==================== life_grid_controller_flat
--- config.mk ---
export PLATFORM = sky130hd
export DESIGN_NAME = life_grid_controller_flat
export DESIGN_NICKNAME = d
export VERILOG_FILES = /design/src/rtl/life_grid_pkg.sv /design/src/rtl/life_grid_controller_if.sv /design/src/rtl/life_cell_eval.sv /design/src/rtl/life_grid_controller.sv /design/src/flat_wrapper.sv
export SDC_FILE = /design/constraint.sdc
export NUM_CORES = 1
export LEC_CHECK = 0
export CAP_MARGIN = 15
export CORE_MARGIN = 3
export CORE_UTILIZATION = 50
export DETAILED_ROUTE_END_ITERATION = 12
export PLACE_DENSITY = 0.83
export SYNTH_ARGS = -nofsm -noshare
export SYNTH_HDL_FRONTEND = slang
export SYNTH_SLANG_ARGS = --single-unit
--- constraint.sdc ---
create_clock -name clk -period 10.1 [get_ports clk]
set_input_delay 1.515 -clock clk [delete_from_list [all_inputs] [get_ports clk]]
set_output_delay 1.515 -clock clk [all_outputs]
set_load 0.02 [all_outputs]
--- src/rtl/life_grid_pkg.sv ---
// Shared types for the Game-of-Life grid controller and its cell evaluator.
package life_grid_pkg;
    typedef enum logic [1:0] {IDLE, COMPUTE, WAIT_VB} state_t;
    localparam int NBR_W = 4;
endpackage

--- src/rtl/life_grid_controller_if.sv ---
// Button/frame inputs and display-facing outputs of the grid controller.
interface life_grid_controller_if #(
    parameter int GRID_W = 10,
    parameter int GRID_H = 10
);
    logic                       frame_tick;
    logic                       btn_up, btn_down, btn_left, btn_right;
    logic                       btn_toggle, btn_run, btn_step, btn_clear;
    logic [GRID_W*GRID_H-1:0]   cell_map;
    logic [3:0]                 cursor_h, cursor_v;
    logic                       running, busy;
    logic [15:0]                generation;

    modport master (
        output frame_tick, btn_up, btn_down, btn_left, btn_right,
               btn_toggle, btn_run, btn_step, btn_clear,
        input  cell_map, cursor_h, cursor_v, running, busy, generation
    );
    modport slave (
        input  frame_tick, btn_up, btn_down, btn_left, btn_right,
               btn_toggle, btn_run, btn_step, btn_clear,
        output cell_map, cursor_h, cursor_v, running, busy, generation
    );
endinterface

--- src/rtl/life_cell_eval.sv ---
// Combinational B3/S23 rule for one cell; off-grid neighbours read as dead.
module life_cell_eval
    import life_grid_pkg::*;
#(
    parameter int GRID_W = 10,
    parameter int GRID_H = 10
) (
    input  logic [GRID_W*GRID_H-1:0] map,
    input  logic [3:0]               x,
    input  logic [3:0]               y,
    output logic                     alive_next
);
    localparam int N  = GRID_W * GRID_H;
    localparam int IW = (N > 1) ? $clog2(N) : 1;

    logic [NBR_W-1:0] nbr;
    logic             self_alive;

    always_comb begin
        nbr = '0;
        for (int dy = -1; dy <= 1; dy++) begin
            for (int dx = -1; dx <= 1; dx++) begin
                if (!(dx == 0 && dy == 0) &&
                    int'(x) + dx >= 0 && int'(x) + dx < GRID_W &&
                    int'(y) + dy >= 0 && int'(y) + dy < GRID_H)
                    nbr = nbr + NBR_W'(map[IW'((int'(y) + dy) * GRID_W + int'(x) + dx)]);
            end
        end
    end

    assign self_alive = map[IW'(int'(y) * GRID_W + int'(x))];
    assign alive_next = (nbr == NBR_W'(3)) || (self_alive && nbr == NBR_W'(2));
endmodule

--- src/rtl/life_grid_controller.sv ---
// Live cell map + cursor; next generation computed serially into a shadow
// buffer and committed on frame_tick so the display never sees a partial grid.
module life_grid_controller
    import life_grid_pkg::*;
#(
    parameter int                       GRID_W      = 10,
    parameter int                       GRID_H      = 10,
    parameter int                       STEP_FRAMES = 30,
    parameter logic [GRID_W*GRID_H-1:0] INIT_MAP    = '0
) (
    input logic                   clk,
    input logic                   reset_n,
    life_grid_controller_if.slave bus
);
    localparam int N  = GRID_W * GRID_H;
    localparam int IW = (N > 1) ? $clog2(N) : 1;
    localparam int FW = $clog2(STEP_FRAMES + 1);

    state_t          state;
    logic [N-1:0]    cell_map, next_map;
    logic [IW-1:0]   idx;
    logic [3:0]      cx, cy, cur_h, cur_v;
    logic [FW-1:0]   frame_cnt;
    logic            running, busy, cell_next;
    logic [15:0]     generation;

    logic            frame_wrap, edit_ok, step_go;
    logic [IW-1:0]   cur_idx;

    // frame_wrap is the run-mode trigger point; the counter wraps there even if
    // the FSM is busy and the trigger itself is dropped.
    assign frame_wrap = bus.frame_tick && running && frame_cnt == FW'(STEP_FRAMES - 1);
    assign edit_ok    = (state == IDLE) && !running;
    assign step_go    = (state == IDLE) && ((bus.btn_step && !running) || frame_wrap);
    assign cur_idx    = IW'(int'(cur_v) * GRID_W + int'(cur_h));

    life_cell_eval #(.GRID_W(GRID_W), .GRID_H(GRID_H)) u_eval (
        .map        (cell_map),
        .x          (cx),
        .y          (cy),
        .alive_next (cell_next)
    );

    always_ff @(posedge clk or negedge reset_n) begin
        if (!reset_n) begin
            state      <= IDLE;
            cell_map   <= INIT_MAP;
            next_map   <= '0;
            idx        <= '0;
            cx         <= '0;
            cy         <= '0;
            cur_h      <= '0;
            cur_v      <= '0;
            frame_cnt  <= '0;
            running    <= 1'b0;
            busy       <= 1'b0;
            generation <= '0;
        end else begin
            if (bus.btn_up && !bus.btn_down)
                cur_v <= (cur_v == 4'd0) ? 4'(GRID_H - 1) : cur_v - 4'd1;
            else if (bus.btn_down && !bus.btn_up)
                cur_v <= (cur_v == 4'(GRID_H - 1)) ? 4'd0 : cur_v + 4'd1;
            if (bus.btn_left && !bus.btn_right)
                cur_h <= (cur_h == 4'd0) ? 4'(GRID_W - 1) : cur_h - 4'd1;
            else if (bus.btn_right && !bus.btn_left)
                cur_h <= (cur_h == 4'(GRID_W - 1)) ? 4'd0 : cur_h + 4'd1;

            if (bus.btn_run)
                running <= !running;
            if (bus.btn_run && !running)
                frame_cnt <= '0;
            else if (frame_wrap)
                frame_cnt <= '0;
            else if (bus.frame_tick && running)
                frame_cnt <= frame_cnt + FW'(1);

            case (state)
                IDLE: begin
                    if (edit_ok && bus.btn_clear) begin
                        cell_map   <= '0;
                        generation <= '0;
                    end else if (edit_ok && bus.btn_toggle) begin
                        cell_map[cur_idx] <= ~cell_map[cur_idx];
                    end
                    if (step_go) begin
                        state <= COMPUTE;
                        busy  <= 1'b1;
                        idx   <= '0;
                        cx    <= '0;
                        cy    <= '0;
                    end
                end
                COMPUTE: begin
                    next_map[idx] <= cell_next;
                    if (idx == IW'(N - 1)) begin
                        state <= WAIT_VB;
                    end else begin
                        idx <= idx + IW'(1);
                        if (cx == 4'(GRID_W - 1)) begin
                            cx <= '0;
                            cy <= cy + 4'd1;
                        end else begin
                            cx <= cx + 4'd1;
                        end
                    end
                end
                WAIT_VB: begin
                    if (bus.frame_tick) begin
                        cell_map   <= next_map;
                        generation <= generation + 16'd1;
                        state      <= IDLE;
                        busy       <= 1'b0;
                    end
                end
                default: state <= IDLE;
            endcase
        end
    end

    assign bus.cell_map   = cell_map;
    assign bus.cursor_h   = cur_h;
    assign bus.cursor_v   = cur_v;
    assign bus.running    = running;
    assign bus.busy       = busy;
    assign bus.generation = generation;
endmodule

--- src/flat_wrapper.sv ---
// flat-port wrapper written by rule: the top's interface ports become plain ports
module life_grid_controller_flat import life_grid_pkg::*;
#(
    parameter int                       GRID_W      = 10,
    parameter int                       GRID_H      = 10,
    parameter int                       STEP_FRAMES = 30,
    parameter logic [GRID_W*GRID_H-1:0] INIT_MAP    = '0
)
  (clk, reset_n, bus_frame_tick, bus_btn_up, bus_btn_down, bus_btn_left, bus_btn_right, bus_btn_toggle, bus_btn_run, bus_btn_step, bus_btn_clear, bus_cell_map, bus_cursor_h, bus_cursor_v, bus_running, bus_busy, bus_generation);
  life_grid_controller_if #(.GRID_W(GRID_W), .GRID_H(GRID_H)) bus_i ();
  input logic clk;
  input logic reset_n;
  input wire logic [$bits(bus_i.frame_tick)-1:0] bus_frame_tick;
  input wire logic [$bits(bus_i.btn_up)-1:0] bus_btn_up;
  input wire logic [$bits(bus_i.btn_down)-1:0] bus_btn_down;
  input wire logic [$bits(bus_i.btn_left)-1:0] bus_btn_left;
  input wire logic [$bits(bus_i.btn_right)-1:0] bus_btn_right;
  input wire logic [$bits(bus_i.btn_toggle)-1:0] bus_btn_toggle;
  input wire logic [$bits(bus_i.btn_run)-1:0] bus_btn_run;
  input wire logic [$bits(bus_i.btn_step)-1:0] bus_btn_step;
  input wire logic [$bits(bus_i.btn_clear)-1:0] bus_btn_clear;
  output wire logic [$bits(bus_i.cell_map)-1:0] bus_cell_map;
  output wire logic [$bits(bus_i.cursor_h)-1:0] bus_cursor_h;
  output wire logic [$bits(bus_i.cursor_v)-1:0] bus_cursor_v;
  output wire logic [$bits(bus_i.running)-1:0] bus_running;
  output wire logic [$bits(bus_i.busy)-1:0] bus_busy;
  output wire logic [$bits(bus_i.generation)-1:0] bus_generation;
  assign bus_i.frame_tick = bus_frame_tick;
  assign bus_i.btn_up = bus_btn_up;
  assign bus_i.btn_down = bus_btn_down;
  assign bus_i.btn_left = bus_btn_left;
  assign bus_i.btn_right = bus_btn_right;
  assign bus_i.btn_toggle = bus_btn_toggle;
  assign bus_i.btn_run = bus_btn_run;
  assign bus_i.btn_step = bus_btn_step;
  assign bus_i.btn_clear = bus_btn_clear;
  assign bus_cell_map = bus_i.cell_map;
  assign bus_cursor_h = bus_i.cursor_h;
  assign bus_cursor_v = bus_i.cursor_v;
  assign bus_running = bus_i.running;
  assign bus_busy = bus_i.busy;
  assign bus_generation = bus_i.generation;
  life_grid_controller #(.GRID_W(GRID_W), .GRID_H(GRID_H), .STEP_FRAMES(STEP_FRAMES), .INIT_MAP(INIT_MAP)) u_core (.clk(clk), .reset_n(reset_n), .bus(bus_i));
endmodule
Fig. 1: life_grid_controller_flat, the metal 1 layer
Bar = 50 um. Cells faint in the background.
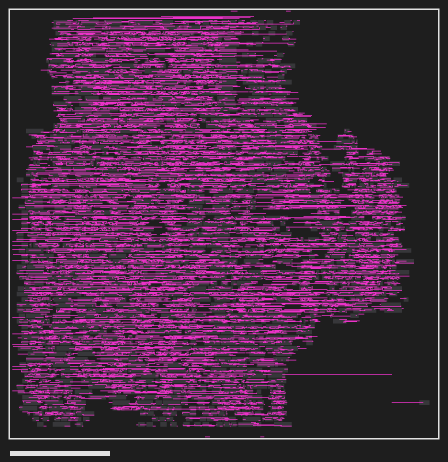
nets with wire on the layer: 2142
wire length on this layer: 26.7 mm
share of all routed wire: 35%
main direction: horizontal
routed vias: 21079
met1 usage: 40.8%
routed wire length: 75.9 mm

==> results.json <==
{
  "synth_seq_share_pct": 28.6,
  "grt_overflow": 0,
  "finalHoldViolCount": 0,
  "dieArea_um2": 45900,
  "nets": 2288,
  "fill_cells": 3551,
  "cp.depth": 42,
  "grt_pass1_wl_mm": 118,
  "required_ns": 10.54,
  "antenna_found_initial": 0,
  "crit_type": "flop to flop",
  "async_flop_share_pct": 100,
  "aoi_share_pct": 23.6,
  "max_stage_delay_ns": 0.57,
  "mostFrequentLayoutCells": "dfrtp_1, o21ai_0, nand2_1",
  "outcome": "completed",
  "ant_nets": 0,
  "hold_end": "u_core.frame_cnt[4]",
  "first_global_vias": 20170,
  "drive_gt1_share_pct": 18.0,
  "hold_buffers": 0
}
Fig. 2: life_grid_controller_flat, congestion heat map
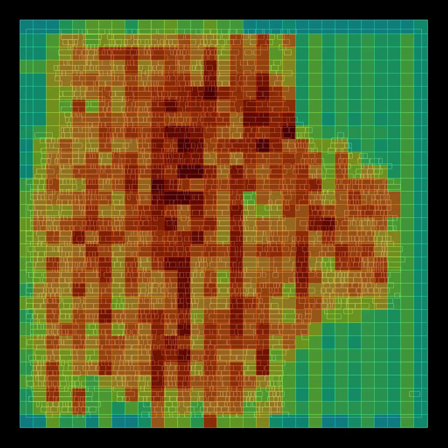
GR Util met3: 6.55%
wire length per cell: 27.0 um
GRT Total Usage: 31.7%
met2 usage: 50.2%
busiest grt layer: met2

routing by layer:
| layer | GRT usage [%] | part of all wire, % | up-vias |
|---|---|---|---|
| li1 | - | - | 8758 |
| met3 | 6.55 | 13 | 361 |
| met4 | 17.4 | 6.6 | 0 |
| met2 | 50.2 | 46 | 1775 |
| met1 | 40.8 | 35 | 10185 |
| met5 | 0 | 0 | - |
area by class of cell:
type                            instances  area share [%]
Antenna cell                            1          0.0102
Clock buffer                           32            3.00
Clock inverter                         18           0.654
Inverter                               32           0.491
Multi-Input combinational cell       1714            59.8
Sequential cell                       248            25.4
Tap cell                              577            2.95
Timing Repair Buffer                  193            7.70

==================== msg_rx_link
Fig. 3: msg_rx_link, the metal 1 layer
Bar = 50 um. Cells faint in the background.
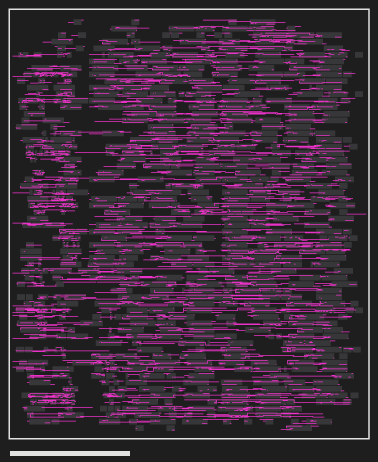
==> config.mk <==
export PLATFORM = sky130hd
export DESIGN_NAME = msg_rx_link
export DESIGN_NICKNAME = d
export VERILOG_FILES = /design/src/rtl/msg_rx_link.sv
export SDC_FILE = /design/constraint.sdc
export NUM_CORES = 1
export LEC_CHECK = 0
export CELL_PAD_IN_SITES_DETAIL_PLACEMENT = 0
export CELL_PAD_IN_SITES_GLOBAL_PLACEMENT = 2
export CORE_ASPECT_RATIO = 1.2
export CORE_MARGIN = 2
export CORE_UTILIZATION = 50
export CTS_CLUSTER_DIAMETER = 200
export CTS_CLUSTER_SIZE = 12
export DETAILED_ROUTE_END_ITERATION = 10
export PLACE_DENSITY_LB_ADDON = 0.05
export SLEW_MARGIN = 25
export SYNTH_ARGS = -nofsm -noshare
export SYNTH_HDL_FRONTEND = slang
export SYNTH_SLANG_ARGS = --single-unit
==> constraint.sdc <==
create_clock -name clk -period 10.7 [get_ports clk]
set_input_delay 2.675 -clock clk [delete_from_list [all_inputs] [get_ports clk]]
set_output_delay 2.675 -clock clk [all_outputs]
set_load 0.005 [all_outputs]
==> src/rtl/msg_rx_link.sv <==
// Word-to-packet receive link: assembles WORDS_PER_PACKET words into a packet, aborts stale
// partial packets after an idle timeout, and buffers completed packets in a fall-through FIFO.
module msg_rx_link #(
  parameter int unsigned WORD_SIZE        = 8,
  parameter int unsigned WORDS_PER_PACKET = 4,
  parameter int unsigned FIFO_DEPTH       = 8,
  parameter int unsigned TIMEOUT_CLKS     = 1024,
  localparam int unsigned PKT_W           = WORD_SIZE * WORDS_PER_PACKET,
  localparam int unsigned LVL_W           = $clog2(FIFO_DEPTH) + 1
) (
  input  logic                 clk,
  input  logic                 n_reset,
  input  logic [WORD_SIZE-1:0] data_in,
  input  logic                 data_in_valid,
  input  logic                 rd_en,
  output logic [PKT_W-1:0]     data_out,
  output logic                 empty,
  output logic                 full,
  output logic [LVL_W-1:0]     level,
  output logic [7:0]           drop_count,
  output logic [7:0]           timeout_count,
  output logic                 timeout_pulse
);

  localparam int unsigned CNT_W = $clog2(WORDS_PER_PACKET);
  localparam int unsigned PTR_W = $clog2(FIFO_DEPTH);
  localparam int unsigned TO_W  = $clog2(TIMEOUT_CLKS);
  localparam int unsigned STW   = PKT_W - WORD_SIZE;

  logic [CNT_W-1:0] r_word_cnt;
  logic [TO_W-1:0]  r_to_cnt;
  logic [STW-1:0]   r_words;
  logic [PTR_W-1:0] r_wptr;
  logic [PTR_W-1:0] r_rptr;
  logic [LVL_W-1:0] r_level;
  logic [7:0]       r_drop_cnt;
  logic [7:0]       r_to_total;
  logic             r_pulse;
  logic [PKT_W-1:0] r_mem [FIFO_DEPTH];

  logic             w_last;
  logic             w_abort;
  logic             w_push;
  logic             w_pop;
  logic             w_full;
  logic             w_wr;
  logic             w_drop;
  logic [PKT_W-1:0] w_pkt;

  always_comb begin
    w_pkt   = {r_words, data_in};
    w_last  = (r_word_cnt == CNT_W'(WORDS_PER_PACKET - 1));
    w_abort = !data_in_valid && (r_word_cnt != '0) && (r_to_cnt == TO_W'(TIMEOUT_CLKS - 1));
    w_push  = data_in_valid && w_last;
    w_full  = (r_level == LVL_W'(FIFO_DEPTH));
    w_pop   = rd_en && (r_level != '0);
    // A pop frees the slot on the same edge, so a push into a full FIFO still lands.
    w_wr    = w_push && (!w_full || w_pop);
    w_drop  = w_push && w_full && !w_pop;
  end

  always_ff @(posedge clk or negedge n_reset) begin
    if (!n_reset) begin
      r_word_cnt <= '0;
      r_to_cnt   <= '0;
      r_words    <= '0;
      r_pulse    <= 1'b0;
      r_to_total <= '0;
    end else begin
      r_pulse <= w_abort;
      if (data_in_valid) begin
        r_words    <= w_pkt[STW-1:0];
        r_word_cnt <= w_last ? '0 : r_word_cnt + CNT_W'(1);
        r_to_cnt   <= '0;
      end else if (w_abort) begin
        r_word_cnt <= '0;
        r_to_cnt   <= '0;
        if (r_to_total != 8'hFF) r_to_total <= r_to_total + 8'd1;
      end else if (r_word_cnt != '0) begin
        r_to_cnt <= r_to_cnt + TO_W'(1);
      end
    end
  end

  always_ff @(posedge clk or negedge n_reset) begin
    if (!n_reset) begin
      r_wptr     <= '0;
      r_rptr     <= '0;
      r_level    <= '0;
      r_drop_cnt <= '0;
    end else begin
      if (w_wr) r_wptr <= r_wptr + PTR_W'(1);
      if (w_pop) r_rptr <= r_rptr + PTR_W'(1);
      if (w_wr && !w_pop) r_level <= r_level + LVL_W'(1);
      else if (w_pop && !w_wr) r_level <= r_level - LVL_W'(1);
      if (w_drop && r_drop_cnt != 8'hFF) r_drop_cnt <= r_drop_cnt + 8'd1;
    end
  end

  always_ff @(posedge clk) begin
    if (w_wr) r_mem[r_wptr] <= w_pkt;
  end

  always_comb begin
    data_out      = r_mem[r_rptr];
    empty         = (r_level == '0);
    full          = w_full;
    level         = r_level;
    drop_count    = r_drop_cnt;
    timeout_count = r_to_total;
    timeout_pulse = r_pulse;
  end

endmodule

==> results.json <==
{
  "area.sequential_um2": 9270,
  "grt_pass1_wl_mm": 37.4,
  "first_global_vias": 6500,
  "outcome": "completed",
  "post-route-drc-count": 0,
  "dpl_cell_area_um2": 13700,
  "fin_cells": 1061,
  "start_kind": "flop",
  "dp_cells": 1005,
  "numCtsBuffers": 30,
  "switching_share_pct": 26.1,
  "cts.clk_slew.worst_paths_ns": 0.06,
  "clk_share_pct": 5.99,
  "power.density_nw_per_um2": 236,
  "numSynthFlops": 319,
  "common_cells": "edfxtp_1, mux4_2, dfrtp_1",
  "die_h_um": 178,
  "min_path_type": "flop to flop",
  "area_leaders": "edfxtp_1, dfrtp_1, mux4_2",
  "signal_buffers": 79,
  "clockBufferCount": 55,
  "seq_share_pct": 63.6,
  "diodes": 0,
  "viasPerCell": 5.62,
  "arrival_ns": 3.46,
  "drt-initial-drc-count": 417
}
## Picture notes: Fig. 3
main direction: horizontal
longest straight run: 46.9 um
share of all routed wire: 42%

[layer usage]
metal,global-route usage (%),vias up
li1,-,2679
met1,24.3,3149
met2,34.0,118
met3,2.80,20
met4,3.33,0
met5,0,-
[power groups by stage]
| stage | clock (uW) | combinational [uW] | sequential, uW |
|---|---|---|---|
| 6_report | 955 | 896 | 1590 |
| 5_1_grt | 1040 | 976 | 1610 |
| 4_1_cts | 981 | 925 | 1590 |
| 3_5_place_dp | 0 | 919 | 1620 |
| 3_3_place_gp | 0 | 902 | 1610 |
| 2_1_floorplan | 0 | 612 | 1530 |

==================== sbqm_people_counter
<file path="src/rtl/sbqm_people_counter.sv">
// Bank-queue customer counter: filters entry/exit photocells, keeps PCount.
// Ports: clk, rst; entry_sensor, exit_sensor in; PCount, full, empty, count_upd, ovf_err, udf_err out.
module sbqm_people_counter #(
    parameter int DEB_CYCLES = 4,
    parameter int MAX_COUNT  = 7
) (
    input  logic       clk,
    input  logic       rst,
    input  logic       entry_sensor,
    input  logic       exit_sensor,
    output logic [2:0] PCount,
    output logic       full,
    output logic       empty,
    output logic       count_upd,
    output logic       ovf_err,
    output logic       udf_err
);

    localparam int CW = $clog2(DEB_CYCLES) + 1;
    localparam logic [CW-1:0] CNT_LAST = CW'(DEB_CYCLES - 1);
    localparam logic [2:0] MAX_C = 3'(MAX_COUNT);

    // Bit 0 is the entry path, bit 1 the exit path.
    logic [1:0] raw;
    logic [1:0] s1_q, s1_d;
    logic [1:0] s2_q, s2_d;
    logic [1:0] filt_q, filt_d;
    logic [1:0] filt_dly_q, filt_dly_d;
    logic [1:0][CW-1:0] cnt_q, cnt_d;
    logic [1:0] evt;

    logic [2:0] pcount_q, pcount_d;
    logic       full_q, full_d;
    logic       empty_q, empty_d;
    logic       upd_q, upd_d;
    logic       ovf_q, ovf_d;
    logic       udf_q, udf_d;

    assign raw = {exit_sensor, entry_sensor};

    // Synchroniser and debounce: the filtered level only follows the
    // synchronised level after DEB_CYCLES consecutive disagreeing samples.
    always_comb begin
        s1_d       = raw;
        s2_d       = s1_q;
        filt_d     = filt_q;
        filt_dly_d = filt_q;
        cnt_d      = '0;
        for (int i = 0; i < 2; i++) begin
            if (s2_q[i] == filt_q[i]) begin
                cnt_d[i] = '0;
            end else if (cnt_q[i] == CNT_LAST) begin
                filt_d[i] = s2_q[i];
                cnt_d[i]  = '0;
            end else begin
                cnt_d[i] = cnt_q[i] + CW'(1);
            end
        end
    end

    // One event per beam break: rising edge of the filtered level only.
    assign evt = filt_q & ~filt_dly_q;

    // Saturation is checked before the add/subtract, so no wrap is possible.
    // Simultaneous entry and exit cancel out without touching the flags.
    always_comb begin
        pcount_d = pcount_q;
        upd_d    = 1'b0;
        ovf_d    = ovf_q;
        udf_d    = udf_q;
        if (evt == 2'b01) begin
            if (pcount_q < MAX_C) begin
                pcount_d = pcount_q + 3'd1;
                upd_d    = 1'b1;
            end else begin
                ovf_d = 1'b1;
            end
        end else if (evt == 2'b10) begin
            if (pcount_q != 3'd0) begin
                pcount_d = pcount_q - 3'd1;
                upd_d    = 1'b1;
            end else begin
                udf_d = 1'b1;
            end
        end
        full_d  = (pcount_d == MAX_C);
        empty_d = (pcount_d == 3'd0);
    end

    always_ff @(posedge clk) begin
        if (rst) begin
            s1_q       <= '0;
            s2_q       <= '0;
            filt_q     <= '0;
            filt_dly_q <= '0;
            cnt_q      <= '0;
            pcount_q   <= '0;
            full_q     <= 1'b0;
            empty_q    <= 1'b1;
            upd_q      <= 1'b0;
            ovf_q      <= 1'b0;
            udf_q      <= 1'b0;
        end else begin
            s1_q       <= s1_d;
            s2_q       <= s2_d;
            filt_q     <= filt_d;
            filt_dly_q <= filt_dly_d;
            cnt_q      <= cnt_d;
            pcount_q   <= pcount_d;
            full_q     <= full_d;
            empty_q    <= empty_d;
            upd_q      <= upd_d;
            ovf_q      <= ovf_d;
            udf_q      <= udf_d;
        end
    end

    assign PCount    = pcount_q;
    assign full      = full_q;
    assign empty     = empty_q;
    assign count_upd = upd_q;
    assign ovf_err   = ovf_q;
    assign udf_err   = udf_q;

endmodule

</file>
<file path="config.mk">
export PLATFORM = sky130hd
export DESIGN_NAME = sbqm_people_counter
export DESIGN_NICKNAME = d
export VERILOG_FILES = /design/src/rtl/sbqm_people_counter.sv
export SDC_FILE = /design/constraint.sdc
export NUM_CORES = 1
export LEC_CHECK = 0
export CAP_MARGIN = 30
export CORE_UTILIZATION = 52
export CTS_CLUSTER_SIZE = 25
export DETAILED_ROUTE_END_ITERATION = 7
export GPL_ROUTABILITY_DRIVEN = 0
export MAX_ROUTING_LAYER = met4
export PLACE_DENSITY = 0.76
export SLEW_MARGIN = 10
export SYNTH_ARGS = -nofsm -noshare
export SYNTH_HDL_FRONTEND = slang
export SYNTH_SLANG_ARGS = --single-unit
</file>
<file path="constraint.sdc">
create_clock -name clk -period 2.4 [get_ports clk]
set_input_delay 0.36 -clock clk [delete_from_list [all_inputs] [get_ports clk]]
set_output_delay 0.36 -clock clk [all_outputs]
set_load 0.05 [all_outputs]
</file>
Fig. 4: sbqm_people_counter, metal layers overlaid
Bar = 10 um. Two of the layers only.
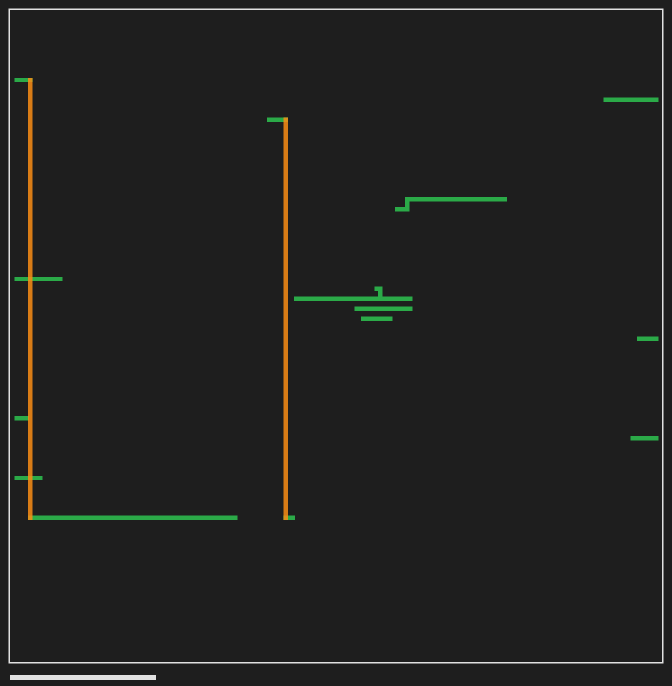
| color | layer | wire length |
|---|---|---|
| orange | met4 | 57.1 um |
| green | met3 | 50.1 um |

## logic make-up (layout without fill, tap and decap cells)
group,count (synthesis),in the layout,share of synthesized area [%]
buf+inv,12,24,5.71
mux,2,2,2.12
simple gates,37,37,22.3
xor+xnor,3,3,2.79
flops,22,22,46.7
fa+ha+maj,7,7,9.30
compound gates,13,13,11.0
## area by class of cell
type | instances | area [um^2]
timing repair buffer | 12 | 118
sequential | 22 | 440
multi-input combinational | 62 | 448
tap | 25 | 31.3
inverter | 9 | 33.8
clock buffer | 3 | 22.5
fill | 150 | 614
==> results.json <==
{
  "dieArea_um2": 1990,
  "pwr-share-clk_pct": 28.9,
  "vias": 696,
  "hold_buffers": 0,
  "clock_path_buffers": 2,
  "grt_usage_pct": 18.8,
  "mostFrequentLayoutCells": "dfxtp_1, nor2_1, clkdlybuf4s50_1",
  "ff2ff_path_depth": 5,
  "async_flop_share_pct": 0,
  "cp.depth": 1,
  "use_met1_pct": 21.8,
  "worst_pin_slew_ns": 0.499,
  "synthCells": 96,
  "synth_stat.cells": 96,
  "outcome": "completed",
  "fin_ws_ns": 0.394,
  "busiest_layer": "met2",
  "power_frac_comb_pct": 3.3,
  "dpl_cell_area_um2": 1070,
  "finalHoldViolCount": 0,
  "area_leaders": "dfxtp_1, ha_1, nor2_1",
  "drt-initial-drc-count": 22,
  "max_freq_mhz": 499,
  "syn_area_per_cell_um2": 9.81
}

==================== ser_deserializer
**src/rtl/ser_pkg.sv**
```systemverilog
// Shared definitions for the serial receive path.
//   state_t        : receiver FSM states
//   FRAME_LEN_DEF  : default frame length in bits
//   FRAME_CNT_W    : width of the completed-frame counter (wraps)
//   ERR_CNT_W      : width of the aborted-frame counter (saturates)
package ser_pkg;
  typedef enum logic {IDLE, SHIFT} state_t;

  localparam int FRAME_LEN_DEF = 16;
  localparam int FRAME_CNT_W   = 8;
  localparam int ERR_CNT_W     = 4;
endpackage

```
**src/rtl/ser_bit_counter.sv**
```systemverilog
// Bit position counter for the current partial frame.
//   clk, rst : clock, async active-high reset
//   clkEn    : counter only moves when set
//   inc      : advance by one
//   clr      : synchronous clear, wins over inc
//   count    : bits collected so far
//   tc       : count sits at FRAME_LEN-1 (next accepted bit closes the frame)
module ser_bit_counter #(
  parameter int FRAME_LEN = 16,
  parameter int CNT_W     = 5
) (
  input  logic             clk,
  input  logic             rst,
  input  logic             clkEn,
  input  logic             inc,
  input  logic             clr,
  output logic [CNT_W-1:0] count,
  output logic             tc
);
  always_ff @(posedge clk or posedge rst) begin
    if (rst)
      count <= '0;
    else if (clkEn) begin
      if (clr)      count <= '0;
      else if (inc) count <= count + 1'b1;
    end
  end

  assign tc = (count == CNT_W'(FRAME_LEN - 1));
endmodule

```
**src/rtl/ser_deserializer.sv**
```systemverilog
// Serial-to-parallel receiver. Packs each uninterrupted run of FRAME_LEN
// qualified bits (MSB first) into a word and keeps frame/error counters.
//   clk, rst   : clock, async active-high reset
//   clkEn      : sampling enable shared with the transmitter
//   serIn      : serial data
//   serInValid : serial data qualifier; a drop mid-frame aborts the frame
//   dataOut    : last completed frame
//   dataValid  : one-clk strobe on a new dataOut
//   bitCount   : bits held in the current partial frame
//   frameCount : completed frames, wraps
//   shortFrame : one-clk strobe on an aborted frame
//   errCount   : aborted frames, saturates
module ser_deserializer
  import ser_pkg::*;
#(
  parameter int FRAME_LEN = FRAME_LEN_DEF,
  parameter int CNT_W     = 5
) (
  input  logic                   clk,
  input  logic                   rst,
  input  logic                   clkEn,
  input  logic                   serIn,
  input  logic                   serInValid,
  output logic [FRAME_LEN-1:0]   dataOut,
  output logic                   dataValid,
  output logic [CNT_W-1:0]       bitCount,
  output logic [FRAME_CNT_W-1:0] frameCount,
  output logic                   shortFrame,
  output logic [ERR_CNT_W-1:0]   errCount
);
  state_t               state;
  logic [FRAME_LEN-2:0] shift;
  logic [FRAME_LEN-1:0] shift_nxt;
  logic                 cnt_tc, cnt_inc, cnt_clr;

  // Only FRAME_LEN-1 bits need storing: the last bit goes straight to dataOut.
  assign shift_nxt = {shift, serIn};

  // In IDLE the counter is always 0, so tc can only fire in SHIFT.
  assign cnt_clr = (state == SHIFT) && (!serInValid || cnt_tc);
  assign cnt_inc = serInValid && !cnt_clr;

  ser_bit_counter #(.FRAME_LEN(FRAME_LEN), .CNT_W(CNT_W)) u_cnt (
    .clk   (clk),
    .rst   (rst),
    .clkEn (clkEn),
    .inc   (cnt_inc),
    .clr   (cnt_clr),
    .count (bitCount),
    .tc    (cnt_tc)
  );

  always_ff @(posedge clk or posedge rst) begin
    if (rst) begin
      state      <= IDLE;
      shift      <= '0;
      dataOut    <= '0;
      dataValid  <= 1'b0;
      shortFrame <= 1'b0;
      frameCount <= '0;
      errCount   <= '0;
    end else begin
      // Strobes last one clk regardless of clkEn.
      dataValid  <= 1'b0;
      shortFrame <= 1'b0;
      if (clkEn) begin
        case (state)
          IDLE: begin
            if (serInValid) begin
              shift <= shift_nxt[FRAME_LEN-2:0];
              state <= SHIFT;
            end
          end
          SHIFT: begin
            if (serInValid) begin
              shift <= shift_nxt[FRAME_LEN-2:0];
              if (cnt_tc) begin
                dataOut    <= shift_nxt;
                dataValid  <= 1'b1;
                frameCount <= frameCount + 1'b1;
                state      <= IDLE;
              end
            end else begin
              shortFrame <= 1'b1;
              if (errCount != '1) errCount <= errCount + 1'b1;
              state <= IDLE;
            end
          end
          default: state <= IDLE;
        endcase
      end
    end
  end
endmodule
```
**config.mk**
```make
export PLATFORM = sky130hd
export DESIGN_NAME = ser_deserializer
export DESIGN_NICKNAME = d
export VERILOG_FILES = /design/src/rtl/ser_pkg.sv /design/src/rtl/ser_bit_counter.sv /design/src/rtl/ser_deserializer.sv
export SDC_FILE = /design/constraint.sdc
export NUM_CORES = 1
export LEC_CHECK = 0
export CAP_MARGIN = 20
export CORE_ASPECT_RATIO = 0.7
export CORE_MARGIN = 10
export CORE_UTILIZATION = 40
export DETAILED_ROUTE_END_ITERATION = 7
export MAX_ROUTING_LAYER = met4
export SETUP_SLACK_MARGIN = 0.4
export SYNTH_ARGS = -nofsm -noshare
export SYNTH_HDL_FRONTEND = slang
export SYNTH_HIERARCHICAL = 1
export SYNTH_SLANG_ARGS = --single-unit
```
**constraint.sdc**
```tcl
create_clock -name clk -period 5 [get_ports clk]
set_input_delay 1 -clock clk [delete_from_list [all_inputs] [get_ports clk]]
set_output_delay 1 -clock clk [all_outputs]
set_load 0.01 [all_outputs]
```
Fig. 5: ser_deserializer, wire density map
The die is cut into 21 by 16 equal tiles; white is low, dark blue is high, scaled to the fullest tile. Values are wire area over tile area, all layers added.
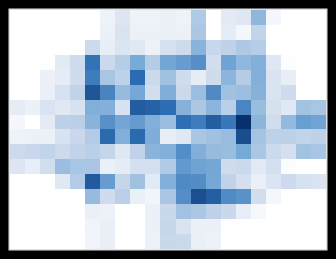
nearly empty tiles: 29%
densest ninth of the die: middle
mean over tiles: 0.072

Fig. 6: ser_deserializer, metal layers overlaid
Bar = 20 um. Two of the layers only.
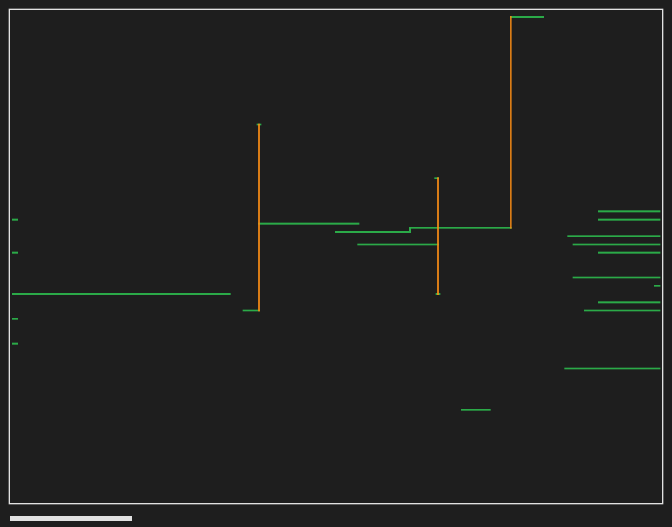
| color | layer | wire length |
|---|---|---|
| orange | met4 | 84.3 um |
| green | met3 | 222 um |
GRT Total Usage: 10.2%
wire length per cell: 13.2 um
routed vias: 1394
routed wire length: 3.94 mm

## cell type report
type                            count  share of cell area, %
Inverter                            8                   1.11
Timing Repair Buffer               39                   14.4
Clock buffer                        5                   2.54
Tap cell                           72                   3.33
Clock inverter                      3                   2.50
Sequential cell                    51                   47.2
Multi-Input combinational cell    120                   28.9
## per-stage QoR
step | hold WS (ns) | total power [uW]
6_report | 0.466 | 1120
5_1_grt | 0.509 | 1190
4_1_cts | 0.476 | 1140
3_5_place_dp | 0.463 | 801
3_3_place_gp | 0.450 | 798
2_1_floorplan | 0.432 | 692
==> results.json <==
{
  "switching_share_pct": 26.4,
  "post-route-drc-count": 0,
  "worst_pin_slew_ns": 0.910,
  "core.rowCount": 22,
  "dpl_cell_area_um2": 2570,
  "cp_cell_sequence": "clkdlybuf4s50_1 -> nand4_4 -> inv_2 -> nand4_1 -> xnor2_1",
  "cts.clk_slew.worst_paths_ns": 0.09,
  "maxPowerGroup": "registers",
  "busiest_layer": "met2",
  "ant_nets": 0,
  "fp_util_pct": 40.9,
  "die_h_um": 81.0,
  "dpl.hpwl_mm": 2.80,
  "dieArea_um2": 8690,
  "outcome": "completed",
  "yosysUniqueCellTypes": 32,
  "async_flop_share_pct": 100,
  "syn_area_um2": 2130,
  "synth-simple-area-share_pct": 16.7,
  "fin_cells": 298
}

==================== regbank_wb_arbiter
Fig. 7: regbank_wb_arbiter, wire density map
The die is cut into 16 by 24 equal tiles; white is low, dark blue is high, scaled to the fullest tile. Values are wire area over tile area, all layers added.
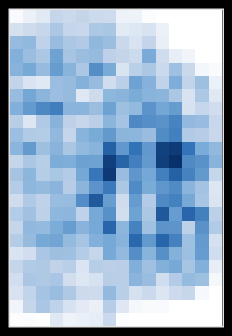
Fig. 8: regbank_wb_arbiter, congestion heat map
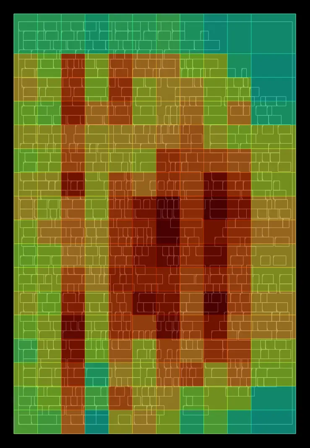
Fig. 9: regbank_wb_arbiter, a small window of the routed layout
Bar = 5 um. Window x 51 to 71, y 81 to 101 um. Cells in gray, sequential cells in the stronger gray; small squares are vias.
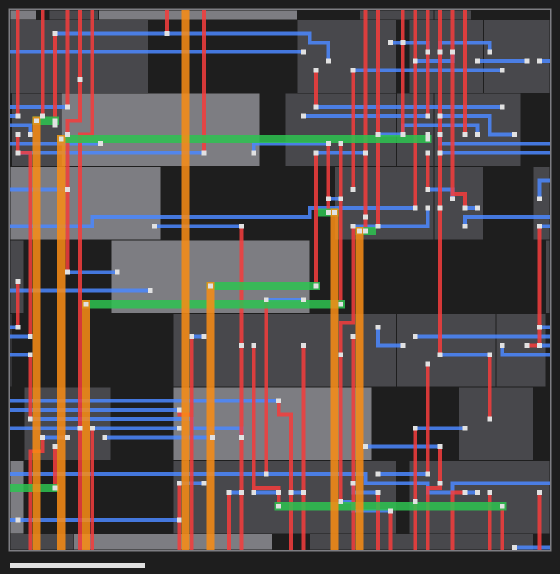
`src/rtl/regbank_wb_arbiter.sv`:
```
// ---------------------------------------------------------------------------
// regbank_wb_arbiter : round-robin write-back arbiter + pending-write scoreboard
// Revision: 1.0
// ---------------------------------------------------------------------------
`default_nettype none

module regbank_wb_arbiter #(
  parameter int DW = 32,
  parameter int AW = 5
) (
  input  logic          clk,
  input  logic          rst,
  input  logic          alu_valid,
  input  logic [AW-1:0] alu_rd,
  input  logic [DW-1:0] alu_data,
  output logic          alu_ready,
  input  logic          mem_valid,
  input  logic [AW-1:0] mem_rd,
  input  logic [DW-1:0] mem_data,
  output logic          mem_ready,
  input  logic          rsv_valid,
  input  logic [AW-1:0] rsv_rd,
  input  logic [AW-1:0] rs,
  input  logic [AW-1:0] rt,
  input  logic [AW-1:0] rd,
  output logic          rs_busy,
  output logic          rt_busy,
  output logic          rd_busy,
  output logic          stall,
  output logic          wr_en,
  output logic [AW-1:0] wr_rd,
  output logic [DW-1:0] wr_data,
  output logic          bad_rd
);

  localparam int NREG = 1 << AW;

  typedef enum logic {
    SRC_ALU = 1'b0,
    SRC_MEM = 1'b1
  } src_e;

  function automatic logic is_impl(input logic [AW-1:0] idx);
    return (int'(idx) <= 10) || ((int'(idx) >= 25) && (int'(idx) <= 31));
  endfunction

  src_e          last_q;
  logic          wr_en_q;
  logic [AW-1:0] wr_rd_q;
  logic [DW-1:0] wr_data_q;
  logic          bad_q;
  logic [NREG-1:0] pend_q;
  logic [NREG-1:0] clrd_q;

  logic          hs_alu, hs_mem, hs;
  logic [AW-1:0] hs_rd;
  logic [DW-1:0] hs_data;
  logic          hs_impl;
  logic          bad_d;

  // Grant goes to the requester that did not win last, when both are valid.
  always_comb begin
    alu_ready = 1'b0;
    mem_ready = 1'b0;
    if (!rst) begin
      alu_ready = alu_valid & (~mem_valid | (last_q == SRC_MEM));
      mem_ready = mem_valid & (~alu_valid | (last_q == SRC_ALU));
    end
  end

  assign hs_alu  = alu_valid & alu_ready;
  assign hs_mem  = mem_valid & mem_ready;
  assign hs      = hs_alu | hs_mem;
  assign hs_rd   = hs_mem ? mem_rd : alu_rd;
  assign hs_data = hs_mem ? mem_data : alu_data;
  assign hs_impl = is_impl(hs_rd);
  assign bad_d   = bad_q | (hs & ~hs_impl) | (rsv_valid & ~is_impl(rsv_rd));

  always_ff @(posedge clk) begin
    if (rst) begin
      last_q    <= SRC_ALU;
      wr_en_q   <= 1'b0;
      wr_rd_q   <= '0;
      wr_data_q <= '0;
      bad_q     <= 1'b0;
    end else begin
      wr_en_q <= hs & hs_impl;
      bad_q   <= bad_d;
      if (hs) begin
        last_q <= hs_mem ? SRC_MEM : SRC_ALU;
      end
      if (hs & hs_impl) begin
        wr_rd_q   <= hs_rd;
        wr_data_q <= hs_data;
      end
    end
  end

  // Only implemented indices get a pending flop; clrd_q remembers a
  // clear from the previous cycle so stall covers the bank's write latency.
  for (genvar i = 0; i < NREG; i++) begin : g_sb
    if ((i <= 10) || ((i >= 25) && (i <= 31))) begin : g_impl
      logic p_q, p_d, c_q;
      assign p_d = (rsv_valid && (rsv_rd == AW'(i))) ||
                   (p_q && !(hs && (hs_rd == AW'(i))));
      always_ff @(posedge clk) begin
        if (rst) begin
          p_q <= 1'b0;
          c_q <= 1'b0;
        end else begin
          p_q <= p_d;
          c_q <= p_q & ~p_d;
        end
      end
      assign pend_q[i] = p_q;
      assign clrd_q[i] = c_q;
    end else begin : g_unimpl
      assign pend_q[i] = 1'b0;
      assign clrd_q[i] = 1'b0;
    end
  end

  assign rs_busy = pend_q[rs];
  assign rt_busy = pend_q[rt];
  assign rd_busy = pend_q[rd];
  assign stall   = rs_busy | rt_busy | rd_busy | clrd_q[rs] | clrd_q[rt] | clrd_q[rd];

  assign wr_en   = wr_en_q;
  assign wr_rd   = wr_rd_q;
  assign wr_data = wr_data_q;
  assign bad_rd  = bad_q;

endmodule

`default_nettype wire

```
`config.mk`:
```
export PLATFORM = sky130hd
export DESIGN_NAME = regbank_wb_arbiter
export DESIGN_NICKNAME = d
export VERILOG_FILES = /design/src/rtl/regbank_wb_arbiter.sv
export SDC_FILE = /design/constraint.sdc
export NUM_CORES = 1
export LEC_CHECK = 0
export CAP_MARGIN = 30
export CORE_ASPECT_RATIO = 1.5
export CORE_UTILIZATION = 47
export CTS_CLUSTER_DIAMETER = 40
export DETAILED_ROUTE_END_ITERATION = 7
export HOLD_SLACK_MARGIN = 0.12
export PLACE_DENSITY_LB_ADDON = 0.25
export SETUP_SLACK_MARGIN = 0.2
export SLEW_MARGIN = 40
export SYNTH_ARGS = -nofsm -noshare
export SYNTH_HDL_FRONTEND = slang
export SYNTH_SLANG_ARGS = --single-unit
```
`constraint.sdc`:
```
create_clock -name clk -period 3.48 [get_ports clk]
set_input_delay 0.522 -clock clk [delete_from_list [all_inputs] [get_ports clk]]
set_output_delay 0.522 -clock clk [all_outputs]
set_load 0.005 [all_outputs]
```
==> results.json <==
{
  "grt_pass1_wl_mm": 24.1,
  "cap_violations": 0,
  "async_flop_share_pct": 0,
  "finalSetupViolCount": 0,
  "die_h_um": 122,
  "top_layer_used": "met4",
  "synth_seq_share_pct": 33.7,
  "ant_nets": 0,
  "synth_adder_area_share_pct": 0,
  "outcome": "completed",
  "flop_cell": "dfxtp_1",
  "fin_area_um2": 6410,
  "grt_overflow": 0,
  "area_leaders": "dfxtp_1, mux2i_1, a211oi_2",
  "ys_sh_xor_pct": 0,
  "warning_count": 27,
  "numSynthFlops": 76,
  "busiest_layer": "met2",
  "hold_start": "g_sb[7].g_impl.p_q",
  "antenna_found_initial": 0,
  "post-route-drc-count": 0,
  "nFlopsAndLatches": 76,
  "fin_crit_sh_pct": 94.0,
  "cp_cell_sequence": "clkdlybuf4s15_2 -> mux4_2 -> o311a_2 -> or4_1 -> or4_1 -> dlygate4sd2_1",
  "critPathBufInv": 2,
  "seq_share_pct": 23.7,
  "synth-simple-area-share_pct": 14.2
}
Notes on Fig. 7 above:
nearly empty tiles: 8.3%
fullest tile: 0.73
emptiest ninth of the die: top right
tiles over half the peak: 22%

Notes on Fig. 8 above:
GRT Total Usage: 32.6%
wire length per cell: 20.4 um
GR Util met3: 11.9%
met2 usage: 56.0%
Core Util, Final: 68.9%

Notes on Fig. 9 above:
| color | layer |
|---|---|
| red | met2 |
| blue | met1 |
| green | met3 |
| orange | met4 |
sequential cells in the window: 4
netlist names of flops here include: `g_sb.g_impl.c_q` (3), `g_sb.g_impl.p_q` (1)
most frequent: dfxtp_1 (4), mux4_2 (3), mux2i_1 (3)
cells with their middle in the window: 21

==> kinds of logic (layout without fill, tap and decap cells) <==
family / after synthesis / after routing
multiplexers: 70 / 70
flip-flops: 76 / 76
buffers and inverters: 45 / 203
AND/OR/NAND/NOR: 127 / 127
AND-OR/OR-AND: 163 / 163
==> worst register-to-register path, stage by stage, from the launching register on <==
cell and delay (ns):
dfxtp_1 0.35, a21bo_2 0.25, nor2_4 0.33, mux2i_1 0.43, a22o_1 0.27, and2_2 0.18
buf_4 0.30, a211oi_1 0.12

==================== boundary_reflect
[src/rtl/kin_defs.sv]
// rtl/kin_defs.sv - shared widths, FSM state encoding and FIFO entry record
package kin_defs;
  localparam int DATA_W = 16;
  localparam int INT_W  = 18;

  typedef enum logic [1:0] {
    IDLE  = 2'd0,
    CHK_X = 2'd1,
    CHK_Y = 2'd2,
    HOLD  = 2'd3
  } state_t;

  typedef struct packed {
    logic signed [DATA_W-1:0] x;
    logic signed [DATA_W-1:0] y;
    logic signed [DATA_W-1:0] vx;
    logic signed [DATA_W-1:0] vy;
  } entry_t;
endpackage

[src/rtl/reflect_axis.sv]
// rtl/reflect_axis.sv - combinational wall reflection of one (p, v) axis pair
// BOUNCE_DAMP_EN: reflected speed is reduced by v >>> DAMP_SHIFT before negation.
module reflect_axis
  import kin_defs::*;
#(
  parameter int DAMP_SHIFT = 2
) (
  input  logic signed [DATA_W-1:0] p,
  input  logic signed [DATA_W-1:0] v,
  input  logic signed [DATA_W-1:0] p_min,
  input  logic signed [DATA_W-1:0] p_max,
  output logic signed [DATA_W-1:0] p_out,
  output logic signed [DATA_W-1:0] v_out,
  output logic                     bounced
);

  localparam logic signed [INT_W-1:0] SAT_MAX = 18'sd32767;
  localparam logic signed [INT_W-1:0] SAT_MIN = -18'sd32768;

  logic signed [DATA_W-1:0] v_mag;
  logic signed [INT_W-1:0]  p_w, min_w, max_w, p_r, v_neg;

`ifdef BOUNCE_DAMP_EN
  assign v_mag = v - (v >>> DAMP_SHIFT);
`else
  logic signed [DATA_W-1:0] unused_damp;
  assign unused_damp = v >>> DAMP_SHIFT;
  assign v_mag = v;
`endif

  assign p_w   = {{(INT_W-DATA_W){p[DATA_W-1]}}, p};
  assign min_w = {{(INT_W-DATA_W){p_min[DATA_W-1]}}, p_min};
  assign max_w = {{(INT_W-DATA_W){p_max[DATA_W-1]}}, p_max};
  assign v_neg = -{{(INT_W-DATA_W){v_mag[DATA_W-1]}}, v_mag};

  always_comb begin
    bounced = 1'b0;
    p_r     = p_w;
    v_out   = v;
    if (p_w > max_w) begin
      p_r     = (max_w <<< 1) - p_w;
      bounced = 1'b1;
    end else if (p_w < min_w) begin
      p_r     = (min_w <<< 1) - p_w;
      bounced = 1'b1;
    end
    // Overshoot by more than one arena width still lands on a wall.
    if (p_r > max_w)
      p_r = max_w;
    else if (p_r < min_w)
      p_r = min_w;
    p_out = p_r[DATA_W-1:0];
    if (bounced) begin
      if (v_neg > SAT_MAX)
        v_out = 16'sh7FFF;
      else if (v_neg < SAT_MIN)
        v_out = 16'sh8000;
      else
        v_out = v_neg[DATA_W-1:0];
    end
  end

endmodule

[src/rtl/boundary_reflect.sv]
// rtl/boundary_reflect.sv - FIFO-buffered arena wall reflection with valid/ack output
// BOUNCE_DAMP_EN (consumed by reflect_axis) selects damped reflected velocity.
module boundary_reflect
  import kin_defs::*;
#(
  parameter int                       FIFO_DEPTH = 4,
  parameter logic signed [DATA_W-1:0] XMIN       = -16'sd1000,
  parameter logic signed [DATA_W-1:0] XMAX       = 16'sd1000,
  parameter logic signed [DATA_W-1:0] YMIN       = -16'sd1000,
  parameter logic signed [DATA_W-1:0] YMAX       = 16'sd1000,
  parameter int                       DAMP_SHIFT = 2
) (
  input  logic                     clock,
  input  logic                     reset,
  input  logic                     in_vld,
  input  logic signed [DATA_W-1:0] xnew,
  input  logic signed [DATA_W-1:0] ynew,
  input  logic signed [DATA_W-1:0] vxnew,
  input  logic signed [DATA_W-1:0] vynew,
  output logic                     out_vld,
  input  logic                     out_ack,
  output logic signed [DATA_W-1:0] x_out,
  output logic signed [DATA_W-1:0] y_out,
  output logic signed [DATA_W-1:0] vx_out,
  output logic signed [DATA_W-1:0] vy_out,
  output logic                     fifo_full,
  output logic                     overflow,
  output logic [DATA_W-1:0]        bounce_count
);

  localparam int PTR_W = $clog2(FIFO_DEPTH);
  localparam int CNT_W = PTR_W + 1;

  state_t state, state_nxt;

  entry_t           mem [FIFO_DEPTH];
  entry_t           head;
  logic [PTR_W-1:0] wr_ptr, rd_ptr;
  logic [CNT_W-1:0] count;
  logic             push, pop;

  logic signed [DATA_W-1:0] wx, wy, wvx, wvy;
  logic signed [DATA_W-1:0] ax_p, ax_v, ax_min, ax_max, ax_p_out, ax_v_out;
  logic                     ax_bounced, sel_y;

  // The FSM only pops in IDLE, so a full FIFO accepts a push only on that edge.
  assign pop       = (state == IDLE) && (count != '0);
  assign fifo_full = (count == CNT_W'(FIFO_DEPTH));
  assign push      = in_vld && (!fifo_full || pop);
  assign head      = mem[rd_ptr];

  always_ff @(posedge clock) begin
    if (push)
      mem[wr_ptr] <= {xnew, ynew, vxnew, vynew};
  end

  always_ff @(posedge clock or posedge reset) begin
    if (reset) begin
      wr_ptr   <= '0;
      rd_ptr   <= '0;
      count    <= '0;
      overflow <= 1'b0;
    end else begin
      if (push)
        wr_ptr <= wr_ptr + PTR_W'(1);
      if (pop)
        rd_ptr <= rd_ptr + PTR_W'(1);
      count <= count + CNT_W'(push) - CNT_W'(pop);
      if (in_vld && !push)
        overflow <= 1'b1;
    end
  end

  always_ff @(posedge clock or posedge reset) begin
    if (reset)
      state <= IDLE;
    else
      state <= state_nxt;
  end

  always_comb begin
    state_nxt = state;
    case (state)
      IDLE:    if (pop) state_nxt = CHK_X;
      CHK_X:   state_nxt = CHK_Y;
      CHK_Y:   state_nxt = HOLD;
      HOLD:    if (out_ack) state_nxt = IDLE;
      default: state_nxt = IDLE;
    endcase
  end

  // One reflector, shared between the X and Y check states.
  assign sel_y  = (state == CHK_Y);
  assign ax_p   = sel_y ? wy   : wx;
  assign ax_v   = sel_y ? wvy  : wvx;
  assign ax_min = sel_y ? YMIN : XMIN;
  assign ax_max = sel_y ? YMAX : XMAX;

  reflect_axis #(
    .DAMP_SHIFT(DAMP_SHIFT)
  ) u_reflect (
    .p      (ax_p),
    .v      (ax_v),
    .p_min  (ax_min),
    .p_max  (ax_max),
    .p_out  (ax_p_out),
    .v_out  (ax_v_out),
    .bounced(ax_bounced)
  );

  always_ff @(posedge clock or posedge reset) begin
    if (reset) begin
      wx           <= '0;
      wy           <= '0;
      wvx          <= '0;
      wvy          <= '0;
      x_out        <= '0;
      y_out        <= '0;
      vx_out       <= '0;
      vy_out       <= '0;
      out_vld      <= 1'b0;
      bounce_count <= '0;
    end else begin
      case (state)
        IDLE: begin
          if (pop) begin
            wx  <= head.x;
            wy  <= head.y;
            wvx <= head.vx;
            wvy <= head.vy;
          end
        end
        CHK_X: begin
          wx           <= ax_p_out;
          wvx          <= ax_v_out;
          bounce_count <= bounce_count + DATA_W'(ax_bounced);
        end
        CHK_Y: begin
          x_out        <= wx;
          vx_out       <= wvx;
          y_out        <= ax_p_out;
          vy_out       <= ax_v_out;
          out_vld      <= 1'b1;
          bounce_count <= bounce_count + DATA_W'(ax_bounced);
        end
        HOLD: begin
          if (out_ack)
            out_vld <= 1'b0;
        end
        default: ;
      endcase
    end
  end

endmodule

[config.mk]
export PLATFORM = sky130hd
export DESIGN_NAME = boundary_reflect
export DESIGN_NICKNAME = d
export VERILOG_FILES = /design/src/rtl/kin_defs.sv /design/src/rtl/reflect_axis.sv /design/src/rtl/boundary_reflect.sv
export SDC_FILE = /design/constraint.sdc
export NUM_CORES = 1
export LEC_CHECK = 0
export ABC_AREA = 1
export CELL_PAD_IN_SITES_DETAIL_PLACEMENT = 2
export CELL_PAD_IN_SITES_GLOBAL_PLACEMENT = 2
export CORE_UTILIZATION = 37
export CTS_CLUSTER_DIAMETER = 120
export DETAILED_ROUTE_END_ITERATION = 16
export PLACE_DENSITY = 0.88
export SLEW_MARGIN = 30
export SYNTH_ARGS = -nofsm -noshare
export SYNTH_HDL_FRONTEND = slang
export SYNTH_HIERARCHICAL = 1
export SYNTH_SLANG_ARGS = --single-unit
[constraint.sdc]
create_clock -name clock -period 6.6 [get_ports clock]
set_input_delay 0.66 -clock clock [delete_from_list [all_inputs] [get_ports clock]]
set_output_delay 0.66 -clock clock [all_outputs]
set_load 0.01 [all_outputs]
Fig. 10: boundary_reflect, congestion heat map
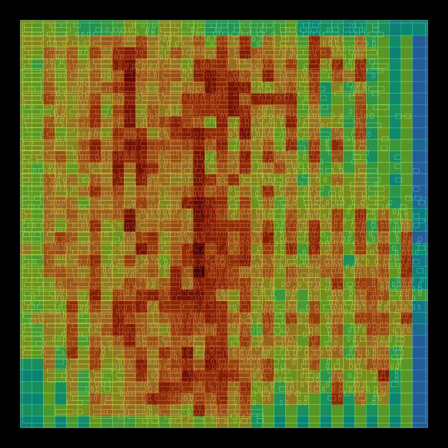
GRT Total Usage: 28.9%
wire length per cell: 24.8 um
met2 usage: 51.7%
GR Util met3: 3.53%
busiest grt layer: met2

Fig. 11: boundary_reflect, the metal 1 layer
Bar = 50 um. Cells faint in the background.
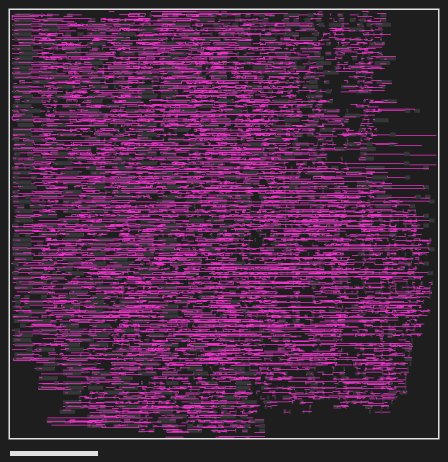
wire length on this layer: 36.2 mm
main direction: horizontal
share of all routed wire: 42%
nets with wire on the layer: 2742
longest straight run: 125 um

-- final cells by class --
cell class / instances / area (um^2) / area share [%]
Clock buffer: 65 / 1220 / 4.73
Sequential cell: 411 / 11600 / 44.8
Tap cell: 765 / 957 / 3.71
Timing Repair Buffer: 182 / 1800 / 6.96
Clock inverter: 18 / 241 / 0.935
Multi-Input combinational cell: 1750 / 8980 / 34.7
Inverter: 279 / 1070 / 4.13
-- what timing repair did --
action,4_1_cts,5_1_grt
buffers inserted,4,1
hold endpoints to repair,0,0
endpoints found under the setup margin,22,32
gates resized,5,14
==> results.json <==
{
  "outcome": "completed",
  "ys_area_um2": 21600,
  "mostFrequentLayoutCells": "nand2_1, nor2_1, inv_1",
  "core_area_um2": 57700,
  "viasPerCell": 5.33,
  "wl_met3_mm": 3.16,
  "synth_adder_area_share_pct": 6.65,
  "drt-initial-drc-count": 1207,
  "tns_ns": 0,
  "reg2reg_to": "wx[3]",
  "synthCells": 2436,
  "largest_register_ffs": 256,
  "die_h_um": 244,
  "hold_buffers": 0,
  "routed_wl_mm": 86.0,
  "aoi_share_pct": 7.95,
  "drt_pass1_iterations": 5
}

==================== imem_loader
Fig. 12: imem_loader, metal layers overlaid
Bar = 50 um. Two of the layers only.
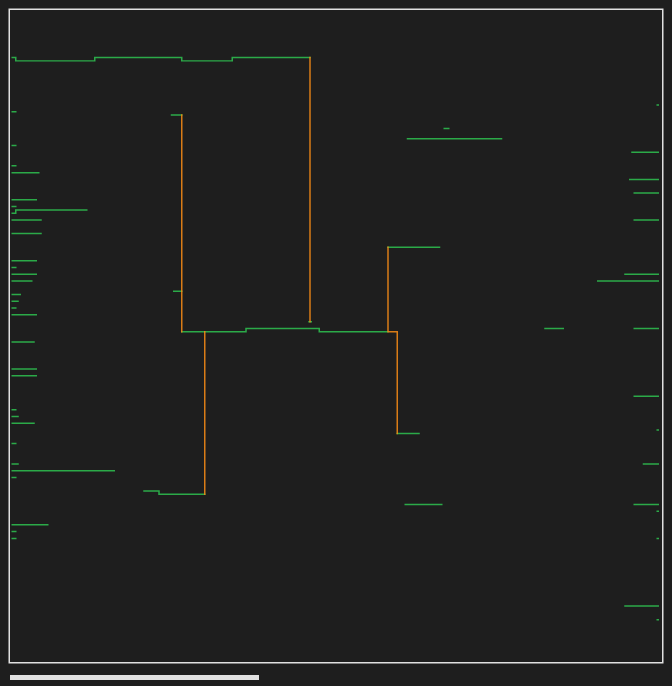
Fig. 13: imem_loader, a small window of the routed layout
Bar = 5 um. Window x 88 to 108, y 88 to 108 um. Cells in gray, sequential cells in the stronger gray; small squares are vias.
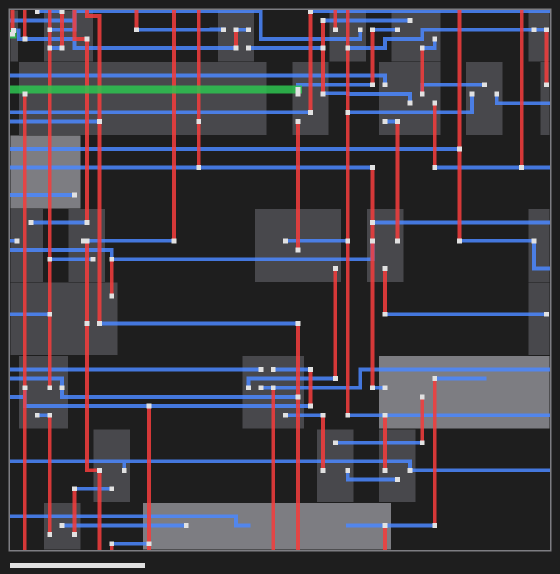
### config.mk
export PLATFORM = sky130hd
export DESIGN_NAME = imem_loader
export DESIGN_NICKNAME = d
export VERILOG_FILES = /design/src/rtl/imem_loader.sv
export SDC_FILE = /design/constraint.sdc
export NUM_CORES = 1
export LEC_CHECK = 0
export ABC_AREA = 1
export CAP_MARGIN = 20
export CELL_PAD_IN_SITES_DETAIL_PLACEMENT = 1
export CELL_PAD_IN_SITES_GLOBAL_PLACEMENT = 2
export CORE_UTILIZATION = 28
export DETAILED_ROUTE_END_ITERATION = 10
export PLACE_DENSITY_LB_ADDON = 0.1
export SLEW_MARGIN = 10
export SYNTH_ARGS = -nofsm -noshare
export SYNTH_HDL_FRONTEND = slang
export SYNTH_SLANG_ARGS = --single-unit
### constraint.sdc
create_clock -name clk -period 2.2 [get_ports clk]
set_clock_uncertainty 0.15 [all_clocks]
set_input_delay 0.55 -clock clk [delete_from_list [all_inputs] [get_ports clk]]
set_output_delay 0.55 -clock clk [all_outputs]
set_load 0.02 [all_outputs]
### src/rtl/imem_loader.sv
// Boot loader: streams a length-prefixed little-endian word image into
// instruction RAM and holds the core in reset until the image is complete.
module imem_loader #(
  parameter int   ADDR_W    = 12,
  parameter int   DEPTH     = 4096,
  parameter logic BOOT_HOLD = 1'b0
) (
  input  logic              clk,
  input  logic              rst_n,
  input  logic              load_start,
  input  logic              byte_valid,
  input  logic [7:0]        byte_data,
  output logic              byte_ready,
  output logic              imem_we,
  output logic [ADDR_W-1:0] imem_waddr,
  output logic [31:0]       imem_wdata,
  output logic              cpu_rst_n,
  output logic              loading,
  output logic              done,
  output logic              err,
  output logic [ADDR_W:0]   word_count
);

  typedef enum logic [2:0] {
    IDLE,
    HDR0,
    HDR1,
    DATA,
    WRITE,
    DONE,
    ERR
  } state_t;

  localparam logic [16:0] DEPTH_L = 17'(DEPTH);

  state_t            state;
  state_t            state_nx;
  logic [7:0]        len_lo;
  logic [15:0]       len;
  logic [1:0]        bidx;
  logic [ADDR_W-1:0] addr;
  logic [31:0]       wdata;
  logic [ADDR_W:0]   wcnt;
  logic              run_en;
  logic              run_nx;
  logic              cpu_rst_q;

  logic              xfer;
  logic [15:0]       hdr_len;
  logic [ADDR_W:0]   wcnt_inc;
  logic              last_word;

  assign xfer      = byte_valid & byte_ready;
  assign hdr_len   = {byte_data, len_lo};
  assign wcnt_inc  = wcnt + 1'b1;
  assign last_word = (16'(wcnt_inc) == len);
  assign run_nx    = run_en | (state == DONE);

  assign byte_ready = (state == HDR0) | (state == HDR1)
                    | (state == DATA);
  assign imem_we    = (state == WRITE);
  assign done       = (state == DONE);
  assign err        = (state == ERR);
  assign loading    = (state != IDLE) & (state != ERR);
  assign imem_waddr = addr;
  assign imem_wdata = wdata;
  assign word_count = wcnt;
  assign cpu_rst_n  = cpu_rst_q;

  always_ff @(posedge clk or negedge rst_n) begin
    if (!rst_n) state <= IDLE;
    else        state <= state_nx;
  end

  always_comb begin
    state_nx = state;
    unique case (state)
      IDLE:  if (load_start) state_nx = HDR0;
      HDR0:  if (xfer) state_nx = HDR1;
      HDR1: begin
        if (xfer) begin
          if (hdr_len == 16'd0)
            state_nx = DONE;
          else if ({1'b0, hdr_len} > DEPTH_L)
            state_nx = ERR;
          else
            state_nx = DATA;
        end
      end
      DATA:  if (xfer && bidx == 2'd3) state_nx = WRITE;
      WRITE: state_nx = last_word ? DONE : DATA;
      DONE:  state_nx = IDLE;
      ERR:   if (load_start) state_nx = HDR0;
      default: state_nx = IDLE;
    endcase
  end

  // Core reset is only released when the FSM lands back in IDLE.
  always_ff @(posedge clk or negedge rst_n) begin
    if (!rst_n) begin
      run_en    <= ~BOOT_HOLD;
      cpu_rst_q <= ~BOOT_HOLD;
    end else begin
      run_en    <= run_nx;
      cpu_rst_q <= (state_nx == IDLE) ? run_nx : 1'b0;
    end
  end

  always_ff @(posedge clk or negedge rst_n) begin
    if (!rst_n) begin
      len_lo <= '0;
      len    <= '0;
      bidx   <= '0;
      addr   <= '0;
      wdata  <= '0;
      wcnt   <= '0;
    end else begin
      unique case (state)
        IDLE, ERR: begin
          if (load_start) begin
            len  <= '0;
            bidx <= '0;
            addr <= '0;
            wcnt <= '0;
          end
        end
        HDR0: if (xfer) len_lo <= byte_data;
        HDR1: if (xfer) len <= hdr_len;
        DATA: begin
          if (xfer) begin
            wdata[{bidx, 3'b000} +: 8] <= byte_data;
            bidx <= bidx + 2'd1;
          end
        end
        WRITE: begin
          wcnt <= wcnt_inc;
          // Hold on the last word so a full-depth image never wraps.
          if (!last_word) addr <= addr + 1'b1;
        end
        default: ;
      endcase
    end
  end

endmodule
==> results.json <==
{
  "numSynthFlops": 88,
  "busiest_layer": "met2",
  "finalHoldViolCount": 3,
  "pwr-share-clk_pct": 22.8,
  "reg2reg_to": "imem_waddr[5]",
  "ff2ff_path_depth": 14,
  "clk_latency_ns": 0.34,
  "outcome": "finished with violations",
  "clockBufferCount": 11,
  "violations": "hold timing",
  "timing.hold.ws_ns": -0.0110,
  "p_seq_uw": 2340,
  "area.sequential_um2": 2210,
  "final-nonclk-buf-share_pct": 18.3,
  "power.density_nw_per_um2": 1080,
  "met2_length_mm": 7.10,
  "critPathLaunch": "word_count[0]",
  "finalSetupViolCount": 0
}
About Fig. 12:
| color | layer | wire length |
|---|---|---|
| green | met3 | 347 um |
| orange | met4 | 168 um |

About Fig. 13:
| color | layer |
|---|---|
| red | met2 |
| blue | met1 |
| green | met3 |
sequential cells in the window: 2
cells with their middle in the window: 22
netlist names of flops here include: `imem_waddr` (2)
most frequent: nand2_1 (8)

==> what timing repair did <==
action | CTS | global route
gates resized | 35 | 19
hold endpoints to repair | 0 | 0
gates cloned | 1 | 0
hold buffers | 0 | 0
setup endpoints to repair | 18 | 24
pin swaps | 9 | 4
setup buffers | 4 | 0
==> worst reg2reg max path: stages (launching register included) <==
cell and delay [ns]:
dfrtp_1 0.39, ha_4 0.18, nand3_2 0.12, nor2_4 0.16, nand3_2 0.10, nand3_1 0.12
inv_1 0.06, nor2_1 0.08, nand2_1 0.07, nor2_2 0.11, nand3_2 0.12, buf_6 0.15
buf_8 0.13, nand3_1 0.07, nand2_1 0.05


==> gallery <==
The metal 1 layer.
shot_01.png
Bar = 50 um. Cells faint in the background.
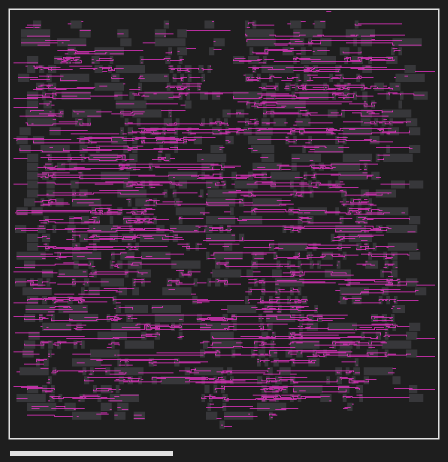
shot_02.png
Bar = 10 um. Cells faint in the background.
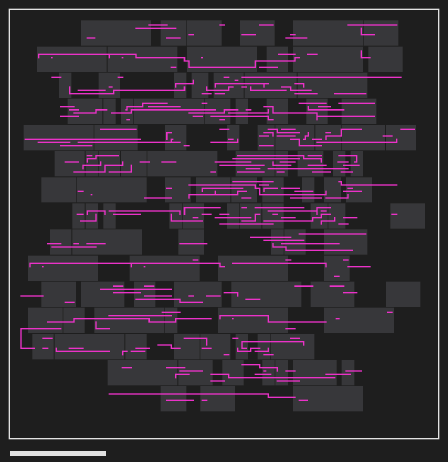
shot_03.png
Bar = 20 um. Cells faint in the background.
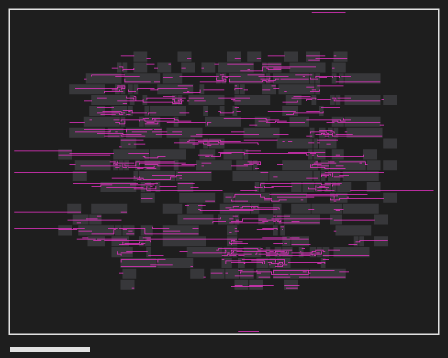
shot_04.png
Bar = 20 um. Cells faint in the background.
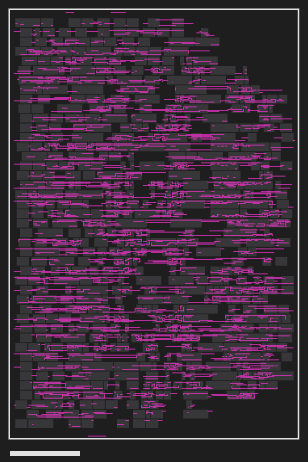
The one with the smallest die is shot_02.png.
The one with the largest die is shot_01.png.
ser_deserializer is shot_03.png.
imem_loader is shot_01.png.
sbqm_people_counter is shot_02.png.
regbank_wb_arbiter is shot_04.png.

Key to shot_03.png:
nets with wire on the layer: 207
longest straight run: 24.4 um
wire length on this layer: 1960 um


==> screenshots <==
Congestion heat map.
Plate I
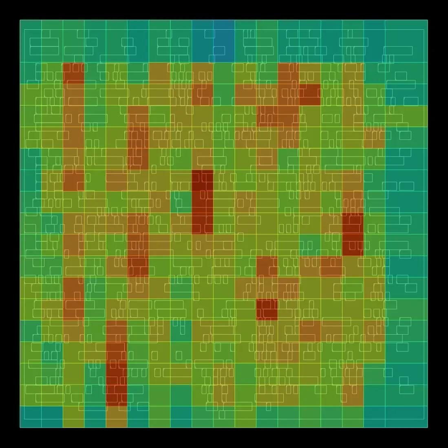
Plate II
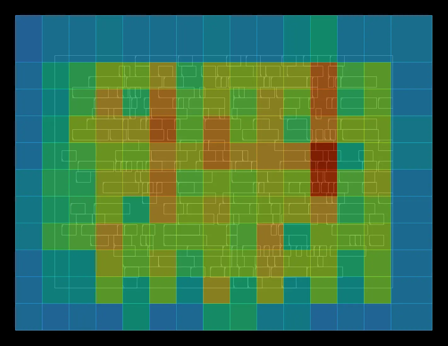
Plate III
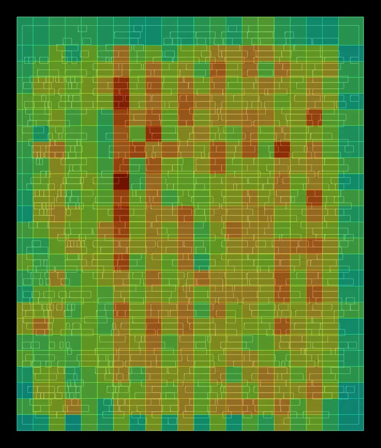
Plate IV
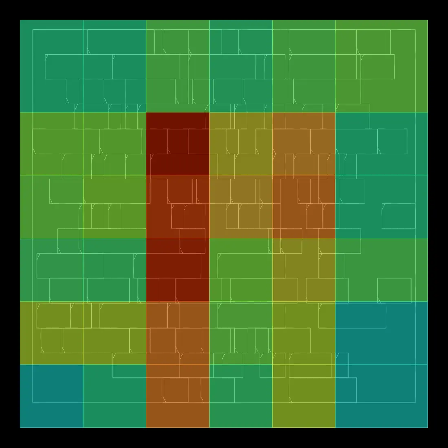
For ser_deserializer, see Plate II.
For sbqm_people_counter, see Plate IV.
For imem_loader, see Plate I.
For msg_rx_link, see Plate III.
- lowest utilization: Plate I
- most wire per cell: Plate III

Power figures rest on the tool's default switching activity, not on a simulated workload.
